# ---- reorder_buffer ----
**reorder_buffer: signal wires on met4**

Cells faint in the background.
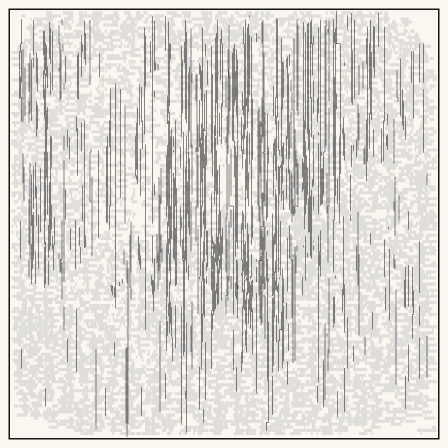
**reorder_buffer: layout detail**

Region (274, 83) to (299, 108) um. Cells in grey, sequential cells in the stronger grey; small squares are vias.
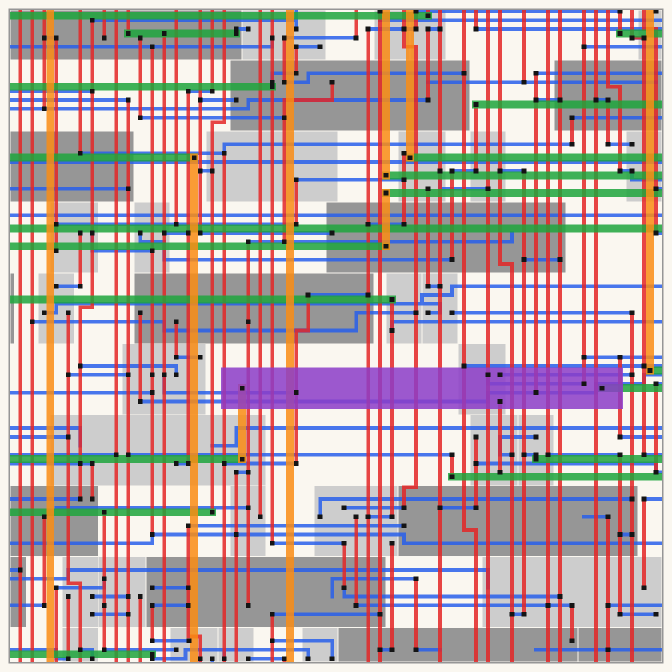
**reorder_buffer: routing congestion map**

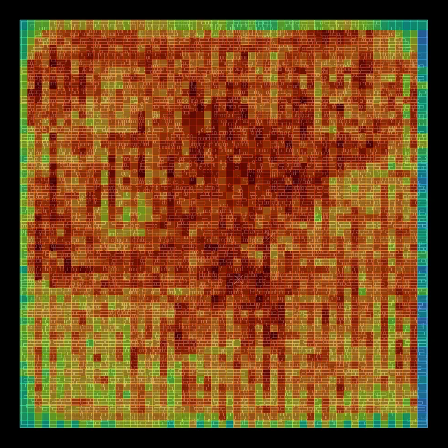
<file path="src/rtl/reorder_buffer_pkg.sv">
// Shared types and constants for the reorder buffer: depth, tag width,
// instruction id / address widths, the entry record and a pointer helper.
package reorder_buffer_pkg;

   localparam int ROB_DEPTH  = 16;
   localparam int ROB_IDX_W  = $clog2(ROB_DEPTH);
   localparam int INSTR_ID_W = 6;
   localparam int ADDR_W     = 32;

   localparam logic [ROB_IDX_W:0] ROB_CNT_FULL = (ROB_IDX_W+1)'(ROB_DEPTH);
   localparam logic [ROB_IDX_W:0] ROB_CNT_ONE  = (ROB_IDX_W+1)'(1);

   // A few decoded instruction ids used by upstream decode
   localparam logic [INSTR_ID_W-1:0] INSTR_NOP = INSTR_ID_W'(0);
   localparam logic [INSTR_ID_W-1:0] INSTR_ADD = INSTR_ID_W'(1);
   localparam logic [INSTR_ID_W-1:0] INSTR_LW  = INSTR_ID_W'(2);
   localparam logic [INSTR_ID_W-1:0] INSTR_SW  = INSTR_ID_W'(3);
   localparam logic [INSTR_ID_W-1:0] INSTR_BEQ = INSTR_ID_W'(4);

   typedef logic [ROB_IDX_W-1:0]  rob_idx_t;
   typedef logic [INSTR_ID_W-1:0] instr_id_t;

   typedef struct packed {
      logic              busy;
      logic              ready;
      instr_id_t         instr_id;
      logic [4:0]        rd;
      logic [31:0]       value;
      logic              jump_en;
      logic [ADDR_W-1:0] jump_a;
   } rob_entry_t;

   // Pointers wrap naturally because the depth is a power of two
   function automatic rob_idx_t idx_inc(input rob_idx_t idx);
      return idx + ROB_IDX_W'(1);
   endfunction

endpackage

</file>
<file path="src/rtl/reorder_buffer_query_port.sv">
// Operand read port of the reorder buffer. Selects the stored ready/value
// of the queried tag; with ROB_BYPASS_EN defined it also forwards results
// present on the ALU/LSB writeback buses this cycle (ALU has priority).
module reorder_buffer_query_port
   import reorder_buffer_pkg::*;
(
   input  logic [ROB_DEPTH-1:0] busy_vec_i,
   input  logic [ROB_DEPTH-1:0] ready_vec_i,
   input  logic [31:0]          value_arr_i [ROB_DEPTH],
   input  rob_idx_t             query_tag_i,
`ifdef ROB_BYPASS_EN
   input  logic                 alu_wb_en_i,
   input  rob_idx_t             alu_wb_tag_i,
   input  logic [31:0]          alu_wb_value_i,
   input  logic                 lsb_wb_en_i,
   input  rob_idx_t             lsb_wb_tag_i,
   input  logic [31:0]          lsb_wb_value_i,
`endif
   output logic                 query_ready_o,
   output logic [31:0]          query_value_o
);

   // Stored state first, then same-cycle bus forwarding overrides it
   always_comb begin
      query_ready_o = busy_vec_i[query_tag_i] && ready_vec_i[query_tag_i];
      query_value_o = value_arr_i[query_tag_i];
`ifdef ROB_BYPASS_EN
      if (lsb_wb_en_i && (lsb_wb_tag_i == query_tag_i)) begin
         query_ready_o = 1'b1;
         query_value_o = lsb_wb_value_i;
      end
      if (alu_wb_en_i && (alu_wb_tag_i == query_tag_i)) begin
         query_ready_o = 1'b1;
         query_value_o = alu_wb_value_i;
      end
`endif
   end

endmodule

</file>
<file path="src/rtl/reorder_buffer.sv">
// Circular reorder buffer feeding the commit stage. Entries are allocated
// in program order at the tail, completed by the ALU/LSB writeback buses
// and retired from the head. Optional macro: ROB_BYPASS_EN (query port
// forwards same-cycle writeback results).
module reorder_buffer
   import reorder_buffer_pkg::*;
(
   input  logic              clk_in,
   input  logic              rst_in,
   input  logic              rdy_in,
   input  logic              dispatch_en_in,
   input  instr_id_t         dispatch_instr_id_in,
   input  logic [4:0]        dispatch_rd_in,
   output rob_idx_t          dispatch_tag_out,
   output logic              rob_full_out,
   input  logic              alu_wb_en_in,
   input  rob_idx_t          alu_wb_tag_in,
   input  logic [31:0]       alu_wb_value_in,
   input  logic              alu_wb_jump_en_in,
   input  logic [ADDR_W-1:0] alu_wb_jump_a_in,
   input  logic              lsb_wb_en_in,
   input  rob_idx_t          lsb_wb_tag_in,
   input  logic [31:0]       lsb_wb_value_in,
   input  rob_idx_t          query_tag_in,
   output logic              query_ready_out,
   output logic [31:0]       query_value_out,
   output logic              rob_to_commit_en_out,
   output instr_id_t         commit_instr_id_out,
   output logic [4:0]        commit_rd_out,
   output logic [31:0]       commit_value_out,
   output logic              commit_jump_en_out,
   output logic [ADDR_W-1:0] commit_jump_a_out,
   output rob_idx_t          commit_tag_out,
   input  logic              clear_branch_in
);

   rob_entry_t           entry_q [ROB_DEPTH];
   rob_idx_t             head_q, tail_q;
   logic [ROB_IDX_W:0]   count_q, count_d;
   rob_entry_t           head_entry;
   logic                 dispatch_fire, commit_fire;
   logic                 alu_wb_hit, lsb_wb_hit;
   logic [ROB_DEPTH-1:0] busy_vec, ready_vec;
   logic [31:0]          value_arr [ROB_DEPTH];

   assign head_entry           = entry_q[head_q];
   assign rob_full_out         = (count_q == ROB_CNT_FULL);
   assign dispatch_tag_out     = tail_q;
   assign rob_to_commit_en_out = rdy_in && (count_q != '0) && head_entry.busy && head_entry.ready;
   assign commit_fire          = rob_to_commit_en_out;
   // No pop-through: a full buffer refuses dispatch even while the head retires
   assign dispatch_fire        = rdy_in && dispatch_en_in && !rob_full_out;
   assign alu_wb_hit           = alu_wb_en_in && entry_q[alu_wb_tag_in].busy;
   // ALU wins if both buses name the same tag
   assign lsb_wb_hit           = lsb_wb_en_in && entry_q[lsb_wb_tag_in].busy &&
                                 !(alu_wb_en_in && (alu_wb_tag_in == lsb_wb_tag_in));

   assign commit_instr_id_out  = head_entry.instr_id;
   assign commit_rd_out        = head_entry.rd;
   assign commit_value_out     = head_entry.value;
   assign commit_jump_en_out   = head_entry.jump_en;
   assign commit_jump_a_out    = head_entry.jump_a;
   assign commit_tag_out       = head_q;

   genvar gi;
   generate
      for (gi = 0; gi < ROB_DEPTH; gi++) begin : g_flat
         assign busy_vec[gi]  = entry_q[gi].busy;
         assign ready_vec[gi] = entry_q[gi].ready;
         assign value_arr[gi] = entry_q[gi].value;
      end
   endgenerate

   // Occupancy: simultaneous dispatch and commit leave it unchanged
   always_comb begin
      count_d = count_q;
      if (dispatch_fire && !commit_fire)
         count_d = count_q + ROB_CNT_ONE;
      else if (!dispatch_fire && commit_fire)
         count_d = count_q - ROB_CNT_ONE;
   end

   // Pointer and entry updates; a flush overrides dispatch, writeback and pop
   always_ff @(posedge clk_in or negedge rst_in) begin
      if (!rst_in) begin
         head_q  <= '0;
         tail_q  <= '0;
         count_q <= '0;
         for (int i = 0; i < ROB_DEPTH; i++) entry_q[i] <= '0;
      end else if (rdy_in) begin
         if (clear_branch_in) begin
            head_q  <= '0;
            tail_q  <= '0;
            count_q <= '0;
            for (int i = 0; i < ROB_DEPTH; i++) entry_q[i].busy <= 1'b0;
         end else begin
            if (alu_wb_hit) begin
               entry_q[alu_wb_tag_in].ready   <= 1'b1;
               entry_q[alu_wb_tag_in].value   <= alu_wb_value_in;
               entry_q[alu_wb_tag_in].jump_en <= alu_wb_jump_en_in;
               entry_q[alu_wb_tag_in].jump_a  <= alu_wb_jump_a_in;
            end
            if (lsb_wb_hit) begin
               entry_q[lsb_wb_tag_in].ready <= 1'b1;
               entry_q[lsb_wb_tag_in].value <= lsb_wb_value_in;
            end
            if (commit_fire) begin
               entry_q[head_q].busy <= 1'b0;
               head_q               <= idx_inc(head_q);
            end
            if (dispatch_fire) begin
               entry_q[tail_q] <= '{busy: 1'b1, ready: 1'b0, instr_id: dispatch_instr_id_in,
                                    rd: dispatch_rd_in, value: 32'h0, jump_en: 1'b0,
                                    jump_a: '0};
               tail_q          <= idx_inc(tail_q);
            end
            count_q <= count_d;
         end
      end
   end

   reorder_buffer_query_port u_query (
      .busy_vec_i     (busy_vec),
      .ready_vec_i    (ready_vec),
      .value_arr_i    (value_arr),
      .query_tag_i    (query_tag_in),
`ifdef ROB_BYPASS_EN
      .alu_wb_en_i    (alu_wb_en_in),
      .alu_wb_tag_i   (alu_wb_tag_in),
      .alu_wb_value_i (alu_wb_value_in),
      .lsb_wb_en_i    (lsb_wb_en_in),
      .lsb_wb_tag_i   (lsb_wb_tag_in),
      .lsb_wb_value_i (lsb_wb_value_in),
`endif
      .query_ready_o  (query_ready_out),
      .query_value_o  (query_value_out)
   );

endmodule

</file>
<file path="config.mk">
export PLATFORM = sky130hd
export DESIGN_NAME = reorder_buffer
export DESIGN_NICKNAME = d
export VERILOG_FILES = /design/src/rtl/reorder_buffer_pkg.sv /design/src/rtl/reorder_buffer_query_port.sv /design/src/rtl/reorder_buffer.sv
export SDC_FILE = /design/constraint.sdc
export NUM_CORES = 2
export LEC_CHECK = 0
export CAP_MARGIN = 20
export CORE_UTILIZATION = 50
export CTS_BUF_LIST = sky130_fd_sc_hd__clkbuf_2 sky130_fd_sc_hd__clkbuf_4 sky130_fd_sc_hd__clkbuf_8
export DETAILED_ROUTE_END_ITERATION = 8
export GPL_TIMING_DRIVEN = 0
export PLACE_DENSITY_LB_ADDON = 0.08
export SETUP_SLACK_MARGIN = 0.15
export SKIP_CTS_REPAIR_TIMING = 1
export SLEW_MARGIN = 20
export SYNTH_ARGS = -nofsm -noshare
export SYNTH_HDL_FRONTEND = slang
export SYNTH_HIERARCHICAL = 1
export SYNTH_SLANG_ARGS = --single-unit
</file>
<file path="constraint.sdc">
create_clock -name clk_in -period 4.38 [get_ports clk_in]
set_input_delay 0.876 -clock clk_in [delete_from_list [all_inputs] [get_ports clk_in]]
set_output_delay 0.876 -clock clk_in [all_outputs]
set_load 0.1 [all_outputs]
</file>
==> reports/results.ini <==
[status]
outcome=complete, but fails checks
violations=DRC, setup timing

[min_path]
hold_depth=2
hold_class=input port to flip-flop
hold_path_end=entry_q[84]

[global_route]
overflow=0
grtUsageMet3_pct=19.9
grt_pass1_wl_mm=487
grt_max_degree=141

[logic_synthesis]
top_cells_by_count=dfrtp_1 (1,261), nand2_1 (741), mux4_2 (551)
post-synth-top-area-cell=dfrtp_1
yosys_area_sq_um=72200
ys_types=79
edf_count=0

[timing]
timing.final.ws_setup_ps=-142
finalHoldViolations=0
tns_ps=-5290
skew_ps=42.0
setup_viol=82
rsz0062_at_grt=true

[clock_tree]
insertion_delay_ps=990
clockRootBuffer=clkbuf_8

[critical_path]
worst-setup-path-type=flip-flop to output pin
r2r_setup_slack_ps=-10
cp.required_ps=3500
critPathLaunchType=flip-flop

[cells_and_area]
syn2layout_area_growth_pct=17.9
lay_top_count=dfrtp_1
drive_gt1_share_pct=25.4
final_area_sq_um=85100
clockBufferCount=358
comb_area_share_pct=43.1
seq_area_sq_um=31600
fin_util_pct=59.3
nNetsFinal=7118

[placed_design]
io_buffers=204
place_inst=8572

[pwr]
ir_drop_uv=592

[drt]
drc=2
firstDrtPassIters=9

[flow_run]
stage_log_warnings=66

[floorplanning]
chip_area_sq_um=146000

Notes on 'signal wires on met4' of reorder_buffer above:
longest straight run	201 um
main direction	vertical
routed via count: 67,000
drt total wl: 361 mm

Notes on 'layout detail' of reorder_buffer above:
layer	colour
M4	orange
M5	purple
M2	red
M3	green
M1	blue
sequential cells in the window	7
cells with their middle in the window	29
most frequent	dfrtp_1 (7), nand2_1 (6), a21oi_1 (5)
netlist names of flops here include	`entry_q` (7)

Notes on 'routing congestion map' of reorder_buffer above:
WL/cell: 39.8 um
Tot GR Track Use: 47.6%
grt met1 use: 63.3%
Most Used Layer, Global Route: met2

## power breakdown
| group | internal (uW) | switching [uW] | leakage [uW] |
|---|---|---|---|
| logic | 3400 | 5080 | 0.0163 |
| clock network | 6640 | 5720 | 0.00264 |
| registers | 12900 | 1210 | 0.0172 |
## routing by layer
layer  up-vias  wire length, um
li1      25300                -
met5         -              355
met4        30            26700
met1     34200           131000
met2      6074           146000
met3      1393            56900
## registers in the layout, summed over array words and instances (netlist names)
register	cells
commit_tag_out	4
busy_vec	16
entry_q	1232
dispatch_tag_out	4
count_q	5

# ---- counter ----
**counter: sizing map**

Scale bar: 20 um.
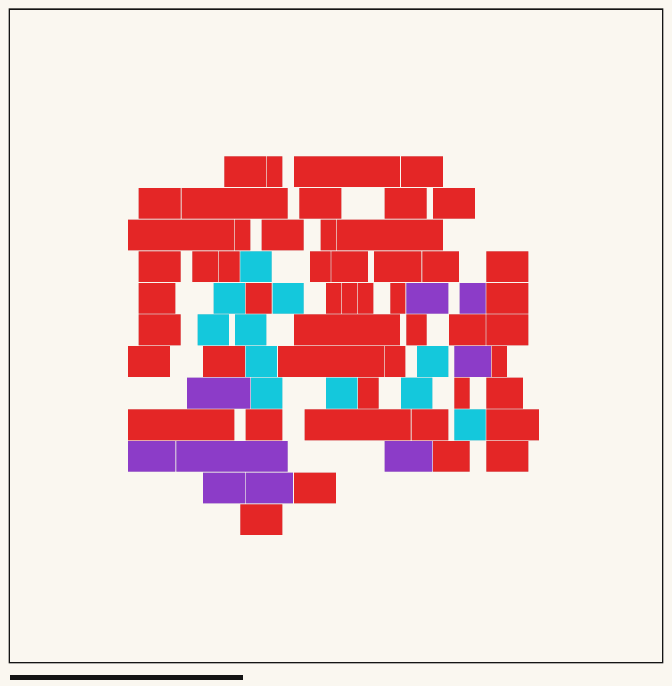
**counter: routing congestion map**

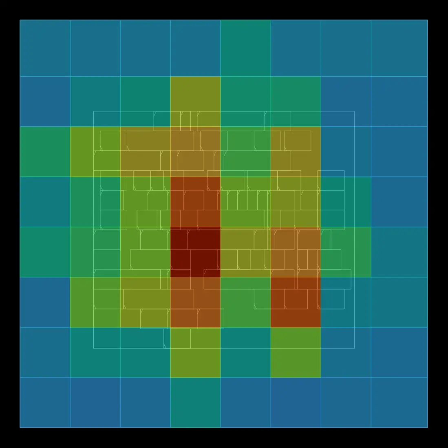
**counter: power grid**

Scale bar: 20 um. Pins as bars on the die edge. Tap cells in grey.
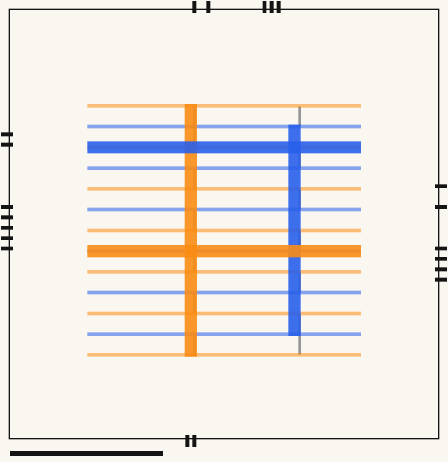
--- config.mk ---
export PLATFORM = sky130hd
export DESIGN_NAME = counter
export DESIGN_NICKNAME = d
export VERILOG_FILES = /design/src/rtl/counter.sv
export SDC_FILE = /design/constraint.sdc
export NUM_CORES = 1
export LEC_CHECK = 0
export CAP_MARGIN = 0
export CORE_MARGIN = 10
export CORE_UTILIZATION = 35
export CTS_CLUSTER_SIZE = 10
export DETAILED_ROUTE_END_ITERATION = 6
export PLACE_DENSITY = 0.71
export RECOVER_POWER = 50
export SLEW_MARGIN = 20
export SYNTH_ARGS = -nofsm -noshare
export SYNTH_HDL_FRONTEND = slang
export SYNTH_SLANG_ARGS = --single-unit
--- constraint.sdc ---
create_clock -name clk -period 1.5 [get_ports clk]
set_input_delay 0.225 -clock clk [delete_from_list [all_inputs] [get_ports clk]]
set_output_delay 0.225 -clock clk [all_outputs]
set_load 0.01 [all_outputs]
--- src/rtl/counter.sv ---
// Loadable free-running up-counter with registered terminal-count flag.
// Optional macro COUNTER_SAT_EN makes the counter saturate at all-ones instead of wrapping.
module counter #(
  parameter int                 WIDTH   = 8,
  parameter logic [WIDTH-1:0]   RST_VAL = '0
) (
  input  logic             clk,
  input  logic             rst_n,
  input  logic             st,
  input  logic [WIDTH-1:0] x,
  output logic [WIDTH-1:0] o,
  output logic             tc
);

  localparam logic [WIDTH-1:0] ALL_ONES = '1;
  localparam logic [WIDTH-1:0] ONE      = WIDTH'(1);

  logic [WIDTH-1:0] o_next;

  // NOTE: o_next gets a default on entry so every path assigns it and no latch is inferred.
  always_comb begin
    o_next = o + ONE;
`ifdef COUNTER_SAT_EN
    if (o == ALL_ONES) o_next = o;
`endif
    if (st) o_next = x;
  end

  // tc is registered from the next-state value so it always lines up with o.
  // NOTE: state registers use non-blocking assignments so all flops update together on the edge.
  always_ff @(posedge clk or negedge rst_n) begin
    if (!rst_n) begin
      o  <= RST_VAL;
      tc <= (RST_VAL == ALL_ONES);
    end else begin
      o  <= o_next;
      tc <= (o_next == ALL_ONES);
    end
  end

endmodule

==> reports/results.ini <==
[status]
outcome=complete, no violations

[clock_tree]
tritoncts=done
cts_resized=3

[timing]
period_needed_ps=1480
worst_pin_slew_ps=404
rsz0062_at_grt=true

[critical_path]
r2r_setup_slack_ps=20
reg2regPathDepth=6
endpoint_kind=flip-flop
crit_path_end=tc

[logic_synthesis]
ys_sh_simple_pct=18.7
mux_share_pct=9.89
yosys.area_share.aoi_pct=5.22
netlist_instances=41
ff_type=dfrtp_1

[drt]
drt_wl_total_mm=1.18
met2_length_um=509
m1WireLength_um=566
firstDrtPassIters=2
vias=397
drc=0
wl_met3_um=100

[cells_and_area]
logic_area_sq_um=221
layout.cells.non_filler=85
antenna_cells=0
max_flop_register=o
clk_share_pct=3.52
dominant_cells=buffers
lay_top_count=clkdlybuf4s50_1
reg_top3=o: 8 flops, tc: 1 flops
fin_util_pct=63.7
comb_area_share_pct=29.7
drive_gt1_share_pct=28.2

[placed_design]
place_inst=80
placed_cell_area_sq_um=708

[pwr]
finalPower_uw=732
leakagePower_uw=0.000327
switchingPower_uw=212
p_per_area_nw_per_um2=982

[floorplanning]
n_tap_cell=14

[global_route]
grt_pass1_wl_mm=2.00

About 'sizing map' of counter:
size	colour	cells	share	most used
x3 and x4	cyan	11	15%	buf_4
x2	purple	9	13%	mux2_2
x1 and smaller	red	51	72%	clkdlybuf4s50_1
Non-clk bufs: 27
Area Overhead vs Synth: 63.7%
final instance area: 746 sq um
Setup WS post-layout: 24.6 ps

About 'routing congestion map' of counter:
met2 Usage GRT: 12.1%
grt met1 use: 8.53%
Tot GR Track Use: 7.57%

About 'power grid' of counter:
net	colour
VDD	blue
VSS	orange
met1 rails	13
signal pins	20
DIE WIDTH: 56.1 um
placeable core area: 1170 sq um
die height: 56.1 um
Peak VDD IR: 582 uV

-- worst max-delay path: stages, from the launching register on --
cell and delay (ps):
dfrtp_1 380, ha_2 220, nand3_1 100, xnor2_1 130, mux2_2 280, nand4_1 70, and4b_1 190
-- power by group through the flow --
| stage | clock (uW) | combinational [uW] | sequential [uW] |
|---|---|---|---|
| after floorplan | 0 | 84.6 | 327 |
| after global placement | 0 | 247 | 309 |
| after detailed placement | 0 | 247 | 311 |
| after CTS | 183 | 247 | 307 |
| after global routing | 197 | 264 | 312 |
| final | 182 | 244 | 306 |

# ---- decoder_scan_nto2n ----
**decoder_scan_nto2n: layout detail**

Region (16, 0) to (41, 25) um. Cells in grey, sequential cells in the stronger grey; small squares are vias.
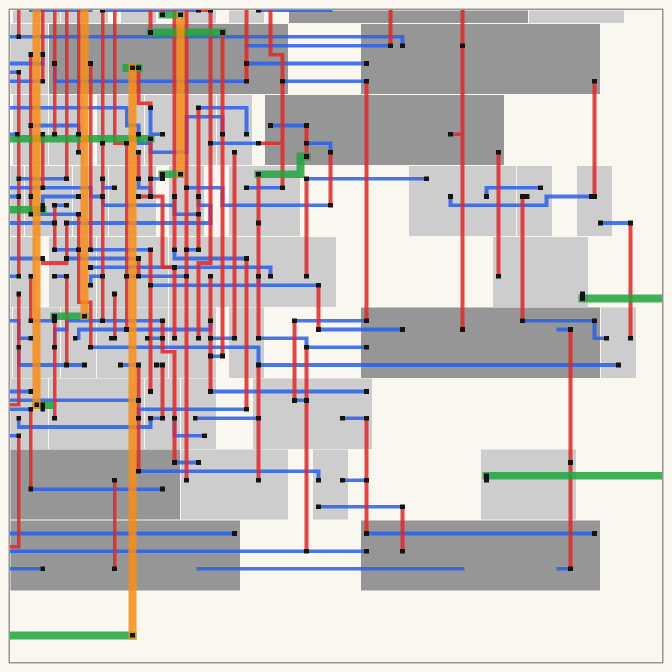
**decoder_scan_nto2n: sequential cells coloured by netlist name**

Other sequential cells in the stronger grey, the rest of the logic in the fainter grey.
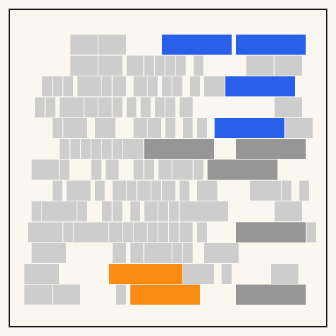
**src/rtl/decoder_pkg.sv**
```systemverilog
// Shared constants and helpers for the N-to-2^N scan decoder.
// Codes up to MAX_N bits wide are supported by onehot().
package decoder_pkg;

    typedef logic [1:0] state_t;

    localparam state_t ST_IDLE   = 2'd0;
    localparam state_t ST_DIRECT = 2'd1;
    localparam state_t ST_SCAN   = 2'd2;
    localparam state_t ST_BLANK  = 2'd3;

    localparam int MAX_N    = 6;
    localparam int MAX_OUTS = 2 ** MAX_N;

    function automatic int clog2(input int v);
        int r;
        r = 0;
        while ((1 << r) < v) r++;
        return r;
    endfunction

    // pol=1 gives one-cold: every line high except the selected one
    function automatic logic [MAX_OUTS-1:0] onehot(
        input logic [MAX_N-1:0] code,
        input logic             pol
    );
        logic [MAX_OUTS-1:0] v;
        v       = '0;
        v[code] = 1'b1;
        return pol ? ~v : v;
    endfunction

endpackage

```
**src/rtl/decoder_scan_nto2n_prescaler.sv**
```systemverilog
// Scan prescaler: counts 0..DIV-1 while run_i, ticks on DIV-1.
// clr_i has priority and parks the count at 0.
module scan_prescaler
    import decoder_pkg::*;
#(
    parameter int DIV = 4
) (
    input  logic clk,
    input  logic rst_n,
    input  logic clr_i,
    input  logic run_i,
    output logic tick_o
);

    localparam int CW = (DIV > 1) ? clog2(DIV) : 1;

    logic [CW-1:0] cnt_q, cnt_d;

    assign tick_o = run_i && (cnt_q == CW'(DIV - 1));

    always_comb begin
        cnt_d = cnt_q;
        if (clr_i)       cnt_d = '0;
        else if (tick_o) cnt_d = '0;
        else if (run_i)  cnt_d = cnt_q + 1'b1;
    end

    always_ff @(posedge clk or negedge rst_n) begin
        if (!rst_n) cnt_q <= '0;
        else        cnt_q <= cnt_d;
    end

endmodule

```
**src/rtl/decoder_scan_nto2n.sv**
```systemverilog
// Registered N-to-2^N decoder with direct and auto-scan modes.
// Optional BLANK_GAP_EN inserts one blank cycle between scan positions.
module decoder_scan_nto2n
    import decoder_pkg::*;
#(
    parameter int N   = 2,
    parameter int DIV = 4
) (
    input  logic            clk,
    input  logic            rst_n,
    input  logic [N-1:0]    w,
    input  logic            S,
    input  logic            En,
    input  logic            mode,
    output logic [2**N-1:0] y,
    output logic [N-1:0]    idx,
    output logic            wrap
);

    localparam int OUTS = 2 ** N;

    state_t          state_q, state_d;
    logic [OUTS-1:0] y_q, y_d;
    logic [N-1:0]    idx_q, idx_d;
    logic            wrap_q, wrap_d;
    logic            clr, run, tick;
    logic [N-1:0]    idx_inc;

    function automatic logic [OUTS-1:0] lines(
        input logic [N-1:0] code,
        input logic         pol
    );
        return OUTS'(onehot(MAX_N'(code), pol));
    endfunction

    assign idx_inc = idx_q + 1'b1;

    scan_prescaler #(
        .DIV (DIV)
    ) u_presc (
        .clk    (clk),
        .rst_n  (rst_n),
        .clr_i  (clr),
        .run_i  (run),
        .tick_o (tick)
    );

    always_comb begin
        state_d = state_q;
        idx_d   = idx_q;
        y_d     = y_q;
        wrap_d  = 1'b0;
        clr     = 1'b1;
        run     = 1'b0;
        if (!En) begin
            state_d = ST_IDLE;
            idx_d   = '0;
            y_d     = {OUTS{S}};
        end else if (!mode) begin
            state_d = ST_DIRECT;
            idx_d   = w;
            y_d     = lines(w, S);
        end else if (state_q == ST_SCAN) begin
            clr = 1'b0;
            run = 1'b1;
            y_d = lines(idx_q, S);
            if (tick) begin
`ifdef BLANK_GAP_EN
                state_d = ST_BLANK;
                y_d     = {OUTS{S}};
`else
                idx_d  = idx_inc;
                wrap_d = &idx_q;
                y_d    = lines(idx_inc, S);
`endif
            end
`ifdef BLANK_GAP_EN
        end else if (state_q == ST_BLANK) begin
            // prescaler stays cleared so the next position gets DIV cycles
            state_d = ST_SCAN;
            idx_d   = idx_inc;
            wrap_d  = &idx_q;
            y_d     = lines(idx_inc, S);
`endif
        end else begin
            state_d = ST_SCAN;
            idx_d   = '0;
            y_d     = lines('0, S);
        end
    end

    always_ff @(posedge clk or negedge rst_n) begin
        if (!rst_n) begin
            state_q <= ST_IDLE;
            y_q     <= '0;
            idx_q   <= '0;
            wrap_q  <= 1'b0;
        end else begin
            state_q <= state_d;
            y_q     <= y_d;
            idx_q   <= idx_d;
            wrap_q  <= wrap_d;
        end
    end

    assign y    = y_q;
    assign idx  = idx_q;
    assign wrap = wrap_q;

endmodule
```
**config.mk**
```make
export PLATFORM = sky130hd
export DESIGN_NAME = decoder_scan_nto2n
export DESIGN_NICKNAME = d
export VERILOG_FILES = /design/src/rtl/decoder_pkg.sv /design/src/rtl/decoder_scan_nto2n_prescaler.sv /design/src/rtl/decoder_scan_nto2n.sv
export SDC_FILE = /design/constraint.sdc
export NUM_CORES = 1
export LEC_CHECK = 0
export ABC_AREA = 1
export CAP_MARGIN = 15
export CORE_UTILIZATION = 50
export DETAILED_ROUTE_END_ITERATION = 8
export HOLD_SLACK_MARGIN = 0.05
export PLACE_DENSITY = 0.83
export SLEW_MARGIN = 40
export SYNTH_ARGS = -nofsm -noshare
export SYNTH_HDL_FRONTEND = slang
export SYNTH_SLANG_ARGS = --single-unit
export TNS_END_PERCENT = 30
```
**constraint.sdc**
```tcl
create_clock -name clk -period 1.58 [get_ports clk]
set_input_delay 0.158 -clock clk [delete_from_list [all_inputs] [get_ports clk]]
set_output_delay 0.158 -clock clk [all_outputs]
set_load 0.01 [all_outputs]
```
==> reports/results.ini <==
[global_route]
grt_max_degree=12
grt.total_usage_pct=21.7

[clock_tree]
tritoncts=done
cts_num_sinks=11

[logic_synthesis]
synth_area_sq_um=771

[drt]
drc=0
final_antenna_net_count=0
drt_iter0_markers=25
met2_length_um=700

[pwr]
comb-power_uw=161

[status]
outcome=complete, no violations

[floorplanning]
chip_area_sq_um=1700

[placed_design]
gp_congestion=0.934

[cells_and_area]
clockBufferCount=4

[timing]
rsz0062_at_grt=false

[critical_path]
reg2reg_from=idx[1]
critPathLaunchType=flip-flop

About 'layout detail' of decoder_scan_nto2n:
layer	colour
M3	green
M4	orange
M1	blue
M2	red
sequential cells in the window	7
most frequent	inv_1 (6), nand2_1 (6), dfrtp_1 (6)
cells with their middle in the window	42
netlist names of flops here include	`idx` (2), `state_q` (2), `u_presc.cnt_q` (2)

About 'sequential cells coloured by netlist name' of decoder_scan_nto2n:
name in the netlist	colour	flops
`y`	blue	4
`idx`	orange	2
not coloured	5
Register Area: 277 sq um
Finished Core Util: 69.0%

-- worst max-delay path, stage by stage (launching register included) --
cell	delay, ps
dfrtp_1	440
inv_1	90
ha_1	220
inv_1	90
nand2_1	60
nand2_1	70
nand3_1	90
nand3_1	120
nand2_1	50
nand2_1	60
nand2_1	50
-- routing by layer --
metal	global-route usage, %	vias to the layer above
li1	-	357
met1	28.9	292
met2	32.8	28
met3	1.63	8
met4	14.5	0
met5	0	-
-- timing repair --
item                                   4_1_cts  5_1_grt
endpoints found under the hold margin        0        0
gates resized                                0        1
setup endpoints to repair                    0        2
hold buffers                                 0        0

# ---- ntt_core_gf64_red_mlane ----
==> src/rtl/ntt_core_gf64_red_mlane.sv <==
// ntt_core_gf64_red_mlane
//   Multi-lane reduction modulo the Goldilocks-style prime
//   p = 2^MOD_NTT_W - 2^(MOD_NTT_W/2) + 1 for NTT datapaths.
//   Three-stage non-stalling pipeline (s0 operands, s1 partial result,
//   s2 final result) feeding a fall-through output FIFO. A credit counter
//   guarantees the FIFO can always absorb everything in flight.
//
// Ports
//   clk       sole clock, rising edge
//   s_rst_n   synchronous active-low reset
//   in_vld    input transaction valid
//   in_rdy    input can be accepted (registered, credit based)
//   in_mode   0 = partial reduction, 1 = canonical reduction
//   in_a      LANE_NB unsigned operands, OP_W bits each
//   in_side   side data carried with the transaction
//   out_vld   output transaction valid
//   out_rdy   downstream accepts output
//   out_z     LANE_NB results, MOD_NTT_W+2 bits each
//   out_mode  mode of the delivered transaction
//   out_side  side data of the delivered transaction

module ntt_core_gf64_red_mlane_chk #(
  parameter int OUT_DEPTH = 4,
  parameter int CNT_W     = 3
) (
  input logic             clk,
  input logic             s_rst_n,
  input logic             fifo_wr,
  input logic [CNT_W-1:0] fifo_cnt
);
  // A write while the FIFO already holds OUT_DEPTH entries would lose data
  a_no_fifo_overflow: assert property (@(posedge clk) disable iff (!s_rst_n)
    !(fifo_wr && (fifo_cnt == CNT_W'(OUT_DEPTH))))
    else $error("write to full output FIFO");
endmodule

module ntt_core_gf64_red_mlane #(
  parameter int MOD_NTT_W = 64,
  parameter int OP_W      = 2*MOD_NTT_W+1,
  parameter int LANE_NB   = 4,
  parameter int SIDE_W    = 0,
  parameter int OUT_DEPTH = 4
) (
  input  logic                                    clk,
  input  logic                                    s_rst_n,
  input  logic                                    in_vld,
  output logic                                    in_rdy,
  input  logic                                    in_mode,
  input  logic [LANE_NB*OP_W-1:0]                 in_a,
  input  logic [((SIDE_W > 0) ? SIDE_W : 1)-1:0]  in_side,
  output logic                                    out_vld,
  input  logic                                    out_rdy,
  output logic [LANE_NB*(MOD_NTT_W+2)-1:0]        out_z,
  output logic                                    out_mode,
  output logic [((SIDE_W > 0) ? SIDE_W : 1)-1:0]  out_side
);
  localparam int MID_W = MOD_NTT_W/2;
  localparam int Z_W   = MOD_NTT_W+2;
  localparam int X_W   = 5*MID_W;        // operand zero-extended to five chunks
  localparam int E_W   = MOD_NTT_W+4;    // signed work width for canonical fixup
  localparam int SW    = (SIDE_W > 0) ? SIDE_W : 1;
  localparam int A_ALL = LANE_NB*OP_W;
  localparam int Z_ALL = LANE_NB*Z_W;
  localparam int FW    = 1+SW+Z_ALL;     // FIFO entry {mode, side, z}
  localparam int CNT_W = $clog2(OUT_DEPTH+1);
  localparam int PTR_W = $clog2(OUT_DEPTH);
  localparam logic [E_W-1:0] ONE_E = E_W'(1'b1);
  localparam logic [E_W-1:0] MOD_P = (ONE_E << MOD_NTT_W) - (ONE_E << MID_W) + ONE_E;

  if ((MOD_NTT_W % 2) != 0) begin : g_bad_mod_w
    $fatal(1, "MOD_NTT_W must be even");
  end
  if (!((OP_W > MOD_NTT_W) && (OP_W <= (5*MOD_NTT_W)/2))) begin : g_bad_op_w
    $fatal(1, "OP_W out of range");
  end
  if (OUT_DEPTH < 3) begin : g_bad_depth
    $fatal(1, "OUT_DEPTH must be at least 3");
  end

  // Folds 2^(2*MID_W) == 2^MID_W - 1 and 2^(3*MID_W) == -1 (mod p)
  function automatic logic [Z_W-1:0] part_red(input logic [OP_W-1:0] a);
    logic [X_W-1:0] x;
    logic [Z_W-1:0] lo, a2, hi;
    x  = X_W'(a);
    lo = Z_W'(x[2*MID_W-1:0]);
    a2 = Z_W'(x[3*MID_W-1:2*MID_W]);
    hi = Z_W'(x[5*MID_W-1:3*MID_W]);
    return lo - a2 + (a2 << MID_W) - hi;
  endfunction

  // Brings a two's-complement z in (-2p, 3p) into [0, p)
  function automatic logic [Z_W-1:0] canon_red(input logic [Z_W-1:0] z);
    logic signed [E_W-1:0] zs, p1, p2, t, r;
    zs = {{2{z[Z_W-1]}}, z};
    p1 = MOD_P;
    p2 = MOD_P << 1;
    t  = zs + p1;
    if (zs[E_W-1]) begin
      r = t[E_W-1] ? (zs + p2) : t;
    end else if (zs < p1) begin
      r = zs;
    end else if (zs < p2) begin
      r = zs - p1;
    end else begin
      r = zs - p2;
    end
    return r[Z_W-1:0];
  endfunction

  function automatic logic [PTR_W-1:0] ptr_inc(input logic [PTR_W-1:0] p);
    return (p == PTR_W'(OUT_DEPTH-1)) ? '0 : p + PTR_W'(1'b1);
  endfunction

  logic              s0_vld_r, s1_vld_r, s2_vld_r;
  logic              s0_mode_r, s1_mode_r, s2_mode_r;
  logic [SW-1:0]     s0_side_r, s1_side_r, s2_side_r;
  logic [A_ALL-1:0]  s0_a_r;
  logic [Z_ALL-1:0]  s1_z_r, s2_z_r, s1_z_s, s2_z_s;
  logic [CNT_W-1:0]  cnt_r, cnt_nxt_s, fcnt_r, fcnt_nxt_s;
  logic              in_rdy_r, in_xfer_s, out_xfer_s, out_vld_s;
  logic              fifo_empty_s, fifo_wr_s, fifo_rd_s;
  logic [PTR_W-1:0]  wr_ptr_r, rd_ptr_r;
  logic [FW-1:0]     mem_r [OUT_DEPTH];
  logic [FW-1:0]     s2_ent_s, head_s;

  assign in_xfer_s    = in_vld && in_rdy_r;
  assign fifo_empty_s = (fcnt_r == '0);
  assign out_vld_s    = s2_vld_r || !fifo_empty_s;
  assign out_xfer_s   = out_vld_s && out_rdy;
  // s2 bypasses the FIFO only when it is empty and the result leaves at once
  assign fifo_wr_s    = s2_vld_r && !(fifo_empty_s && out_rdy);
  assign fifo_rd_s    = !fifo_empty_s && out_rdy;
  assign s2_ent_s     = {s2_mode_r, s2_side_r, s2_z_r};

  // Partial reduction of every lane from the s0 operands
  always_comb begin
    s1_z_s = '0;
    for (int i = 0; i < LANE_NB; i++) begin
      s1_z_s[i*Z_W +: Z_W] = part_red(s0_a_r[i*OP_W +: OP_W]);
    end
  end

  // Optional canonical fixup of every lane from the s1 partial results
  always_comb begin
    s2_z_s = '0;
    for (int i = 0; i < LANE_NB; i++) begin
      if (s1_mode_r) begin
        s2_z_s[i*Z_W +: Z_W] = canon_red(s1_z_r[i*Z_W +: Z_W]);
      end else begin
        s2_z_s[i*Z_W +: Z_W] = s1_z_r[i*Z_W +: Z_W];
      end
    end
  end

  // Credit count: everything in s0..s2 plus FIFO contents
  always_comb begin
    cnt_nxt_s = cnt_r;
    case ({in_xfer_s, out_xfer_s})
      2'b10:   cnt_nxt_s = cnt_r + CNT_W'(1'b1);
      2'b01:   cnt_nxt_s = cnt_r - CNT_W'(1'b1);
      default: cnt_nxt_s = cnt_r;
    endcase
  end

  // FIFO occupancy next value
  always_comb begin
    fcnt_nxt_s = fcnt_r;
    case ({fifo_wr_s, fifo_rd_s})
      2'b10:   fcnt_nxt_s = fcnt_r + CNT_W'(1'b1);
      2'b01:   fcnt_nxt_s = fcnt_r - CNT_W'(1'b1);
      default: fcnt_nxt_s = fcnt_r;
    endcase
  end

  // Output head: FIFO front when non-empty, otherwise s2 falls through
  always_comb begin
    head_s = s2_ent_s;
    if (!fifo_empty_s) begin
      head_s = mem_r[rd_ptr_r];
    end else begin
      head_s = s2_ent_s;
    end
  end

  // Control state: stage valids, credit count, registered in_rdy
  always_ff @(posedge clk) begin
    if (!s_rst_n) begin
      s0_vld_r <= 1'b0;
      s1_vld_r <= 1'b0;
      s2_vld_r <= 1'b0;
      cnt_r    <= '0;
      in_rdy_r <= 1'b0;
    end else begin
      s0_vld_r <= in_xfer_s;
      s1_vld_r <= s0_vld_r;
      s2_vld_r <= s1_vld_r;
      cnt_r    <= cnt_nxt_s;
      in_rdy_r <= (cnt_nxt_s < CNT_W'(OUT_DEPTH));
    end
  end

  // Datapath stage registers, qualified by the valids above
  always_ff @(posedge clk) begin
    s0_a_r    <= in_a;
    s0_mode_r <= in_mode;
    s0_side_r <= in_side;
    s1_z_r    <= s1_z_s;
    s1_mode_r <= s0_mode_r;
    s1_side_r <= s0_side_r;
    s2_z_r    <= s2_z_s;
    s2_mode_r <= s1_mode_r;
    s2_side_r <= s1_side_r;
  end

  // FIFO pointers and occupancy
  always_ff @(posedge clk) begin
    if (!s_rst_n) begin
      wr_ptr_r <= '0;
      rd_ptr_r <= '0;
      fcnt_r   <= '0;
    end else begin
      if (fifo_wr_s) wr_ptr_r <= ptr_inc(wr_ptr_r);
      if (fifo_rd_s) rd_ptr_r <= ptr_inc(rd_ptr_r);
      fcnt_r <= fcnt_nxt_s;
    end
  end

  // FIFO storage
  always_ff @(posedge clk) begin
    if (fifo_wr_s) mem_r[wr_ptr_r] <= s2_ent_s;
  end

  assign in_rdy   = in_rdy_r;
  assign out_vld  = out_vld_s;
  assign out_z    = out_vld_s ? head_s[Z_ALL-1:0] : '0;
  assign out_side = out_vld_s ? head_s[Z_ALL +: SW] : '0;
  assign out_mode = out_vld_s && head_s[FW-1];

  ntt_core_gf64_red_mlane_chk #(
    .OUT_DEPTH (OUT_DEPTH),
    .CNT_W     (CNT_W)
  ) u_chk (
    .clk      (clk),
    .s_rst_n  (s_rst_n),
    .fifo_wr  (fifo_wr_s),
    .fifo_cnt (fcnt_r)
  );
endmodule

==> config.mk <==
export PLATFORM = sky130hd
export DESIGN_NAME = ntt_core_gf64_red_mlane
export DESIGN_NICKNAME = d
export VERILOG_FILES = /design/src/rtl/ntt_core_gf64_red_mlane.sv
export SDC_FILE = /design/constraint.sdc
export NUM_CORES = 2
export LEC_CHECK = 0
export CAP_MARGIN = 20
export CORE_UTILIZATION = 54
export DETAILED_ROUTE_END_ITERATION = 10
export GPL_TIMING_DRIVEN = 0
export PLACE_DENSITY = 0.87
export SYNTH_ARGS = -nofsm -noshare
export SYNTH_HDL_FRONTEND = slang
export SYNTH_SLANG_ARGS = --single-unit
export TNS_END_PERCENT = 5
==> constraint.sdc <==
create_clock -name clk -period 9.2 [get_ports clk]
set_input_delay 1.84 -clock clk [delete_from_list [all_inputs] [get_ports clk]]
set_output_delay 1.84 -clock clk [all_outputs]
set_load 0.01 [all_outputs]
**ntt_core_gf64_red_mlane: routing congestion map**

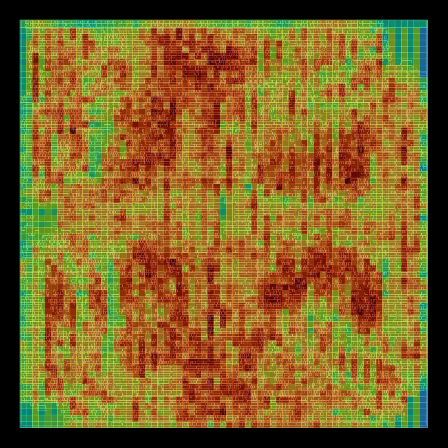
Tot GR Track Use: 36.5%
met2 Usage GRT: 57.0%

**ntt_core_gf64_red_mlane: signal wires on met4**

Cells faint in the background.
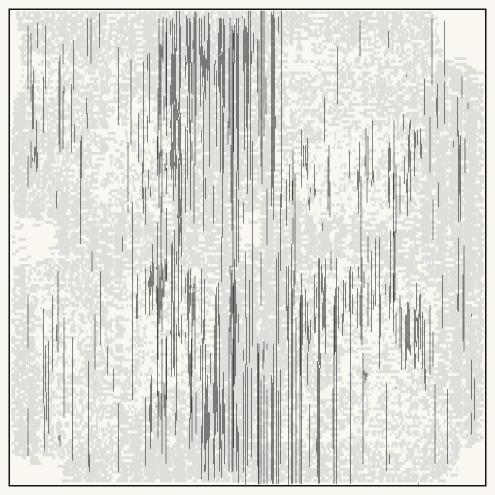
longest straight run	227 um
share of all routed wire	7.4%
main direction	vertical
nets with wire on the layer	389
drt total wl: 381 mm
routed via count: 89,500

**ntt_core_gf64_red_mlane: power grid**

Scale bar: 100 um. Pins as bars on the die edge. Tap cells in grey.
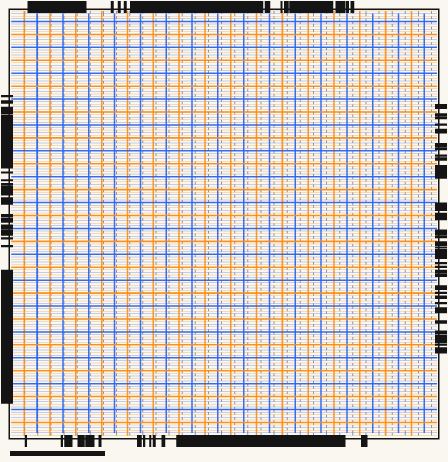
net	colour
VSS	orange
VDD	blue
tap cells	2,656
rows	164
met5 straps	32
met1 rails	165
signal pins	790
DIE WIDTH: 450 um
placeable core area: 200,000 sq um

==> reports/results.ini <==
[status]
outcome=complete, no violations

[cells_and_area]
clk_share_pct=5.58
inv_count=667
fin_util_pct=63.9
logic_gate_count=7160

[floorplanning]
n_tap_cell=2656

[timing]
tns_ps=0
setup_viol=0

[logic_synthesis]
synth_flops=2130
syn_area_per_cell_sq_um=10.3
syn-num-nets=11700
netlist_instances=10500
ys_seq_share_pct=49.2
yosysMostFrequentCell=nand2_1

[critical_path]
arrival_ps=8760
reg2regPathDepth=28

[pwr]
p_per_area_nw_per_um2=236

[drt]
drt-wirelength-per-cell_um=26.5

[clock_tree]
cts.clk_slew.worst_paths_ps=60

[global_route]
grt_max_degree=58

==> kinds of logic (layout without fill, tap and decap cells) <==
kind of cell	after synthesis	in the layout	synth area share, %
AOI/OAI and AO/OA	1978	1978	11.7
buffers and inverters	1185	2402	4.12
xor gates and xnor gates	704	704	5.69
other	0	14	0
and+or+nand+nor	3509	3509	15.6
muxes	292	292	5.77
adders and majority gates	677	677	7.91
DFF	2130	2130	49.2
==> layer usage <==
layer	global-route usage [%]	share of wire (%)	up-vias
li1	-	-	40100
met3	6.42	8.6	1114
met5	0	0.020	-
met4	23.5	7.4	10
met2	57.0	45	5086
met1	46.8	39	43200

# ---- alu_sequencer_n ----
==> config.mk <==
export PLATFORM = sky130hd
export DESIGN_NAME = alu_sequencer_n
export DESIGN_NICKNAME = d
export VERILOG_FILES = /design/src/rtl/alu_sequencer_n.sv
export SDC_FILE = /design/constraint.sdc
export NUM_CORES = 1
export LEC_CHECK = 0
export CAP_MARGIN = 40
export CORE_ASPECT_RATIO = 1.5
export CORE_MARGIN = 1.5
export CORE_UTILIZATION = 58
export CTS_CLUSTER_SIZE = 12
export DETAILED_ROUTE_END_ITERATION = 6
export GPL_TIMING_DRIVEN = 0
export HOLD_SLACK_MARGIN = 0.06
export PLACE_DENSITY = 0.9
export SLEW_MARGIN = 40
export SYNTH_ARGS = -nofsm -noshare
export SYNTH_HDL_FRONTEND = slang
export SYNTH_SLANG_ARGS = --single-unit
==> constraint.sdc <==
create_clock -name CLK50M -period 6.05 [get_ports CLK50M]
set_clock_uncertainty 0.2 [all_clocks]
set_input_delay 0.9075 -clock CLK50M [delete_from_list [all_inputs] [get_ports CLK50M]]
set_output_delay 0.9075 -clock CLK50M [all_outputs]
set_load 0.05 [all_outputs]
==> src/rtl/alu_sequencer_n.sv <==
// rtl/alu_sequencer_n.sv - step-key driven N-bit ALU sequencer with accumulate mode and op counter
module alu_sequencer_n #(
   parameter int N     = 8,
   parameter int CNT_W = 8
) (
   input  logic             CLK50M,
   input  logic             RSTb,
   input  logic             STEP,
   input  logic [N-1:0]     INPUT,
   input  logic [2:0]       ALUcontrol,
   input  logic             ACC,
   output logic [N-1:0]     A_out,
   output logic [N-1:0]     B_out,
   output logic [N-1:0]     C_out,
   output logic             V,
   output logic             C,
   output logic             Neg,
   output logic             Z,
   output logic [1:0]       state,
   output logic             valid,
   output logic [CNT_W-1:0] opcnt
);

   typedef enum logic [1:0] {
      S_A   = 2'b00,
      S_B   = 2'b01,
      S_RES = 2'b10
   } state_t;

   state_t           state_q, state_d;
   logic             step_q;
   logic             strobe;
   logic [N-1:0]     a_q, a_d, b_q, b_d, c_q, c_d;
   logic [2:0]       op_q, op_d;
   logic             v_q, v_d, cf_q, cf_d, neg_q, neg_d, z_q, z_d;
   logic             valid_q, valid_d;
   logic [CNT_W-1:0] cnt_q, cnt_d;

   logic [N:0]       sum;
   logic [N-1:0]     alu_res;
   logic             alu_c, alu_v;

   // step_q resets high so a key held through reset release is not seen as a press
   assign strobe = STEP & ~step_q;

   always_comb begin
      sum     = '0;
      alu_res = '0;
      alu_c   = 1'b0;
      alu_v   = 1'b0;
      case (op_q)
         3'b000, 3'b101: begin
            sum     = {1'b0, a_q} + {1'b0, INPUT}
                    + {{N{1'b0}}, (op_q == 3'b101) ? cf_q : 1'b0};
            alu_res = sum[N-1:0];
            alu_c   = sum[N];
            alu_v   = (a_q[N-1] == INPUT[N-1]) && (alu_res[N-1] != a_q[N-1]);
         end
         3'b001: begin
            sum     = {1'b0, a_q} + {1'b0, ~INPUT} + {{N{1'b0}}, 1'b1};
            alu_res = sum[N-1:0];
            alu_c   = sum[N];
            alu_v   = (a_q[N-1] != INPUT[N-1]) && (alu_res[N-1] != a_q[N-1]);
         end
         3'b010: alu_res = a_q & INPUT;
         3'b011: alu_res = a_q | INPUT;
         3'b100: alu_res = a_q ^ INPUT;
         3'b110: begin
            alu_res = {a_q[N-2:0], 1'b0};
            alu_c   = a_q[N-1];
            alu_v   = a_q[N-1] ^ a_q[N-2];
         end
         default: begin
            alu_res = {1'b0, a_q[N-1:1]};
            alu_c   = a_q[0];
         end
      endcase
   end

   always_comb begin
      state_d = state_q;
      a_d     = a_q;
      b_d     = b_q;
      c_d     = c_q;
      op_d    = op_q;
      v_d     = v_q;
      cf_d    = cf_q;
      neg_d   = neg_q;
      z_d     = z_q;
      valid_d = valid_q;
      cnt_d   = cnt_q;
      case (state_q)
         S_A: begin
            if (strobe) begin
               a_d     = INPUT;
               op_d    = ALUcontrol;
               state_d = S_B;
            end
         end
         S_B: begin
            if (strobe) begin
               b_d     = INPUT;
               c_d     = alu_res;
               v_d     = alu_v;
               cf_d    = alu_c;
               neg_d   = alu_res[N-1];
               z_d     = (alu_res == '0);
               cnt_d   = cnt_q + 1'b1;
               valid_d = 1'b1;
               state_d = S_RES;
            end
         end
         S_RES: begin
            if (strobe) begin
               a_d     = ACC ? c_q : INPUT;
               op_d    = ALUcontrol;
               valid_d = 1'b0;
               state_d = S_B;
            end
         end
         default: state_d = S_A;
      endcase
   end

   always_ff @(posedge CLK50M or negedge RSTb) begin
      if (!RSTb) begin
         state_q <= S_A;
         step_q  <= 1'b1;
         a_q     <= '0;
         b_q     <= '0;
         c_q     <= '0;
         op_q    <= 3'b000;
         v_q     <= 1'b0;
         cf_q    <= 1'b0;
         neg_q   <= 1'b0;
         z_q     <= 1'b0;
         valid_q <= 1'b0;
         cnt_q   <= '0;
      end else begin
         state_q <= state_d;
         step_q  <= STEP;
         a_q     <= a_d;
         b_q     <= b_d;
         c_q     <= c_d;
         op_q    <= op_d;
         v_q     <= v_d;
         cf_q    <= cf_d;
         neg_q   <= neg_d;
         z_q     <= z_d;
         valid_q <= valid_d;
         cnt_q   <= cnt_d;
      end
   end

   assign A_out = a_q;
   assign B_out = b_q;
   assign C_out = c_q;
   assign V     = v_q;
   assign C     = cf_q;
   assign Neg   = neg_q;
   assign Z     = z_q;
   assign state = state_q;
   assign valid = valid_q;
   assign opcnt = cnt_q;

endmodule

**alu_sequencer_n: routing congestion map**

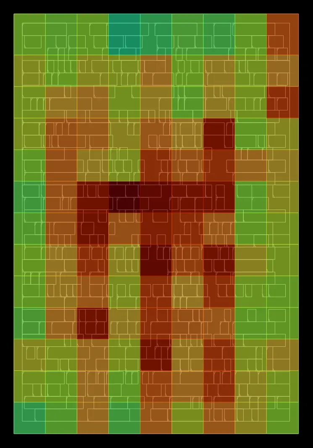
Most Used Layer, Global Route: met2
met2 Usage GRT: 59.1%
Tot GR Track Use: 33.3%
GRT met3 Usage: 3.56%

**alu_sequencer_n: power grid**

Scale bar: 20 um. Pins as bars on the die edge. Tap cells in grey.
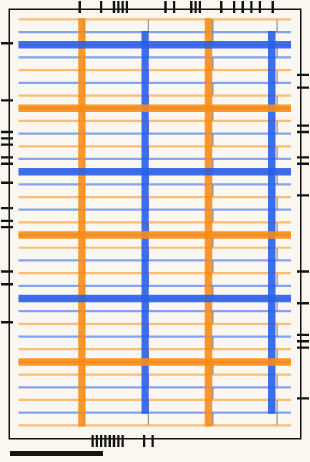
net	colour
VDD	blue
VSS	orange
rows	32
met4 straps	4
Peak VDD IR: 350 uV
DIE WIDTH: 62.2 um
die height: 91.8 um
placeable core area: 5080 sq um

==> reports/results.ini <==
[status]
outcome=complete, no violations

[logic_synthesis]
mux_share_pct=8.37
ys_sh_simple_pct=14.8
ys_types=55
ys_sh_xor_pct=2.87
adder_share_pct=12.2
syn_area_per_cell_sq_um=8.86
ff_type=dfrtp_1

[cells_and_area]
flops=42
logic_area_sq_um=1800
fill_cells=413

[timing]
relSlewSlack_pct=53.1
rsz0062_at_grt=false

[global_route]
grt_antenna_before_repair=0

[clock_tree]
ctsHtreeMaxLevel=2

[drt]
drc=0
firstDrtPassIters=6

[critical_path]
rr_endpoint=Z

[placed_design]
io_buffers=53
gp_congestion=0.957

[pwr]
p_int_uw=1070
pwr-share-seq_pct=22.6

## worst max-delay path: stages
cell             delay (ps)
clkdlybuf4s50_1         560
inv_1                   120
fa_1                    460
inv_1                    90
fa_1                    420
nor2b_1                 140
a211oi_1                240
a211oi_1                 80
a211o_1                 320
nor2_1                  100
nand4_1                 150
o41ai_2                 310
## stage by stage
step	setup slack, ps	total power (uW)	util [%]	hold slack, ps
after floorplan	2750	1670	-	412
after global placement	1930	2140	72.0	262
after detailed placement	1870	2180	72.0	269
after CTS	2190	2370	73.7	286
after global routing	1970	2520	73.7	310
final	2140	2390	73.7	283

# ---- uart_rx_deserializer ----
**uart_rx_deserializer: power grid**

Scale bar: 20 um. Pins as bars on the die edge. Tap cells in grey.
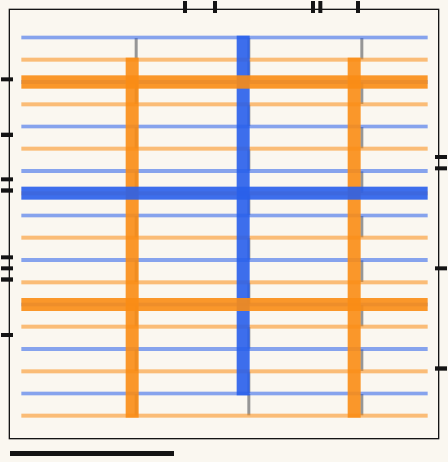
**uart_rx_deserializer: routing congestion map**

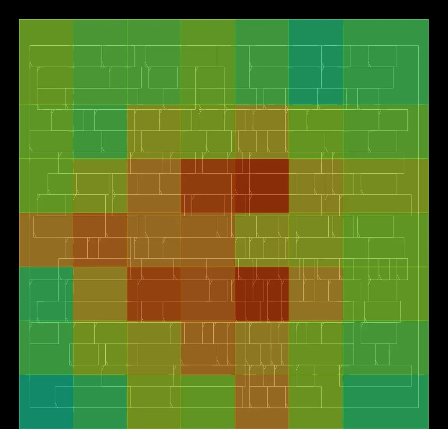
**config.mk**
```make
export PLATFORM = sky130hd
export DESIGN_NAME = uart_rx_deserializer
export DESIGN_NICKNAME = d
export VERILOG_FILES = /design/src/rtl/uart_rx_deserializer.sv
export SDC_FILE = /design/constraint.sdc
export NUM_CORES = 1
export LEC_CHECK = 0
export CAP_MARGIN = 20
export CORE_MARGIN = 1
export CORE_UTILIZATION = 62
export CTS_BUF_LIST = sky130_fd_sc_hd__clkbuf_2 sky130_fd_sc_hd__clkbuf_4 sky130_fd_sc_hd__clkbuf_8
export CTS_CLUSTER_DIAMETER = 40
export DETAILED_ROUTE_END_ITERATION = 8
export GPL_ROUTABILITY_DRIVEN = 0
export GPL_TIMING_DRIVEN = 0
export PLACE_DENSITY = 0.95
export SLEW_MARGIN = 25
export SYNTH_ARGS = -nofsm -noshare
export SYNTH_HDL_FRONTEND = slang
export SYNTH_SLANG_ARGS = --single-unit
```
**constraint.sdc**
```tcl
create_clock -name CLK -period 3.5 [get_ports CLK]
set_input_delay 1.05 -clock CLK [delete_from_list [all_inputs] [get_ports CLK]]
set_output_delay 1.05 -clock CLK [all_outputs]
set_load 0.05 [all_outputs]
```
**src/rtl/uart_rx_deserializer.sv**
```systemverilog
// UART receiver: 2-flop synchronised RX, start-bit qualification, LSB-first shift, optional parity, stop check.
// Define UART_RX_MAJORITY_EN to sample each bit by 2-of-3 majority around the bit centre (resolution one cycle later).
module uart_rx_deserializer #(
   parameter int DATA_WIDTH = 8,
   parameter int PRESCALE   = 8,
   parameter int CNT_W      = 3
) (
   input  logic                  CLK,
   input  logic                  RST,
   input  logic                  RX_IN,
   input  logic                  PAR_EN,
   input  logic                  PAR_TYP,
   output logic [DATA_WIDTH-1:0] P_DATA,
   output logic                  DATA_VALID,
   output logic                  PAR_ERR,
   output logic                  STP_ERR,
   output logic                  BUSY
);

   localparam int BIT_W = (DATA_WIDTH > 1) ? $clog2(DATA_WIDTH) : 1;

   typedef enum logic [2:0] {IDLE, START, DATA, PARITY, STOP} state_t;

   state_t                  state_q, state_d;
   logic                    sync1_q, rx_s_q;
   logic [CNT_W-1:0]        edge_cnt_q, edge_cnt_d;
   logic [BIT_W-1:0]        bit_cnt_q, bit_cnt_d;
   logic [DATA_WIDTH-1:0]   data_q, data_d;
   logic [DATA_WIDTH-1:0]   p_data_q, p_data_d;
   logic                    par_en_q, par_en_d, par_typ_q, par_typ_d;
   logic                    par_bad_q, par_bad_d;
   logic                    dv_q, dv_d, pe_q, pe_d, se_q, se_d;
   logic                    bit_s;

`ifdef UART_RX_MAJORITY_EN
   localparam int SMP = PRESCALE / 2;
   logic [1:0] maj_q;

   // Holds the two samples preceding the decision cycle; the third is the live rx_s.
   always_ff @(posedge CLK or negedge RST) begin
      if (!RST)
         maj_q <= 2'b00;
      else if (edge_cnt_q == CNT_W'(SMP - 2) || edge_cnt_q == CNT_W'(SMP - 1))
         maj_q <= {maj_q[0], rx_s_q};
   end

   assign bit_s = (maj_q[1] & maj_q[0]) | (maj_q[1] & rx_s_q) | (maj_q[0] & rx_s_q);
`else
   localparam int SMP = PRESCALE / 2 - 1;
   assign bit_s = rx_s_q;
`endif

   localparam logic [CNT_W-1:0] SMP_C  = CNT_W'(SMP);
   localparam logic [CNT_W-1:0] LAST_C = CNT_W'(PRESCALE - 1);
   localparam logic [BIT_W-1:0] LBIT_C = BIT_W'(DATA_WIDTH - 1);

   logic at_smp, at_last;
   assign at_smp  = (edge_cnt_q == SMP_C);
   assign at_last = (edge_cnt_q == LAST_C);

   always_ff @(posedge CLK or negedge RST) begin
      if (!RST) begin
         sync1_q    <= 1'b1;
         rx_s_q     <= 1'b1;
         state_q    <= IDLE;
         edge_cnt_q <= '0;
         bit_cnt_q  <= '0;
         data_q     <= '0;
         p_data_q   <= '0;
         par_en_q   <= 1'b0;
         par_typ_q  <= 1'b0;
         par_bad_q  <= 1'b0;
         dv_q       <= 1'b0;
         pe_q       <= 1'b0;
         se_q       <= 1'b0;
      end else begin
         sync1_q    <= RX_IN;
         rx_s_q     <= sync1_q;
         state_q    <= state_d;
         edge_cnt_q <= edge_cnt_d;
         bit_cnt_q  <= bit_cnt_d;
         data_q     <= data_d;
         p_data_q   <= p_data_d;
         par_en_q   <= par_en_d;
         par_typ_q  <= par_typ_d;
         par_bad_q  <= par_bad_d;
         dv_q       <= dv_d;
         pe_q       <= pe_d;
         se_q       <= se_d;
      end
   end

   always_comb begin
      state_d    = state_q;
      edge_cnt_d = at_last ? '0 : edge_cnt_q + CNT_W'(1);
      bit_cnt_d  = bit_cnt_q;
      data_d     = data_q;
      p_data_d   = p_data_q;
      par_en_d   = par_en_q;
      par_typ_d  = par_typ_q;
      par_bad_d  = par_bad_q;
      dv_d       = 1'b0;
      pe_d       = 1'b0;
      se_d       = 1'b0;

      unique case (state_q)
         IDLE: begin
            edge_cnt_d = '0;
            if (!rx_s_q) begin
               state_d   = START;
               bit_cnt_d = '0;
               par_en_d  = PAR_EN;
               par_typ_d = PAR_TYP;
               par_bad_d = 1'b0;
            end
         end
         START: begin
            if (at_smp && bit_s) begin
               state_d    = IDLE;
               edge_cnt_d = '0;
            end else if (at_last) begin
               state_d = DATA;
            end
         end
         DATA: begin
            if (at_smp)
               data_d = {bit_s, data_q[DATA_WIDTH-1:1]};
            if (at_last) begin
               if (bit_cnt_q == LBIT_C) begin
                  bit_cnt_d = '0;
                  state_d   = par_en_q ? PARITY : STOP;
               end else begin
                  bit_cnt_d = bit_cnt_q + BIT_W'(1);
               end
            end
         end
         PARITY: begin
            if (at_smp)
               par_bad_d = bit_s != (par_typ_q ? ~^data_q : ^data_q);
            if (at_last)
               state_d = STOP;
         end
         STOP: begin
            // Resolve at the sample point so a following start bit is never missed.
            if (at_smp) begin
               se_d       = ~bit_s;
               pe_d       = par_bad_q;
               state_d    = IDLE;
               edge_cnt_d = '0;
               if (bit_s && !par_bad_q) begin
                  p_data_d = data_q;
                  dv_d     = 1'b1;
               end
            end
         end
         default: begin
            state_d    = IDLE;
            edge_cnt_d = '0;
         end
      endcase
   end

   assign P_DATA     = p_data_q;
   assign DATA_VALID = dv_q;
   assign PAR_ERR    = pe_q;
   assign STP_ERR    = se_q;
   assign BUSY       = (state_q != IDLE);

endmodule

```
==> reports/results.ini <==
[pwr]
pg_clk_uw=241

[logic_synthesis]
ff_type=dfrtp_1
yosys_warnings=0

[min_path]
hold_class=flip-flop to flip-flop

[global_route]
grt.total_usage_pct=26.1
grt_pass1_vias=1049
overflow=0

[status]
outcome=complete, no violations

[floorplanning]
chip_area_sq_um=2740
n_tap_cell=28
fp_util_pct=68.4

[drt]
highest_layer=met4

[cells_and_area]
dominant_cells=sequential cells
lay_top_count=dfrtp_1
logic_gate_count=87

[critical_path]
r2r_setup_slack_ps=1500
reg2regPathDepth=5

[placed_design]
io_buffers=16

[timing]
finalHoldViolations=0

Notes on 'power grid' of uart_rx_deserializer above:
net	colour
VDD	blue
VSS	orange
rows	17
signal pins	17
met4 straps	3
tap cells	28
met1 rails	18
placeable core area: 2300 sq um
die height: 52.3 um
Peak VDD IR: 562 uV
DIE WIDTH: 52.3 um

Notes on 'routing congestion map' of uart_rx_deserializer above:
grt met1 use: 32.6%
GRT met3 Usage: 9.28%

## sequential cells by signal, indices dropped and copies added (netlist names), 3 cells and up
| register | flops |
|---|---|
| P_DATA | 8 |
| data_q | 8 |
| bit_cnt_q | 3 |
| edge_cnt_q | 3 |
| state_q | 3 |
## layer usage
metal,vias to the layer above,global-route usage (%)
li1,491,-
met1,516,32.6
met2,36,40.5
met3,6,9.28
met4,0,11.8
met5,-,0
## critical path: cells and delay by family, from the launching register on
family	cells	cell delay, ps
buffers and inverters	1	700
flip-flops	1	490
AND/OR/NAND/NOR	1	410

# ---- spi_reg_rx ----
**spi_reg_rx: layout detail**

Region (79, 18) to (104, 43) um. Cells in grey, sequential cells in the stronger grey; small squares are vias.
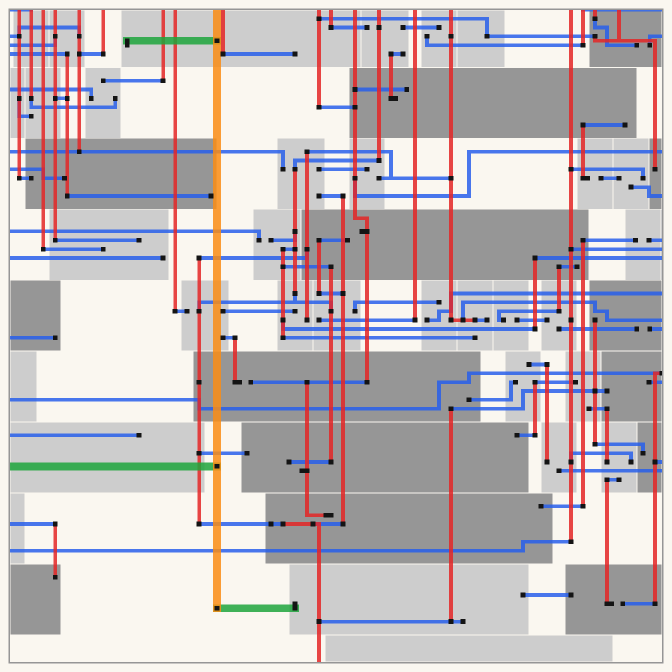
**spi_reg_rx: routing congestion map**

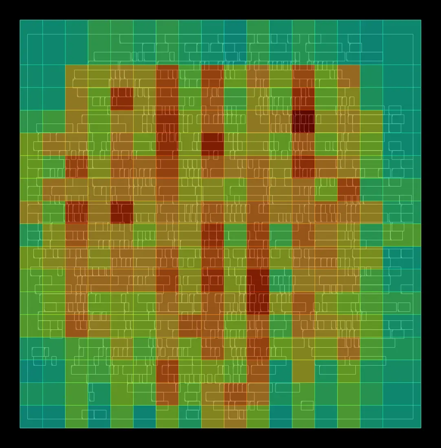
**src/rtl/spi_reg_pkg.sv**
```systemverilog
// Shared types and defaults for the SPI register receiver.
// Holds the frame FSM state encoding and the address-width helper.
package spi_reg_pkg;

    typedef enum logic [1:0] {
        IDLE,
        ADDR,
        DATA,
        DROP
    } spi_state_t;

    localparam int SPI_DATA_W   = 8;
    localparam int SPI_NUM_REGS = 7;

    // One extra code point so the saturated address NUM_REGS fits.
    function automatic int spi_addr_w(input int num_regs);
        return $clog2(num_regs + 1);
    endfunction

endpackage

```
**src/rtl/spi_sync.sv**
```systemverilog
// Multi-stage input synchronizer with registered rise/fall detection.
// The level output is delayed one extra flop so it lines up with the edge pulses.
module spi_sync #(
    parameter int STAGES = 2
) (
    input  logic clk,
    input  logic reset,
    input  logic din,
    output logic q,
    output logic rise,
    output logic fall
);

    logic [STAGES-1:0] chain;

    always_ff @(posedge clk) begin
        if (reset) begin
            chain <= '0;
            q     <= 1'b0;
            rise  <= 1'b0;
            fall  <= 1'b0;
        end else begin
            chain <= {chain[STAGES-2:0], din};
            q     <= chain[STAGES-1];
            rise  <= chain[STAGES-1] & ~q;
            fall  <= ~chain[STAGES-1] & q;
        end
    end

endmodule

```
**src/rtl/spi_reg_rx.sv**
```systemverilog
// SPI mode-0 slave that receives an address word followed by auto-incrementing
// data words into a register bank, optionally committed atomically at frame end.
module spi_reg_rx
    import spi_reg_pkg::*;
#(
    parameter int DATA_W      = SPI_DATA_W,
    parameter int NUM_REGS    = SPI_NUM_REGS,
    parameter int SYNC_STAGES = 2,
    parameter int ATOMIC      = 1
) (
    input  logic                       clk,
    input  logic                       reset,
    input  logic                       sck,
    input  logic                       cs,
    input  logic                       mosi,
    output logic [NUM_REGS*DATA_W-1:0] regs,
    output logic [DATA_W-1:0]          word_data,
    output logic                       word_rdy,
    output logic                       frame_done,
    output logic                       frame_err
);

    localparam int ADDR_W = spi_addr_w(NUM_REGS);
    localparam int CNT_W  = $clog2(DATA_W + 1);

    localparam logic [CNT_W-1:0]  LAST_BIT    = CNT_W'(DATA_W - 1);
    localparam logic [ADDR_W-1:0] ADDR_LIMIT  = ADDR_W'(NUM_REGS);
    localparam logic [DATA_W:0]   WORD_LIMIT  = (DATA_W + 1)'(NUM_REGS);

    logic sck_s_unused, sck_rise, sck_fall_unused;
    logic cs_s, cs_rise, cs_fall;
    logic mosi_s, mosi_rise_unused, mosi_fall_unused;

    spi_sync #(.STAGES(SYNC_STAGES)) u_sync_sck (
        .clk  (clk),
        .reset(reset),
        .din  (sck),
        .q    (sck_s_unused),
        .rise (sck_rise),
        .fall (sck_fall_unused)
    );

    spi_sync #(.STAGES(SYNC_STAGES)) u_sync_cs (
        .clk  (clk),
        .reset(reset),
        .din  (cs),
        .q    (cs_s),
        .rise (cs_rise),
        .fall (cs_fall)
    );

    spi_sync #(.STAGES(SYNC_STAGES)) u_sync_mosi (
        .clk  (clk),
        .reset(reset),
        .din  (mosi),
        .q    (mosi_s),
        .rise (mosi_rise_unused),
        .fall (mosi_fall_unused)
    );

    spi_state_t        state;
    logic [CNT_W-1:0]  bit_cnt;
    logic [DATA_W-2:0] shift;
    logic [ADDR_W-1:0] addr;
    logic [DATA_W-1:0] live   [NUM_REGS];
    logic [DATA_W-1:0] shadow [NUM_REGS];
    logic [DATA_W-1:0] word_next;
    logic              word_in_range;

    always_comb begin
        word_next     = {shift, mosi_s};
        word_in_range = ({1'b0, word_next} < WORD_LIMIT);
    end

    always_comb begin
        regs = '0;
        for (int i = 0; i < NUM_REGS; i++) begin
            regs[i*DATA_W +: DATA_W] = live[i];
        end
    end

    // cs_rise takes priority over a coincident sck_rise, dropping that bit.
    always_ff @(posedge clk) begin
        if (reset) begin
            state      <= IDLE;
            bit_cnt    <= '0;
            shift      <= '0;
            addr       <= '0;
            word_data  <= '0;
            word_rdy   <= 1'b0;
            frame_done <= 1'b0;
            frame_err  <= 1'b0;
            for (int i = 0; i < NUM_REGS; i++) begin
                live[i]   <= '0;
                shadow[i] <= '0;
            end
        end else begin
            word_rdy   <= 1'b0;
            frame_done <= 1'b0;
            case (state)
                IDLE: begin
                    if (cs_fall) begin
                        state     <= ADDR;
                        bit_cnt   <= '0;
                        addr      <= '0;
                        frame_err <= 1'b0;
                        if (ATOMIC != 0) begin
                            for (int i = 0; i < NUM_REGS; i++) begin
                                shadow[i] <= live[i];
                            end
                        end
                    end
                end
                default: begin
                    if (cs_rise) begin
                        state      <= IDLE;
                        bit_cnt    <= '0;
                        frame_done <= 1'b1;
                        if (bit_cnt != '0) begin
                            frame_err <= 1'b1;
                        end
                        if (ATOMIC != 0 && !frame_err && bit_cnt == '0) begin
                            for (int i = 0; i < NUM_REGS; i++) begin
                                live[i] <= shadow[i];
                            end
                        end
                    end else if (sck_rise && !cs_s) begin
                        shift <= word_next[DATA_W-2:0];
                        if (bit_cnt == LAST_BIT) begin
                            bit_cnt   <= '0;
                            word_data <= word_next;
                            word_rdy  <= 1'b1;
                            if (state == ADDR) begin
                                if (word_in_range) begin
                                    addr  <= ADDR_W'(word_next);
                                    state <= DATA;
                                end else begin
                                    frame_err <= 1'b1;
                                    state     <= DROP;
                                end
                            end else if (state == DATA) begin
                                if (addr < ADDR_LIMIT) begin
                                    for (int i = 0; i < NUM_REGS; i++) begin
                                        if (addr == ADDR_W'(i)) begin
                                            if (ATOMIC != 0) begin
                                                shadow[i] <= word_next;
                                            end else begin
                                                live[i] <= word_next;
                                            end
                                        end
                                    end
                                    addr <= addr + ADDR_W'(1);
                                end else begin
                                    frame_err <= 1'b1;
                                    state     <= DROP;
                                end
                            end
                        end else begin
                            bit_cnt <= bit_cnt + CNT_W'(1);
                        end
                    end
                end
            endcase
        end
    end

endmodule

```
**config.mk**
```make
export PLATFORM = sky130hd
export DESIGN_NAME = spi_reg_rx
export DESIGN_NICKNAME = d
export VERILOG_FILES = /design/src/rtl/spi_reg_pkg.sv /design/src/rtl/spi_sync.sv /design/src/rtl/spi_reg_rx.sv
export SDC_FILE = /design/constraint.sdc
export NUM_CORES = 1
export LEC_CHECK = 0
export ABC_AREA = 1
export CORE_AREA = 2 2 120 122
export DETAILED_ROUTE_END_ITERATION = 12
export DIE_AREA = 0 0 122 124
export GPL_TIMING_DRIVEN = 0
export PLACE_DENSITY_LB_ADDON = 0.25
export SKIP_CTS_REPAIR_TIMING = 1
export SYNTH_ARGS = -nofsm -noshare
export SYNTH_HDL_FRONTEND = slang
export SYNTH_HIERARCHICAL = 1
export SYNTH_SLANG_ARGS = --single-unit
```
**constraint.sdc**
```tcl
create_clock -name clk -period 9.7 [get_ports clk]
set_clock_uncertainty 0.1 [all_clocks]
set_input_delay 1.94 -clock clk [delete_from_list [all_inputs] [get_ports clk]]
set_output_delay 1.94 -clock clk [all_outputs]
set_load 0.02 [all_outputs]
```
==> reports/results.ini <==
[global_route]
grtUsageMet3_pct=4.72
grt_pass1_wl_mm=23.8
grt_use_met1_pct=29.0

[floorplanning]
pin_count=72
n_tap_cell=180
core_sq_um=13700

[drt]
drt-wirelength-per-cell_um=15.3
drt_iter0_markers=508
vias_per_cell=4.93

[pwr]
finalPower_uw=1510

[critical_path]
max_stage_delay_ps=610
path_delay_family=buffers and inverters
crit_buf_inv=6
reg2reg_from=state[1]
critical_path.most_common_cell=clkbuf_1

[placed_design]
placed_cell_area_sq_um=7640
hpwlAfterDp_mm=10.5
gp_congestion=0.883

[cells_and_area]
layout.cells.non_filler=999
antenna_cells=0
lay_top_cells=nand2_1 (170), inv_1 (136), edfxtp_1 (112), nor2_1 (90), clkdlybuf4s50_1 (71)
logic_area_sq_um=1880
fill_cells=1147
clk_share_pct=6.67
buffers=93
comb_area_share_pct=23.0

[status]
outcome=complete, no violations

[logic_synthesis]
syn_area_per_cell_sq_um=9.34

[clock_tree]
cts_inserted_buffers=17

[timing]
setup_viol=0

[min_path]
hold_class=flip-flop to flip-flop

Notes on 'layout detail' of spi_reg_rx above:
layer	colour
M4	orange
M2	red
M1	blue
M3	green
netlist names of flops here include	`shadow` (5), `addr` (1)
sequential cells in the window	6
most frequent	nand2_1 (7)
cells with their middle in the window	34

Notes on 'routing congestion map' of spi_reg_rx above:
Finished Core Util: 59.7%
met2 Usage GRT: 33.4%

[path summary, 6_finish.rpt]
check	end	slack, ps	depth (start not counted)
hold / removal	u_sync_sck/rise	290	1
hold reg to reg	u_sync_sck/rise	290	1
setup / recovery	live[0][2]	5100	7
setup reg to reg	live[0][2]	7410	8
[routing by layer]
| layer | up-vias | wire length, um |
|---|---|---|
| met3 | 22 | 934 |
| met4 | 0 | 269 |
| met5 | - | 0 |
| li1 | 2406 | - |
| met1 | 2330 | 6800 |
| met2 | 171 | 7240 |
[report_power, final]
group          switching [uW]  internal (uW)
clock network             244            371
registers                18.6            726
logic                    98.5           50.7

# ---- alu_serial_ctrl_flat ----
$ cat config.mk
export PLATFORM = sky130hd
export DESIGN_NAME = alu_serial_ctrl_flat
export DESIGN_NICKNAME = d
export VERILOG_FILES = /design/src/rtl/alu_serial_ctrl_pkg.sv /design/src/rtl/alu_serial_ctrl_if.sv /design/src/rtl/alu_serial_ctrl_operand_shreg.sv /design/src/rtl/alu_serial_ctrl.sv /design/src/flat_wrapper.sv
export SDC_FILE = /design/constraint.sdc
export NUM_CORES = 1
export LEC_CHECK = 0
export CORE_MARGIN = 2
export CORE_UTILIZATION = 48
export CTS_CLUSTER_SIZE = 28
export DETAILED_ROUTE_END_ITERATION = 12
export GPL_TIMING_DRIVEN = 1
export HOLD_SLACK_MARGIN = 0.02
export PLACE_DENSITY = 0.77
export SLEW_MARGIN = 40
export SYNTH_ARGS = -nofsm -noshare
export SYNTH_HDL_FRONTEND = slang
export SYNTH_SLANG_ARGS = --single-unit
$ cat constraint.sdc
create_clock -name clk -period 2.3 [get_ports clk]
set_input_delay 0.46 -clock clk [delete_from_list [all_inputs] [get_ports clk]]
set_output_delay 0.46 -clock clk [all_outputs]
set_load 0.1 [all_outputs]
$ cat src/rtl/alu_serial_ctrl_pkg.sv
// Shared types, constants and control decode for the bit-serial ALU sequencer.
package alu_serial_pkg;

    localparam int unsigned DEF_WIDTH = 24;

    typedef enum logic [2:0] {
        FN_AND = 3'd0,
        FN_OR  = 3'd1,
        FN_ADD = 3'd2,
        FN_SUB = 3'd3,
        FN_SLT = 3'd4,
        FN_XOR = 3'd5,
        FN_NOR = 3'd6,
        FN_ILL = 3'd7
    } func_t;

    localparam logic [2:0] SOP_AND  = 3'd0;
    localparam logic [2:0] SOP_OR   = 3'd1;
    localparam logic [2:0] SOP_ADD  = 3'd2;
    localparam logic [2:0] SOP_LESS = 3'd3;
    localparam logic [2:0] SOP_XOR  = 3'd4;

    typedef logic [1:0] state_t;
    localparam state_t ST_IDLE = 2'd0;
    localparam state_t ST_RUN  = 2'd1;
    localparam state_t ST_FIX  = 2'd2;
    localparam state_t ST_DONE = 2'd3;

    typedef struct packed {
        logic       ainvert;
        logic       binvert;
        logic [2:0] op;
    } slice_ctrl_t;

    function automatic logic is_arith(input func_t fn);
        return (fn == FN_ADD) || (fn == FN_SUB) || (fn == FN_SLT);
    endfunction

    // Slice controls for a given func in a given state; zero outside RUN/FIX.
    function automatic slice_ctrl_t decode_ctrl(input func_t fn, input state_t st);
        slice_ctrl_t c;
        c = '0;
        if (st == ST_RUN) begin
            case (fn)
                FN_AND: c.op = SOP_AND;
                FN_OR:  c.op = SOP_OR;
                FN_ADD: c.op = SOP_ADD;
                FN_SUB: begin c.op = SOP_ADD; c.binvert = 1'b1; end
                FN_SLT: begin c.op = SOP_ADD; c.binvert = 1'b1; end
                FN_XOR: c.op = SOP_XOR;
                FN_NOR: begin c.op = SOP_AND; c.ainvert = 1'b1; c.binvert = 1'b1; end
                default: c = '0;
            endcase
        end else if (st == ST_FIX) begin
            c.op = SOP_LESS;
        end
        return c;
    endfunction

endpackage

$ cat src/rtl/alu_serial_ctrl_if.sv
// Request/response bus between the decode stage and the serial ALU sequencer.
interface alu_serial_ctrl_if
    import alu_serial_pkg::*;
#(
    parameter int unsigned WIDTH = DEF_WIDTH
);
    logic             start_valid;
    logic             start_ready;
    func_t            func;
    logic [WIDTH-1:0] op_a;
    logic [WIDTH-1:0] op_b;
    logic             done_valid;
    logic             done_ready;
    logic [WIDTH-1:0] result;
    logic             zero;
    logic             carry;
    logic             overflow;
    logic             err;

    modport master (
        output start_valid, func, op_a, op_b, done_ready,
        input  start_ready, done_valid, result, zero, carry, overflow, err
    );

    modport slave (
        input  start_valid, func, op_a, op_b, done_ready,
        output start_ready, done_valid, result, zero, carry, overflow, err
    );
endinterface

$ cat src/rtl/alu_serial_ctrl_operand_shreg.sv
// Parallel-load, shift-right operand register presenting its LSB serially.
module operand_shreg
    import alu_serial_pkg::*;
#(
    parameter int unsigned WIDTH = DEF_WIDTH
) (
    input  logic             clk,
    input  logic             rst_n,
    input  logic             load,
    input  logic             shift,
    input  logic [WIDTH-1:0] data,
    output logic             bit_out
);
    logic [WIDTH-1:0] q;

    always_ff @(posedge clk or negedge rst_n) begin
        if (!rst_n) begin
            q <= '0;
        end else if (load) begin
            q <= data;
        end else if (shift) begin
            q <= {1'b0, q[WIDTH-1:1]};
        end
    end

    assign bit_out = q[0];
endmodule

$ cat src/rtl/alu_serial_ctrl.sv
// Bit-serial sequencer driving one external 1-bit ALU slice, LSB first.
module alu_serial_ctrl
    import alu_serial_pkg::*;
#(
    parameter int unsigned WIDTH = DEF_WIDTH
) (
    input  logic               clk,
    input  logic               rst_n,
    alu_serial_ctrl_if.slave   bus,
    output logic               slice_a,
    output logic               slice_b,
    output logic               slice_ainvert,
    output logic               slice_binvert,
    output logic               slice_cin,
    output logic               slice_less,
    output logic [2:0]         slice_op,
    input  logic               slice_cout,
    input  logic               slice_result
);
    localparam int unsigned     IDX_W    = (WIDTH > 1) ? $clog2(WIDTH) : 1;
    localparam logic [IDX_W-1:0] LAST_IDX = IDX_W'(WIDTH - 1);

    state_t           state_q, state_d;
    func_t            func_q, func_d;
    logic [IDX_W-1:0] idx_q, idx_d;
    logic [WIDTH-1:0] result_q, result_d;
    logic             carry_q, carry_d;
    logic             ovf_q, ovf_d;
    logic             zero_q, zero_d;
    logic             err_q, err_d;
    logic             cin_q, cin_d;
    logic             less_q, less_d;
    logic             start_ready_q, start_ready_d;
    logic             done_valid_q, done_valid_d;
    slice_ctrl_t      ctrl_q, ctrl_d;
    logic             load, shift, set;
    logic [WIDTH-1:0] load_a, load_b;

    // Illegal requests load zeros so the slice operand lines stay quiet.
    assign load_a = (bus.func == FN_ILL) ? '0 : bus.op_a;
    assign load_b = (bus.func == FN_ILL) ? '0 : bus.op_b;

    operand_shreg #(.WIDTH(WIDTH)) u_shreg_a (
        .clk     (clk),
        .rst_n   (rst_n),
        .load    (load),
        .shift   (shift),
        .data    (load_a),
        .bit_out (slice_a)
    );

    operand_shreg #(.WIDTH(WIDTH)) u_shreg_b (
        .clk     (clk),
        .rst_n   (rst_n),
        .load    (load),
        .shift   (shift),
        .data    (load_b),
        .bit_out (slice_b)
    );

    always_ff @(posedge clk or negedge rst_n) begin
        if (!rst_n) begin
            state_q       <= ST_IDLE;
            func_q        <= FN_AND;
            idx_q         <= '0;
            result_q      <= '0;
            carry_q       <= 1'b0;
            ovf_q         <= 1'b0;
            zero_q        <= 1'b0;
            err_q         <= 1'b0;
            cin_q         <= 1'b0;
            less_q        <= 1'b0;
            start_ready_q <= 1'b1;
            done_valid_q  <= 1'b0;
            ctrl_q        <= '0;
        end else begin
            state_q       <= state_d;
            func_q        <= func_d;
            idx_q         <= idx_d;
            result_q      <= result_d;
            carry_q       <= carry_d;
            ovf_q         <= ovf_d;
            zero_q        <= zero_d;
            err_q         <= err_d;
            cin_q         <= cin_d;
            less_q        <= less_d;
            start_ready_q <= start_ready_d;
            done_valid_q  <= done_valid_d;
            ctrl_q        <= ctrl_d;
        end
    end

    always_comb begin
        state_d  = state_q;
        func_d   = func_q;
        idx_d    = idx_q;
        result_d = result_q;
        carry_d  = carry_q;
        ovf_d    = ovf_q;
        zero_d   = zero_q;
        err_d    = err_q;
        cin_d    = cin_q;
        less_d   = less_q;
        load     = 1'b0;
        shift    = 1'b0;
        set      = 1'b0;

        case (state_q)
            ST_IDLE: begin
                if (bus.start_valid) begin
                    load     = 1'b1;
                    func_d   = bus.func;
                    idx_d    = '0;
                    result_d = '0;
                    carry_d  = 1'b0;
                    ovf_d    = 1'b0;
                    zero_d   = 1'b0;
                    less_d   = 1'b0;
                    err_d    = (bus.func == FN_ILL);
                    cin_d    = (bus.func == FN_SUB) || (bus.func == FN_SLT);
                    state_d  = ST_RUN;
                end
            end
            ST_RUN: begin
                // An illegal func spends a single idle RUN cycle before reporting.
                if (err_q) begin
                    cin_d   = 1'b0;
                    zero_d  = (result_q == '0);
                    state_d = ST_DONE;
                end else begin
                    shift            = 1'b1;
                    result_d[idx_q]  = slice_result;
                    cin_d            = slice_cout;
                    idx_d            = idx_q + IDX_W'(1);
                    if (idx_q == LAST_IDX) begin
                        carry_d = slice_cout;
                        ovf_d   = is_arith(func_q) & (cin_q ^ slice_cout);
                        set     = slice_result ^ ovf_d;
                        cin_d   = 1'b0;
                        zero_d  = (result_d == '0);
                        if (func_q == FN_SLT) begin
                            less_d  = set;
                            state_d = ST_FIX;
                        end else begin
                            state_d = ST_DONE;
                        end
                    end
                end
            end
            ST_FIX: begin
                result_d = WIDTH'(slice_result);
                zero_d   = ~slice_result;
                less_d   = 1'b0;
                state_d  = ST_DONE;
            end
            ST_DONE: begin
                if (bus.done_ready) begin
                    state_d = ST_IDLE;
                end
            end
            default: state_d = ST_IDLE;
        endcase

        start_ready_d = (state_d == ST_IDLE);
        done_valid_d  = (state_d == ST_DONE);
        ctrl_d        = decode_ctrl(func_d, state_d);
    end

    assign slice_ainvert = ctrl_q.ainvert;
    assign slice_binvert = ctrl_q.binvert;
    assign slice_op      = ctrl_q.op;
    assign slice_cin     = cin_q;
    assign slice_less    = less_q;

    assign bus.start_ready = start_ready_q;
    assign bus.done_valid  = done_valid_q;
    assign bus.result      = result_q;
    assign bus.zero        = zero_q;
    assign bus.carry       = carry_q;
    assign bus.overflow    = ovf_q;
    assign bus.err         = err_q;
endmodule

$ cat src/flat_wrapper.sv
// flat-port wrapper written by rule: the top's interface ports become plain ports
module alu_serial_ctrl_flat import alu_serial_pkg::*;
#(
    parameter int unsigned WIDTH = DEF_WIDTH
)
  (clk, rst_n, slice_a, slice_b, slice_ainvert, slice_binvert, slice_cin, slice_less, slice_op, slice_cout, slice_result, bus_start_valid, bus_func, bus_op_a, bus_op_b, bus_done_ready, bus_start_ready, bus_done_valid, bus_result, bus_zero, bus_carry, bus_overflow, bus_err);
  alu_serial_ctrl_if #(.WIDTH(WIDTH)) bus_i ();
  input  logic clk;
  input  logic rst_n;
  output logic slice_a;
  output logic slice_b;
  output logic slice_ainvert;
  output logic slice_binvert;
  output logic slice_cin;
  output logic slice_less;
  output logic [2:0] slice_op;
  input  logic slice_cout;
  input  logic slice_result;
  input wire logic [$bits(bus_i.start_valid)-1:0] bus_start_valid;
  input wire logic [$bits(bus_i.func)-1:0] bus_func;
  input wire logic [$bits(bus_i.op_a)-1:0] bus_op_a;
  input wire logic [$bits(bus_i.op_b)-1:0] bus_op_b;
  input wire logic [$bits(bus_i.done_ready)-1:0] bus_done_ready;
  output wire logic [$bits(bus_i.start_ready)-1:0] bus_start_ready;
  output wire logic [$bits(bus_i.done_valid)-1:0] bus_done_valid;
  output wire logic [$bits(bus_i.result)-1:0] bus_result;
  output wire logic [$bits(bus_i.zero)-1:0] bus_zero;
  output wire logic [$bits(bus_i.carry)-1:0] bus_carry;
  output wire logic [$bits(bus_i.overflow)-1:0] bus_overflow;
  output wire logic [$bits(bus_i.err)-1:0] bus_err;
  assign bus_i.start_valid = bus_start_valid;
  assign bus_i.func = bus_func;
  assign bus_i.op_a = bus_op_a;
  assign bus_i.op_b = bus_op_b;
  assign bus_i.done_ready = bus_done_ready;
  assign bus_start_ready = bus_i.start_ready;
  assign bus_done_valid = bus_i.done_valid;
  assign bus_result = bus_i.result;
  assign bus_zero = bus_i.zero;
  assign bus_carry = bus_i.carry;
  assign bus_overflow = bus_i.overflow;
  assign bus_err = bus_i.err;
  alu_serial_ctrl #(.WIDTH(WIDTH)) u_core (.clk(clk), .rst_n(rst_n), .bus(bus_i), .slice_a(slice_a), .slice_b(slice_b), .slice_ainvert(slice_ainvert), .slice_binvert(slice_binvert), .slice_cin(slice_cin), .slice_less(slice_less), .slice_op(slice_op), .slice_cout(slice_cout), .slice_result(slice_result));
endmodule
==> reports/results.ini <==
[status]
outcome=complete, no violations

[critical_path]
crit_buf_inv=1
arrival_ps=2560
path_cells=inv_2 > ha_2 > nor4bb_1 > mux2i_1 > nand4_1 > a211oi_2 > nand4_1 > o22ai_2
cp.required_ps=2590
critPathLaunchType=flip-flop

[logic_synthesis]
ys_types=56
yosys.area_share.aoi_pct=16.2
yosys_area_sq_um=5090
top_cells_by_count=dfrtp_1 (94), nand2_1 (92), o21ai_1 (83)
ys_top_logic_family=simple AND/OR/NAND/NOR gates

[global_route]
top_usage_layer=met2
grt_use_met1_pct=31.1
grt_max_degree=62

[pwr]
clkPwrFrac_pct=10.9
p_int_uw=4760
p_comb_share_pct=59.3
top_power_group=combinational cells
leakagePower_uw=0.00301

[cells_and_area]
lay_top_count=dfrtp_1
clk_share_pct=2.51
fin_util_pct=63.7
dominant_cells=multi-input combinational cells
sh_seq_area_pct=36.2
clockBufferCount=12
final_area_sq_um=6570

[floorplanning]
chip_area_sq_um=11400

[drt]
firstDrtPassIters=5
wl_met3_um=566

[timing]
skew_ps=11.6
finalHoldViolations=0
worst_pin_slew_ps=519
rsz0062_at_grt=true

[clock_tree]
tritoncts=done
cts.clk_slew.worst_paths_ps=90
insertion_delay_ps=370
post-cts-setup-buffers=0
cts_inserted_buffers=9

[placed_design]
place_ws_ps=-56.7

[registers in the layout, indices dropped and copies added (netlist names)]
register / flops
u_core.bus.result: 24
u_core.u_shreg_a.q: 24
u_core.u_shreg_b.q: 24
u_core.idx_q: 5
u_core.func_q: 3
u_core.slice_op: 3
u_core.state_q: 2
u_core.bus.carry: 1
u_core.bus.done_valid: 1
u_core.bus.err: 1
u_core.bus.overflow: 1
u_core.bus.start_ready: 1
u_core.bus.zero: 1
u_core.slice_ainvert: 1
u_core.slice_binvert: 1
u_core.slice_cin: 1
u_core.slice_less: 1
**alu_serial_ctrl_flat: signal wires on met4**

Cells faint in the background.
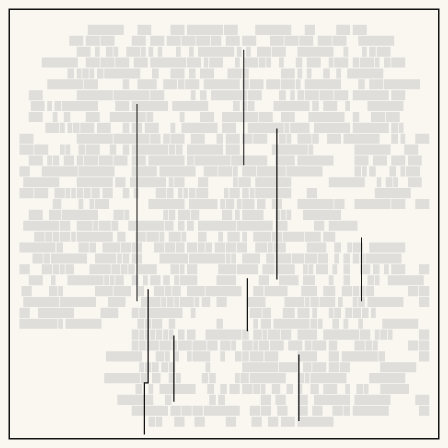
longest straight run	49.0 um
wire length on this layer	213 um
share of all routed wire	1.7%
nets with wire on the layer	6
drt total wl: 12.8 mm
routed via count: 4,435

**alu_serial_ctrl_flat: signal wires by layer**

Two of the layers only.
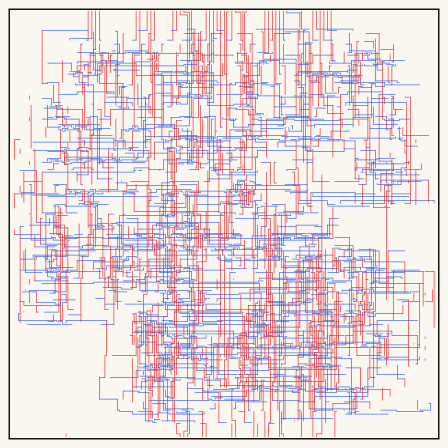
layer	colour	wire length
M1	blue	5,830 um
M2	red	6,180 um
WL/cell: 16.0 um
Tot GR Track Use: 22.4%

**alu_serial_ctrl_flat: power grid**

Scale bar: 20 um. Pins as bars on the die edge. Tap cells in grey.
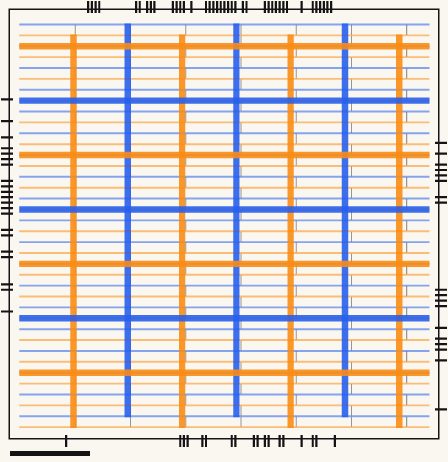
net	colour
VDD	blue
VSS	orange
rows	37
met5 straps	7
met4 straps	7
die height: 107 um
Peak VDD IR: 1030 uV
DIE WIDTH: 107 um
placeable core area: 10,300 sq um


# ---- one_to_n_distributor_flat ----
**src/rtl/one_to_n_distributor_if.sv**
```systemverilog
// Ingress flit stream plus N egress flit slots and error counters of the
// 1-to-N wormhole distributor.
interface one_to_n_distributor_if #(
    parameter int unsigned N         = 6,
    parameter int unsigned FLIT_SIZE = 128
);
    logic [FLIT_SIZE-1:0]   in;
    logic                   in_valid;
    logic                   in_avail;
    logic [FLIT_SIZE*N-1:0] out;
    logic [N-1:0]           out_valid;
    logic [N-1:0]           out_avail;
    logic [15:0]            drop_cnt;
    logic [15:0]            err_cnt;

    // Upstream flit source together with the downstream port consumers
    modport master (
        output in, in_valid, out_avail,
        input  in_avail, out, out_valid, drop_cnt, err_cnt
    );

    // Distributor side
    modport slave (
        input  in, in_valid, out_avail,
        output in_avail, out, out_valid, drop_cnt, err_cnt
    );
endinterface

```
**src/rtl/one_to_n_distributor.sv**
```systemverilog
// Wormhole demultiplexer: steers each packet of one flit stream to one of N
// single-flit output slots by the head's destination, holding the route to the tail.
module one_to_n_distributor #(
    parameter int unsigned           N           = 6,
    parameter int unsigned           FLIT_SIZE   = 128,
    parameter int unsigned           HEADER_LEN  = 2,
    parameter logic [HEADER_LEN-1:0] HEAD_FLIT   = 2'b00,
    parameter logic [HEADER_LEN-1:0] BODY_FLIT   = 2'b01,
    parameter logic [HEADER_LEN-1:0] TAIL_FLIT   = 2'b10,
    parameter logic [HEADER_LEN-1:0] SINGLE_FLIT = 2'b11,
    parameter int unsigned           DST_POS     = 125,
    parameter int unsigned           DST_LEN     = 3
) (
    input  logic                          clk,
    input  logic                          rst,
    one_to_n_distributor_if.slave         bus
);

    localparam int unsigned      CNT_W   = 16;
    localparam logic [CNT_W-1:0] CNT_MAX = '1;

    typedef enum logic [1:0] {
        ST_IDLE = 2'd0,
        ST_LOCK = 2'd1,
        ST_DROP = 2'd2
    } state_e;

    state_e                      state_q, state_d;
    logic [DST_LEN-1:0]          port_q, port_d;
    logic [N-1:0][FLIT_SIZE-1:0] out_q, out_d;
    logic [N-1:0]                out_valid_q, out_valid_d;
    logic [CNT_W-1:0]            drop_cnt_q, drop_cnt_d;
    logic [CNT_W-1:0]            err_cnt_q, err_cnt_d;

    logic [HEADER_LEN-1:0] flit_type;
    logic [DST_LEN-1:0]    dst;
    logic                  dst_ok;
    logic                  is_head;
    logic                  is_body_tail;
    logic                  is_end;
    logic [N-1:0]          slot_free;
    logic                  dst_free;
    logic                  lock_free;
    logic                  in_avail_c;
    logic                  accept;
    logic                  wr_valid;
    logic [DST_LEN-1:0]    wr_port;
    logic                  drop_inc;
    logic                  err_inc;

    assign flit_type    = bus.in[FLIT_SIZE-1 -: HEADER_LEN];
    assign dst          = bus.in[DST_POS -: DST_LEN];
    assign dst_ok       = 32'(dst) < N;
    assign is_head      = (flit_type == HEAD_FLIT);
    assign is_body_tail = (flit_type == BODY_FLIT) || (flit_type == TAIL_FLIT);
    assign is_end       = (flit_type == TAIL_FLIT) || (flit_type == SINGLE_FLIT);

    // A slot can take a flit this edge if it is empty or is being drained now
    assign slot_free = ~out_valid_q | bus.out_avail;

    // Select free flags without indexing out of range for illegal destinations
    always_comb begin : free_sel
        dst_free  = 1'b0;
        lock_free = 1'b0;
        for (int unsigned i = 0; i < N; i++) begin
            if (32'(dst) == i) begin
                dst_free = slot_free[i];
            end
            if (32'(port_q) == i) begin
                lock_free = slot_free[i];
            end
        end
    end

    // Ingress back-pressure; flits that will be discarded are always taken
    always_comb begin : avail_logic
        in_avail_c = 1'b0;
        if (!rst) begin
            case (state_q)
                ST_IDLE: in_avail_c = !bus.in_valid || is_body_tail || !dst_ok || dst_free;
                ST_LOCK: in_avail_c = lock_free;
                ST_DROP: in_avail_c = 1'b1;
                default: in_avail_c = 1'b0;
            endcase
        end
    end

    assign accept = bus.in_valid && in_avail_c;

    // Route state: decides where an accepted flit goes and which counter moves
    always_comb begin : fsm_next
        state_d  = state_q;
        port_d   = port_q;
        wr_valid = 1'b0;
        wr_port  = port_q;
        drop_inc = 1'b0;
        err_inc  = 1'b0;
        if (accept) begin
            case (state_q)
                ST_IDLE: begin
                    if (is_body_tail) begin
                        err_inc = 1'b1;
                    end else if (!dst_ok) begin
                        drop_inc = 1'b1;
                        if (is_head) begin
                            state_d = ST_DROP;
                        end
                    end else begin
                        wr_valid = 1'b1;
                        wr_port  = dst;
                        if (is_head) begin
                            state_d = ST_LOCK;
                            port_d  = dst;
                        end
                    end
                end
                ST_LOCK: begin
                    wr_valid = 1'b1;
                    wr_port  = port_q;
                    if (is_end) begin
                        state_d = ST_IDLE;
                    end else if (is_head) begin
                        err_inc = 1'b1;
                    end
                end
                ST_DROP: begin
                    if (is_end) begin
                        state_d = ST_IDLE;
                    end
                end
                default: begin
                    state_d = ST_IDLE;
                end
            endcase
        end
    end

    // Output slots: a write on the same edge as a drain keeps the slot full
    always_comb begin : slot_next
        out_d       = out_q;
        out_valid_d = out_valid_q & ~bus.out_avail;
        for (int unsigned i = 0; i < N; i++) begin
            if (wr_valid && (32'(wr_port) == i)) begin
                out_d[i]       = bus.in;
                out_valid_d[i] = 1'b1;
            end
        end
    end

    always_comb begin : cnt_next
        drop_cnt_d = drop_cnt_q;
        err_cnt_d  = err_cnt_q;
        if (drop_inc && (drop_cnt_q != CNT_MAX)) begin
            drop_cnt_d = drop_cnt_q + CNT_W'(1);
        end
        if (err_inc && (err_cnt_q != CNT_MAX)) begin
            err_cnt_d = err_cnt_q + CNT_W'(1);
        end
    end

    always_ff @(posedge clk) begin : regs
        if (rst) begin
            state_q     <= ST_IDLE;
            port_q      <= '0;
            out_q       <= '0;
            out_valid_q <= '0;
            drop_cnt_q  <= '0;
            err_cnt_q   <= '0;
        end else begin
            state_q     <= state_d;
            port_q      <= port_d;
            out_q       <= out_d;
            out_valid_q <= out_valid_d;
            drop_cnt_q  <= drop_cnt_d;
            err_cnt_q   <= err_cnt_d;
        end
    end

    assign bus.in_avail  = in_avail_c;
    assign bus.out       = out_q;
    assign bus.out_valid = out_valid_q;
    assign bus.drop_cnt  = drop_cnt_q;
    assign bus.err_cnt   = err_cnt_q;

endmodule

```
**src/flat_wrapper.sv**
```systemverilog
// flat-port wrapper written by rule: the top's interface ports become plain ports
module one_to_n_distributor_flat 
#(
    parameter int unsigned           N           = 6,
    parameter int unsigned           FLIT_SIZE   = 128,
    parameter int unsigned           HEADER_LEN  = 2,
    parameter logic [HEADER_LEN-1:0] HEAD_FLIT   = 2'b00,
    parameter logic [HEADER_LEN-1:0] BODY_FLIT   = 2'b01,
    parameter logic [HEADER_LEN-1:0] TAIL_FLIT   = 2'b10,
    parameter logic [HEADER_LEN-1:0] SINGLE_FLIT = 2'b11,
    parameter int unsigned           DST_POS     = 125,
    parameter int unsigned           DST_LEN     = 3
)
  (clk, rst, bus_in, bus_in_valid, bus_out_avail, bus_in_avail, bus_out, bus_out_valid, bus_drop_cnt, bus_err_cnt);
  one_to_n_distributor_if #(.N(N), .FLIT_SIZE(FLIT_SIZE)) bus_i ();
  input  logic clk;
  input  logic rst;
  input wire logic [$bits(bus_i.in)-1:0] bus_in;
  input wire logic [$bits(bus_i.in_valid)-1:0] bus_in_valid;
  input wire logic [$bits(bus_i.out_avail)-1:0] bus_out_avail;
  output wire logic [$bits(bus_i.in_avail)-1:0] bus_in_avail;
  output wire logic [$bits(bus_i.out)-1:0] bus_out;
  output wire logic [$bits(bus_i.out_valid)-1:0] bus_out_valid;
  output wire logic [$bits(bus_i.drop_cnt)-1:0] bus_drop_cnt;
  output wire logic [$bits(bus_i.err_cnt)-1:0] bus_err_cnt;
  assign bus_i.in = bus_in;
  assign bus_i.in_valid = bus_in_valid;
  assign bus_i.out_avail = bus_out_avail;
  assign bus_in_avail = bus_i.in_avail;
  assign bus_out = bus_i.out;
  assign bus_out_valid = bus_i.out_valid;
  assign bus_drop_cnt = bus_i.drop_cnt;
  assign bus_err_cnt = bus_i.err_cnt;
  one_to_n_distributor #(.N(N), .FLIT_SIZE(FLIT_SIZE), .HEADER_LEN(HEADER_LEN), .HEAD_FLIT(HEAD_FLIT), .BODY_FLIT(BODY_FLIT), .TAIL_FLIT(TAIL_FLIT), .SINGLE_FLIT(SINGLE_FLIT), .DST_POS(DST_POS), .DST_LEN(DST_LEN)) u_core (.clk(clk), .rst(rst), .bus(bus_i));
endmodule
```
**config.mk**
```make
export PLATFORM = sky130hd
export DESIGN_NAME = one_to_n_distributor_flat
export DESIGN_NICKNAME = d
export VERILOG_FILES = /design/src/rtl/one_to_n_distributor_if.sv /design/src/rtl/one_to_n_distributor.sv /design/src/flat_wrapper.sv
export SDC_FILE = /design/constraint.sdc
export NUM_CORES = 2
export LEC_CHECK = 0
export CAP_MARGIN = 20
export CORE_AREA = 2 2 365 367
export DETAILED_ROUTE_END_ITERATION = 7
export DIE_AREA = 0 0 367 369
export HOLD_SLACK_MARGIN = 0.06
export PLACE_DENSITY = 0.43
export SLEW_MARGIN = 20
export SYNTH_ARGS = -nofsm -noshare
export SYNTH_HDL_FRONTEND = slang
export SYNTH_SLANG_ARGS = --single-unit
```
**constraint.sdc**
```tcl
create_clock -name clk -period 4.35 [get_ports clk]
set_clock_uncertainty 0.1 [all_clocks]
set_input_delay 0.87 -clock clk [delete_from_list [all_inputs] [get_ports clk]]
set_output_delay 0.87 -clock clk [all_outputs]
set_load 0.02 [all_outputs]
```
**one_to_n_distributor_flat: signal wires on met4**

Cells faint in the background.
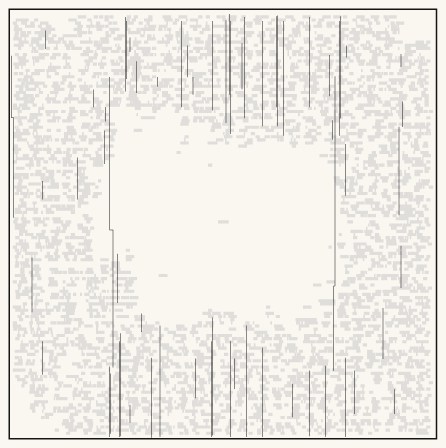
longest straight run	181 um
wire length on this layer	3,800 um
routed via count: 23,900
drt total wl: 123 mm

==> reports/results.ini <==
[status]
outcome=complete, no violations

[logic_synthesis]
yosys_cells=2992
syn_area_per_cell_sq_um=10.1
ys_sh_xor_pct=0.405
ys_seq_share_pct=53.7
top_area_share_pct=53.7
yosysMostFrequentCell=nand2_1
mux_share_pct=25.6

[cells_and_area]
dominant_cells=sequential cells
logic_gate_count=1848
fill_cells=13500
layout.cells.non_filler=5751
inv_count=135
final_area_sq_um=45200
fin_util_pct=34.4

[clock_tree]
clockRootBuffer=clkbuf_16
cts_num_sinks=811
cts_resized=0
cts.clk_slew.worst_paths_ps=50
cts_inserted_buffers=99

[critical_path]
path_cells=clkdlybuf4s50_1 > nand2b_1 > o311ai_1 > o32ai_2 > a311oi_4 > a211oi_1 > clkdlybuf4s50_1
cp.required_ps=3380
max_stage_delay_ps=750

[pwr]
finalPower_uw=17600
pg_seq_uw=7640
p_comb_share_pct=7.4
clkPwrFrac_pct=49.1
netSwitchingFraction_pct=24.4
p_int_uw=13300

[drt]
m1WireLength_mm=50.0
drt_iter0_markers=1135
highest_layer=met4

[floorplanning]
pin_count=944
chip_area_sq_um=135000
fp_util_pct=23.1

[timing]
setup_viol=0
rsz0062_at_grt=false
tns_ps=0

[global_route]
grt_antenna_before_repair=7
use_met2_pct=29.6
grt.total_usage_pct=17.5

[flow_run]
cap_violations=0

[min_path]
hold_depth=2

[placed_design]
hpwlAfterDp_mm=89.6

**one_to_n_distributor_flat: power grid**

Scale bar: 100 um. Pins as bars on the die edge. Tap cells in grey.
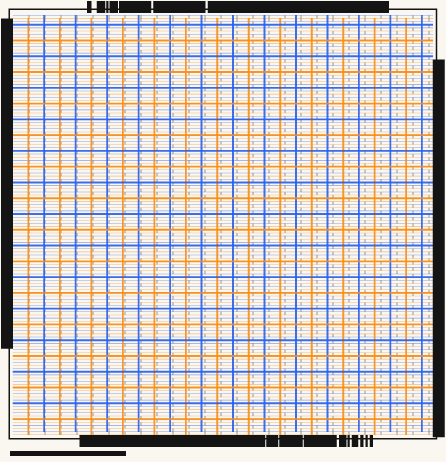
net	colour
VSS	orange
VDD	blue
met5 straps	26
signal pins	944
met1 rails	134
die height: 369 um
DIE WIDTH: 367 um
Peak VDD IR: 272 uV
placeable core area: 131,000 sq um

==> worst max-delay path by stage <==
stage | start | end | slack, ps | cells past startpoint
3_3_place_gp | bus_in[127] | u_core.bus.out[92] | 130 | 11
5_1_grt | bus_out_avail[0] | bus_in_avail | 150 | 7
6_report | bus_out_avail[0] | bus_in_avail | 250 | 7
4_1_cts | bus_out_avail[0] | bus_in_avail | 220 | 7
2_1_floorplan | bus_out_avail[1] | u_core.bus.out[126] | 1010 | 10
3_5_place_dp | bus_in[127] | u_core.bus.out[83] | 150 | 11

# ---- inference_ctrl ----
<file path="config.mk">
export PLATFORM = sky130hd
export DESIGN_NAME = inference_ctrl
export DESIGN_NICKNAME = d
export VERILOG_FILES = /design/src/rtl/inference_ctrl.sv
export SDC_FILE = /design/constraint.sdc
export NUM_CORES = 1
export LEC_CHECK = 0
export CORE_AREA = 2 2 72 74
export CTS_BUF_LIST = sky130_fd_sc_hd__clkbuf_8 sky130_fd_sc_hd__clkbuf_16
export DETAILED_ROUTE_END_ITERATION = 6
export DIE_AREA = 0 0 74 76
export GPL_TIMING_DRIVEN = 0
export PLACE_DENSITY = 0.94
export SLEW_MARGIN = 20
export SYNTH_ARGS = -nofsm -noshare
export SYNTH_HDL_FRONTEND = slang
export SYNTH_SLANG_ARGS = --single-unit
</file>
<file path="constraint.sdc">
create_clock -name CLK -period 8.3 [get_ports CLK]
set_input_delay 1.66 -clock CLK [delete_from_list [all_inputs] [get_ports CLK]]
set_output_delay 1.66 -clock CLK [all_outputs]
set_load 0.01 [all_outputs]
</file>
<file path="src/rtl/inference_ctrl.sv">
// Inference run controller: launches the encoder, times the run, captures the first
// output spike from the core (4-phase AER handshake) and counts delivered input events.
module inference_ctrl #(
  parameter int ADDR_BITS = 8,
  parameter int CNT_BITS  = 16
) (
  input  logic                 CLK,
  input  logic                 RST,
  input  logic                 START,
  input  logic [CNT_BITS-1:0]  TIMEOUT_CYCLES,
  output logic                 NEW_IMAGE,
  input  logic                 IMAGE_ENCODED,
  output logic                 INFERENCE_DONE,
  input  logic                 AERIN_REQ,
  input  logic                 AERIN_ACK,
  input  logic                 AEROUT_REQ,
  input  logic [ADDR_BITS-1:0] AEROUT_ADDR,
  output logic                 AEROUT_ACK,
  output logic                 BUSY,
  output logic [ADDR_BITS-1:0] RESULT,
  output logic                 RESULT_VALID,
  output logic                 TIMED_OUT,
  output logic [8:0]           SPIKE_COUNT,
  output logic [CNT_BITS-1:0]  LATENCY
);

  typedef enum logic [2:0] {IDLE, LAUNCH, RUN, ACK_HI, FINISH, DRAIN} state_t;

  state_t state, state_n;
  logic   aerin_ack_q;
  logic   timeout_hit;
  logic   spike_in;

  // Encoder status and the snooped request are observation-only; a run ends on a
  // core output spike or the timeout, never on encoder completion.
  logic unused_inputs;
  assign unused_inputs = &{1'b0, IMAGE_ENCODED, AERIN_REQ};

  assign BUSY        = (state != IDLE);
  assign timeout_hit = (state == RUN) && (TIMEOUT_CYCLES != '0) &&
                       (LATENCY == TIMEOUT_CYCLES - CNT_BITS'(1));
  assign spike_in    = ((state == RUN) || (state == ACK_HI)) && AERIN_ACK && !aerin_ack_q;

  always_comb begin
    state_n = state;
    case (state)
      IDLE:    if (START) state_n = LAUNCH;
               else if (AEROUT_REQ) state_n = DRAIN;
      LAUNCH:  state_n = RUN;
      // a spike arriving in the timeout cycle takes precedence
      RUN:     if (AEROUT_REQ) state_n = ACK_HI;
               else if (timeout_hit) state_n = FINISH;
      ACK_HI:  if (!AEROUT_REQ) state_n = FINISH;
      FINISH:  state_n = IDLE;
      DRAIN:   if (!AEROUT_REQ) state_n = IDLE;
      default: state_n = IDLE;
    endcase
  end

  always_ff @(posedge CLK) begin
    if (RST) begin
      state          <= IDLE;
      aerin_ack_q    <= 1'b0;
      NEW_IMAGE      <= 1'b0;
      INFERENCE_DONE <= 1'b0;
      AEROUT_ACK     <= 1'b0;
      RESULT         <= '0;
      RESULT_VALID   <= 1'b0;
      TIMED_OUT      <= 1'b0;
      SPIKE_COUNT    <= '0;
      LATENCY        <= '0;
    end else begin
      state          <= state_n;
      aerin_ack_q    <= AERIN_ACK;
      // pulses are registered off the next state so they coincide with that state
      NEW_IMAGE      <= (state_n == LAUNCH);
      INFERENCE_DONE <= (state_n == FINISH);
      AEROUT_ACK     <= (state_n == ACK_HI) || (state_n == DRAIN);
      if (spike_in && SPIKE_COUNT != 9'd511)
        SPIKE_COUNT <= SPIKE_COUNT + 9'd1;
      case (state)
        LAUNCH: begin
          SPIKE_COUNT  <= '0;
          LATENCY      <= '0;
          TIMED_OUT    <= 1'b0;
          RESULT_VALID <= 1'b0;
        end
        RUN: begin
          if (LATENCY != '1) LATENCY <= LATENCY + CNT_BITS'(1);
          if (AEROUT_REQ) RESULT <= AEROUT_ADDR;
          else if (timeout_hit) TIMED_OUT <= 1'b1;
        end
        FINISH:  RESULT_VALID <= !TIMED_OUT;
        default: ;
      endcase
    end
  end

endmodule

</file>
**inference_ctrl: power grid**

Scale bar: 20 um. Pins as bars on the die edge. Tap cells in grey.
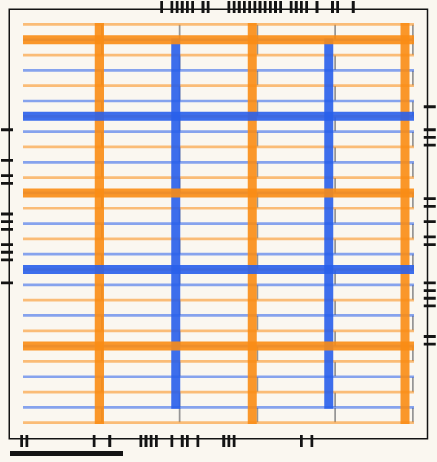
net	colour
VDD	blue
VSS	orange
tap cells	70
rows	26
met5 straps	5
met1 rails	27
signal pins	70
placeable core area: 4910 sq um
DIE WIDTH: 74 um
Peak VDD IR: 75.7 uV
die height: 76 um

**inference_ctrl: layout detail**

Region (43, 6) to (68, 31) um. Cells in grey, sequential cells in the stronger grey; small squares are vias.
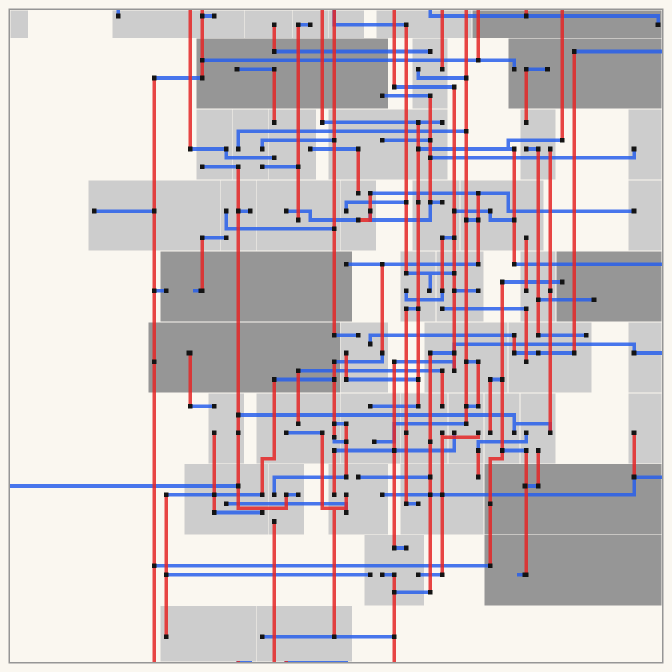
layer	colour
M2	red
M1	blue
sequential cells in the window	7
cells with their middle in the window	39
netlist names of flops here include	`SPIKE_COUNT` (7)
most frequent	nor2_1 (8), dfxtp_1 (7)

==> reports/results.ini <==
[status]
outcome=complete, no violations

[clock_tree]
tritoncts=done

[drt]
wl_met3_um=346
vias_per_cell=5.54
vias=2502
drt-wirelength-per-cell_um=14.0

[global_route]
grt_max_degree=14
grt_antenna_before_repair=0

[critical_path]
crit_path_end=INFERENCE_DONE
max_stage_delay_ps=540
cp_slowest_cell=or4b_4

[min_path]
hold_depth=2

[cells_and_area]
lay_top_count=clkdlybuf4s50_1
max_flop_register=LATENCY

[timing]
finalHoldViolations=0
period_needed_ps=4390

[logic_synthesis]
netlist_instances=309
yosys_cells=309
synth_area_sq_um=2450

[floorplanning]
fp_util_pct=49.8

[placed_design]
io_buffers=65

[final cells by class]
class	count	area, sq um
multi-input combinational	249	1540
clock inverter	2	12.5
sequential	42	841
clock buffer	6	82.6
timing repair buffer	65	651
buffer	13	51.3
fill	403	1630
tap	70	87.6
inverter	5	18.8
[cell families after synthesis]
group	count (synthesis)	synth area share (%)
compound gates	48	12.5
flops	42	34.4
xor+xnor	40	14.9
mux	1	0.460
simple gates	155	32.4
fa+ha+maj	5	2.56
buf+inv	18	2.86
[worst min-delay path, stage by stage (launching register included)]
cell and delay [ps]:
dfxtp_1 320, nand2_1 50, a21oi_1 50

# ---- multisim_pull_fifo ----
===== config.mk =====
export PLATFORM = sky130hd
export DESIGN_NAME = multisim_pull_fifo
export DESIGN_NICKNAME = d
export VERILOG_FILES = /design/src/rtl/multisim_pull_fifo.sv
export SDC_FILE = /design/constraint.sdc
export NUM_CORES = 1
export LEC_CHECK = 0
export CORE_MARGIN = 4
export CORE_UTILIZATION = 45
export CTS_CLUSTER_SIZE = 24
export DETAILED_ROUTE_END_ITERATION = 12
export GPL_ROUTABILITY_DRIVEN = 0
export PLACE_DENSITY = 0.65
export SYNTH_ARGS = -nofsm -noshare
export SYNTH_HDL_FRONTEND = slang
export SYNTH_SLANG_ARGS = --single-unit

===== constraint.sdc =====
create_clock -name clk -period 4.19 [get_ports clk]
set_input_delay 0.838 -clock clk [delete_from_list [all_inputs] [get_ports clk]]
set_output_delay 0.838 -clock clk [all_outputs]
set_load 0.01 [all_outputs]

===== src/rtl/multisim_pull_fifo.sv =====
// First-word-fall-through elastic buffer between the multisim pull client and the DUT consumer.
// Defining MULTISIM_PULL_FIFO_STATS_EN adds the saturating stall_full/stall_empty counters.
module multisim_pull_fifo #(
    parameter int unsigned DATA_WIDTH = 64,
    parameter int unsigned DEPTH      = 4
) (
    input  logic                         clk,
    input  logic                         rst,
    input  logic                         in_vld,
    input  logic [DATA_WIDTH-1:0]        in_data,
    output logic                         in_rdy,
    output logic                         out_vld,
    output logic [DATA_WIDTH-1:0]        out_data,
    input  logic                         out_rdy,
`ifdef MULTISIM_PULL_FIFO_STATS_EN
    output logic [31:0]                  stall_full,
    output logic [31:0]                  stall_empty,
`endif
    output logic [$clog2(DEPTH+1)-1:0]   count
);

    localparam int unsigned PtrW = $clog2(DEPTH);
    localparam int unsigned CntW = $clog2(DEPTH + 1);
    localparam logic [CntW-1:0] Full = CntW'(DEPTH);

    logic [DATA_WIDTH-1:0] mem_q [DEPTH];
    logic [PtrW-1:0]       wr_ptr_q, wr_ptr_d;
    logic [PtrW-1:0]       rd_ptr_q, rd_ptr_d;
    logic [CntW-1:0]       count_q, count_d;
    logic                  push, pop, full, empty;

    assign full     = (count_q == Full);
    assign empty    = (count_q == '0);
    // in_rdy looks only at occupancy so out_rdy never reaches the client combinationally.
    assign in_rdy   = !rst && !full;
    assign out_vld  = !empty;
    assign out_data = mem_q[rd_ptr_q];
    assign count    = count_q;
    assign push     = in_vld && in_rdy;
    assign pop      = out_vld && out_rdy;

    always_comb begin
        wr_ptr_d = wr_ptr_q;
        rd_ptr_d = rd_ptr_q;
        count_d  = count_q;
        if (push) begin
            wr_ptr_d = wr_ptr_q + PtrW'(1);
        end
        if (pop) begin
            rd_ptr_d = rd_ptr_q + PtrW'(1);
        end
        if (push && !pop) begin
            count_d = count_q + CntW'(1);
        end else if (pop && !push) begin
            count_d = count_q - CntW'(1);
        end
    end

    always_ff @(posedge clk) begin
        if (rst) begin
            wr_ptr_q <= '0;
            rd_ptr_q <= '0;
            count_q  <= '0;
        end else begin
            wr_ptr_q <= wr_ptr_d;
            rd_ptr_q <= rd_ptr_d;
            count_q  <= count_d;
        end
    end

    // Storage is not reset; stale words are never exposed since out_vld follows count.
    always_ff @(posedge clk) begin
        if (push) begin
            mem_q[wr_ptr_q] <= in_data;
        end
    end

`ifdef MULTISIM_PULL_FIFO_STATS_EN
    logic [31:0] stall_full_q, stall_empty_q;

    always_ff @(posedge clk) begin
        if (rst) begin
            stall_full_q  <= '0;
            stall_empty_q <= '0;
        end else begin
            if (in_vld && full && (stall_full_q != 32'hFFFF_FFFF)) begin
                stall_full_q <= stall_full_q + 32'd1;
            end
            if (out_rdy && empty && (stall_empty_q != 32'hFFFF_FFFF)) begin
                stall_empty_q <= stall_empty_q + 32'd1;
            end
        end
    end

    assign stall_full  = stall_full_q;
    assign stall_empty = stall_empty_q;
`endif

endmodule


**multisim_pull_fifo: layout detail**

Region (104, 26) to (129, 51) um. Cells in grey, sequential cells in the stronger grey; small squares are vias.
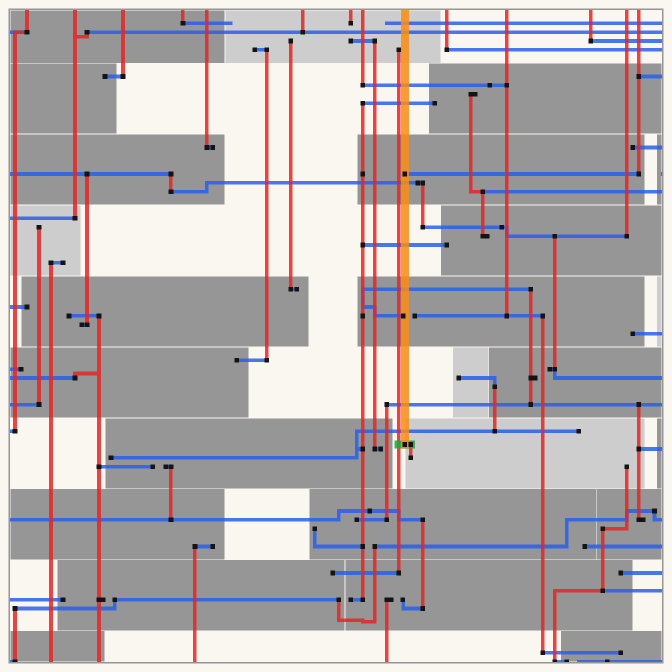
layer	colour
M3	green
M2	red
M4	orange
M1	blue
sequential cells in the window	14
cells with their middle in the window	17
netlist names of flops here include	`mem_q` (14)
most frequent	edfxtp_1 (14)

**multisim_pull_fifo: signal wires by layer**

Two of the layers only.
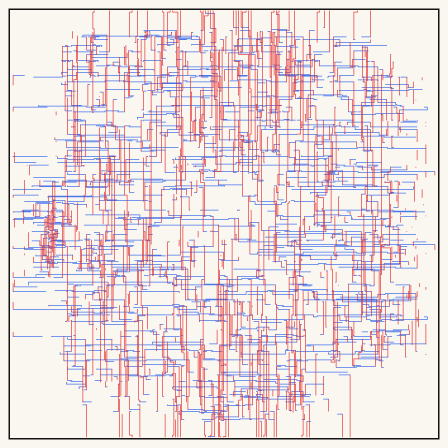
layer	colour	wire length
M2	red	8,550 um
M1	blue	7,220 um
drt total wl: 17.5 mm
Tot GR Track Use: 14.4%

==> kinds of logic after synthesis <==
kind of cell             count (synthesis)  share of synthesized area, %
flip-flops                             265                          80.4
buffers and inverters                   18                          1.87
AND/OR/NAND/NOR                         16                          1.04
adder cells (fa/ha/maj)                  6                         0.844
multiplexers                            67                          15.2
XOR/XNOR                                 4                         0.358
AND-OR/OR-AND                            4                         0.268
==> metal layers <==
layer / track usage (%) / share of wire [%] / vias up
met5: 0 / 0.10 / -
li1: - / - / 1943
met4: 3.54 / 1.7 / 4
met1: 19.3 / 41 / 2280
met3: 4.01 / 8.0 / 34
met2: 23.7 / 49 / 137
==> reports/results.ini <==
[status]
outcome=complete, no violations

[logic_synthesis]
syn_area_per_cell_sq_um=25.8
yosysMostFrequentCell=edfxtp_1
ys_types=24

[flow_run]
cap_violations=0
stage_log_warnings=29

[cells_and_area]
final_area_sq_um=12400
sh_seq_area_pct=63.6
lay_top_count=edfxtp_1
clk_share_pct=7.44
nonClkBufAreaFrac_pct=11.9

[critical_path]
path_cells=buf_4 > mux4_2 > clkdlybuf4s50_1
crit_path_end=out_data[6]
rr_endpoint=count[2]
arrival_ps=2680
reg2regPathDepth=8

[timing]
rsz0062_at_grt=false
fin_hold_ws_ps=534
fin_crit_sh_pct=84.0

[placed_design]
hpwlAfterDp_mm=10.6

[floorplanning]
dieWidth_um=155
n_tap_cell=275

[global_route]
grt_max_degree=65

[pwr]
netSwitchingFraction_pct=23.6



==> notes/layouts.md <==
Pictures saved along the way, in no particular order.

Layout detail.
picture 1
Region (34, 10) to (59, 35) um. Cells in grey, sequential cells in the stronger grey; small squares are vias.
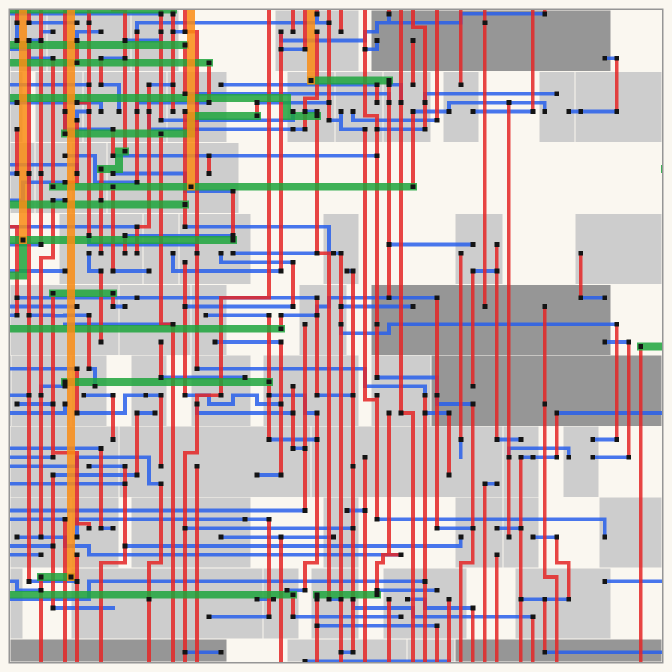
picture 2
Region (30, 2) to (55, 27) um. Cells in grey, sequential cells in the stronger grey; small squares are vias.
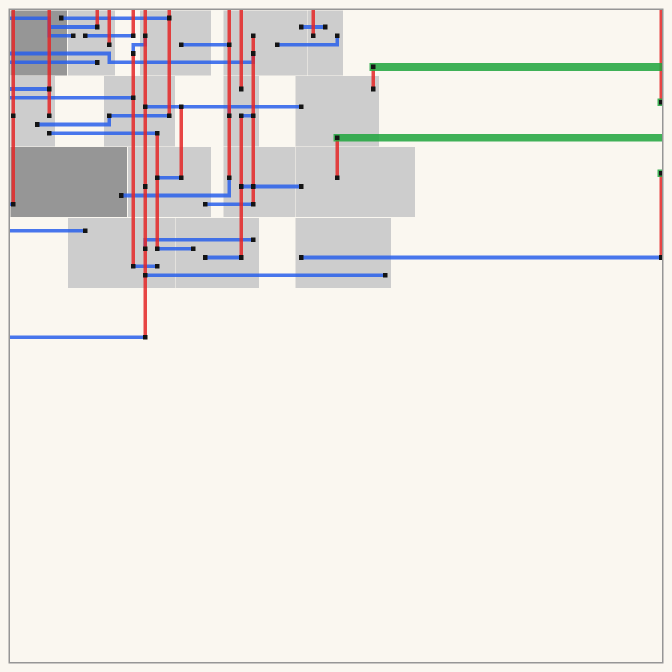
picture 3
Region (263, 80) to (288, 105) um. Cells in grey, sequential cells in the stronger grey; small squares are vias.
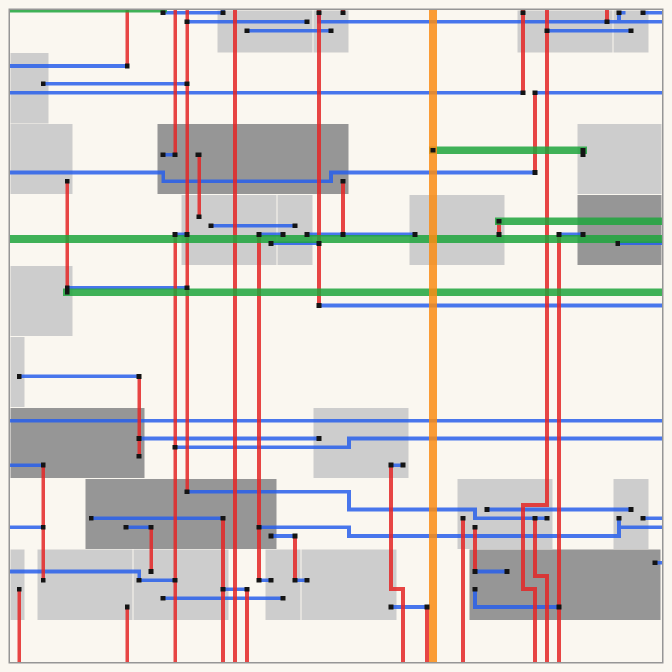
picture 4
Region (68, 14) to (93, 39) um. Cells in grey, sequential cells in the stronger grey; small squares are vias.
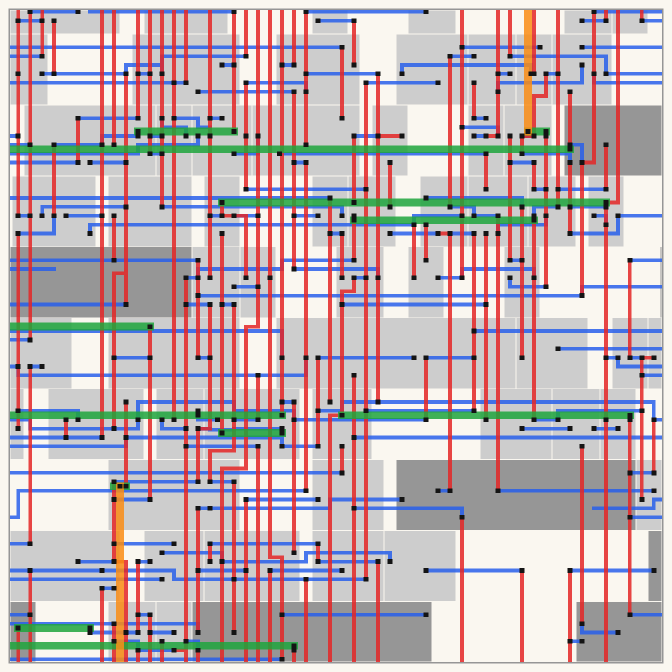
picture 5
Region (325, 100) to (350, 125) um. Cells in grey, sequential cells in the stronger grey; small squares are vias.
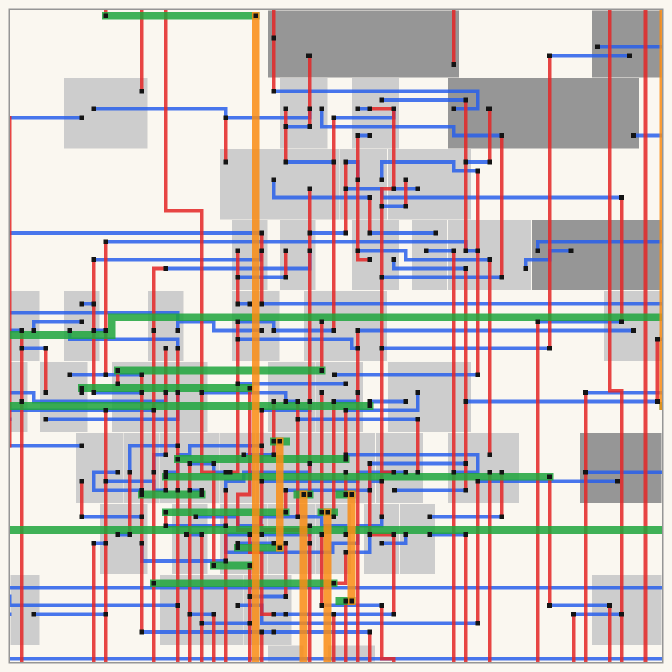
picture 6
Region (27, 1) to (52, 26) um. Cells in grey, sequential cells in the stronger grey; small squares are vias.
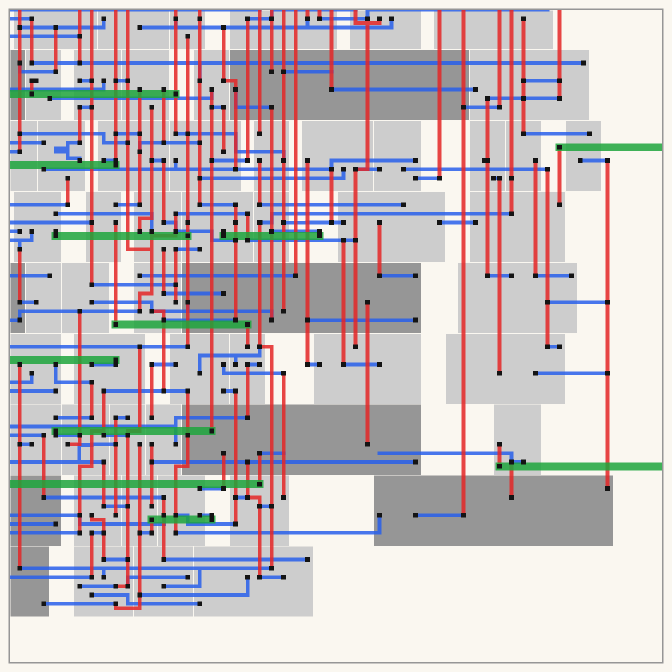
| from | picture |
|---|---|
| counter | picture 2 |
| one_to_n_distributor_flat | picture 3 |
| alu_sequencer_n | picture 1 |
| ntt_core_gf64_red_mlane | picture 5 |
| uart_rx_deserializer | picture 6 |
| alu_serial_ctrl_flat | picture 4 |

Key to picture 5:
layer	colour
M2	red
M4	orange
M3	green
M1	blue
cells with their middle in the window	42
most frequent	a21oi_1 (7)
sequential cells in the window	3
netlist names of flops here include	`s1_z_r` (3)


==> screenshots <==
Signal wires by layer.
Two of the layers only.
(a)
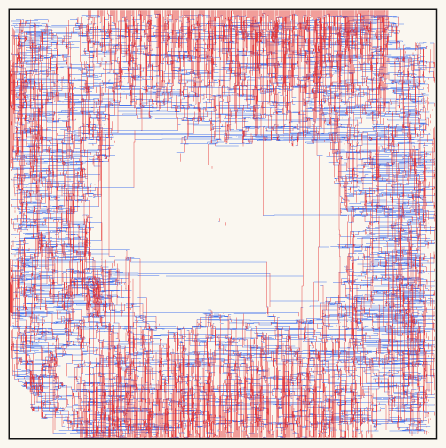
(b)
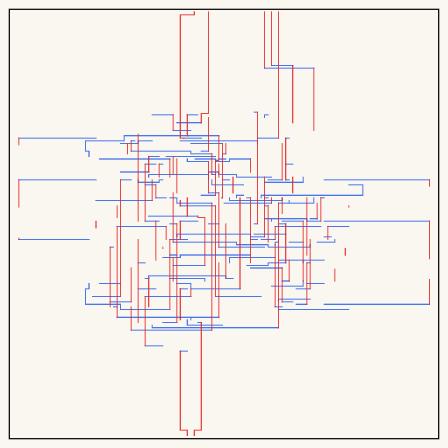
(c)
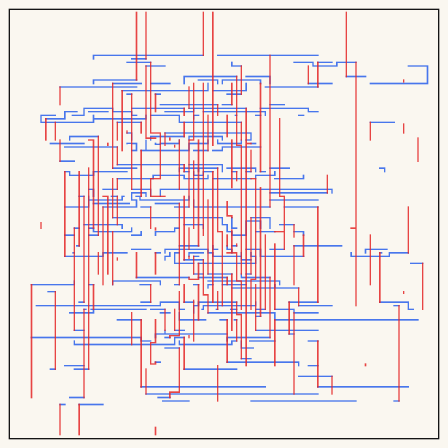
(d)
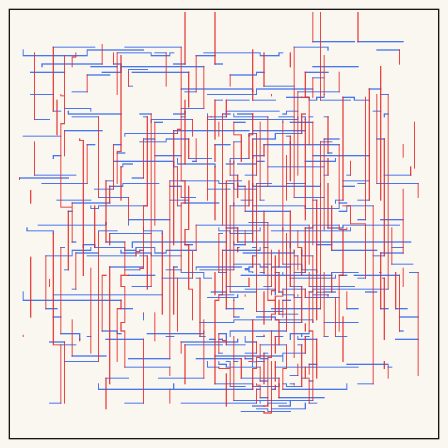
(e)
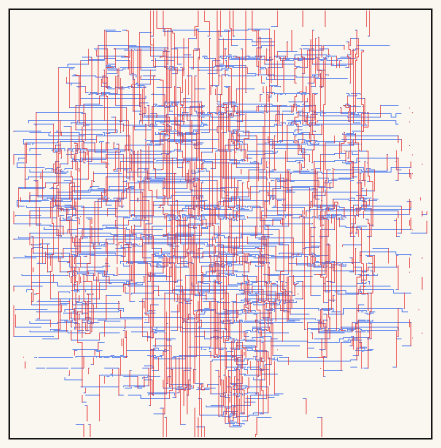
(f)
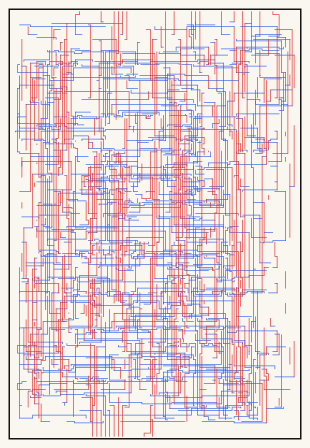
one_to_n_distributor_flat: (a)
alu_sequencer_n: (f)
spi_reg_rx: (e)
decoder_scan_nto2n: (c)
uart_rx_deserializer: (d)
counter: (b)
The one with the least wire is (b).

Power figures rest on the tool's default switching activity, not on a simulated workload.
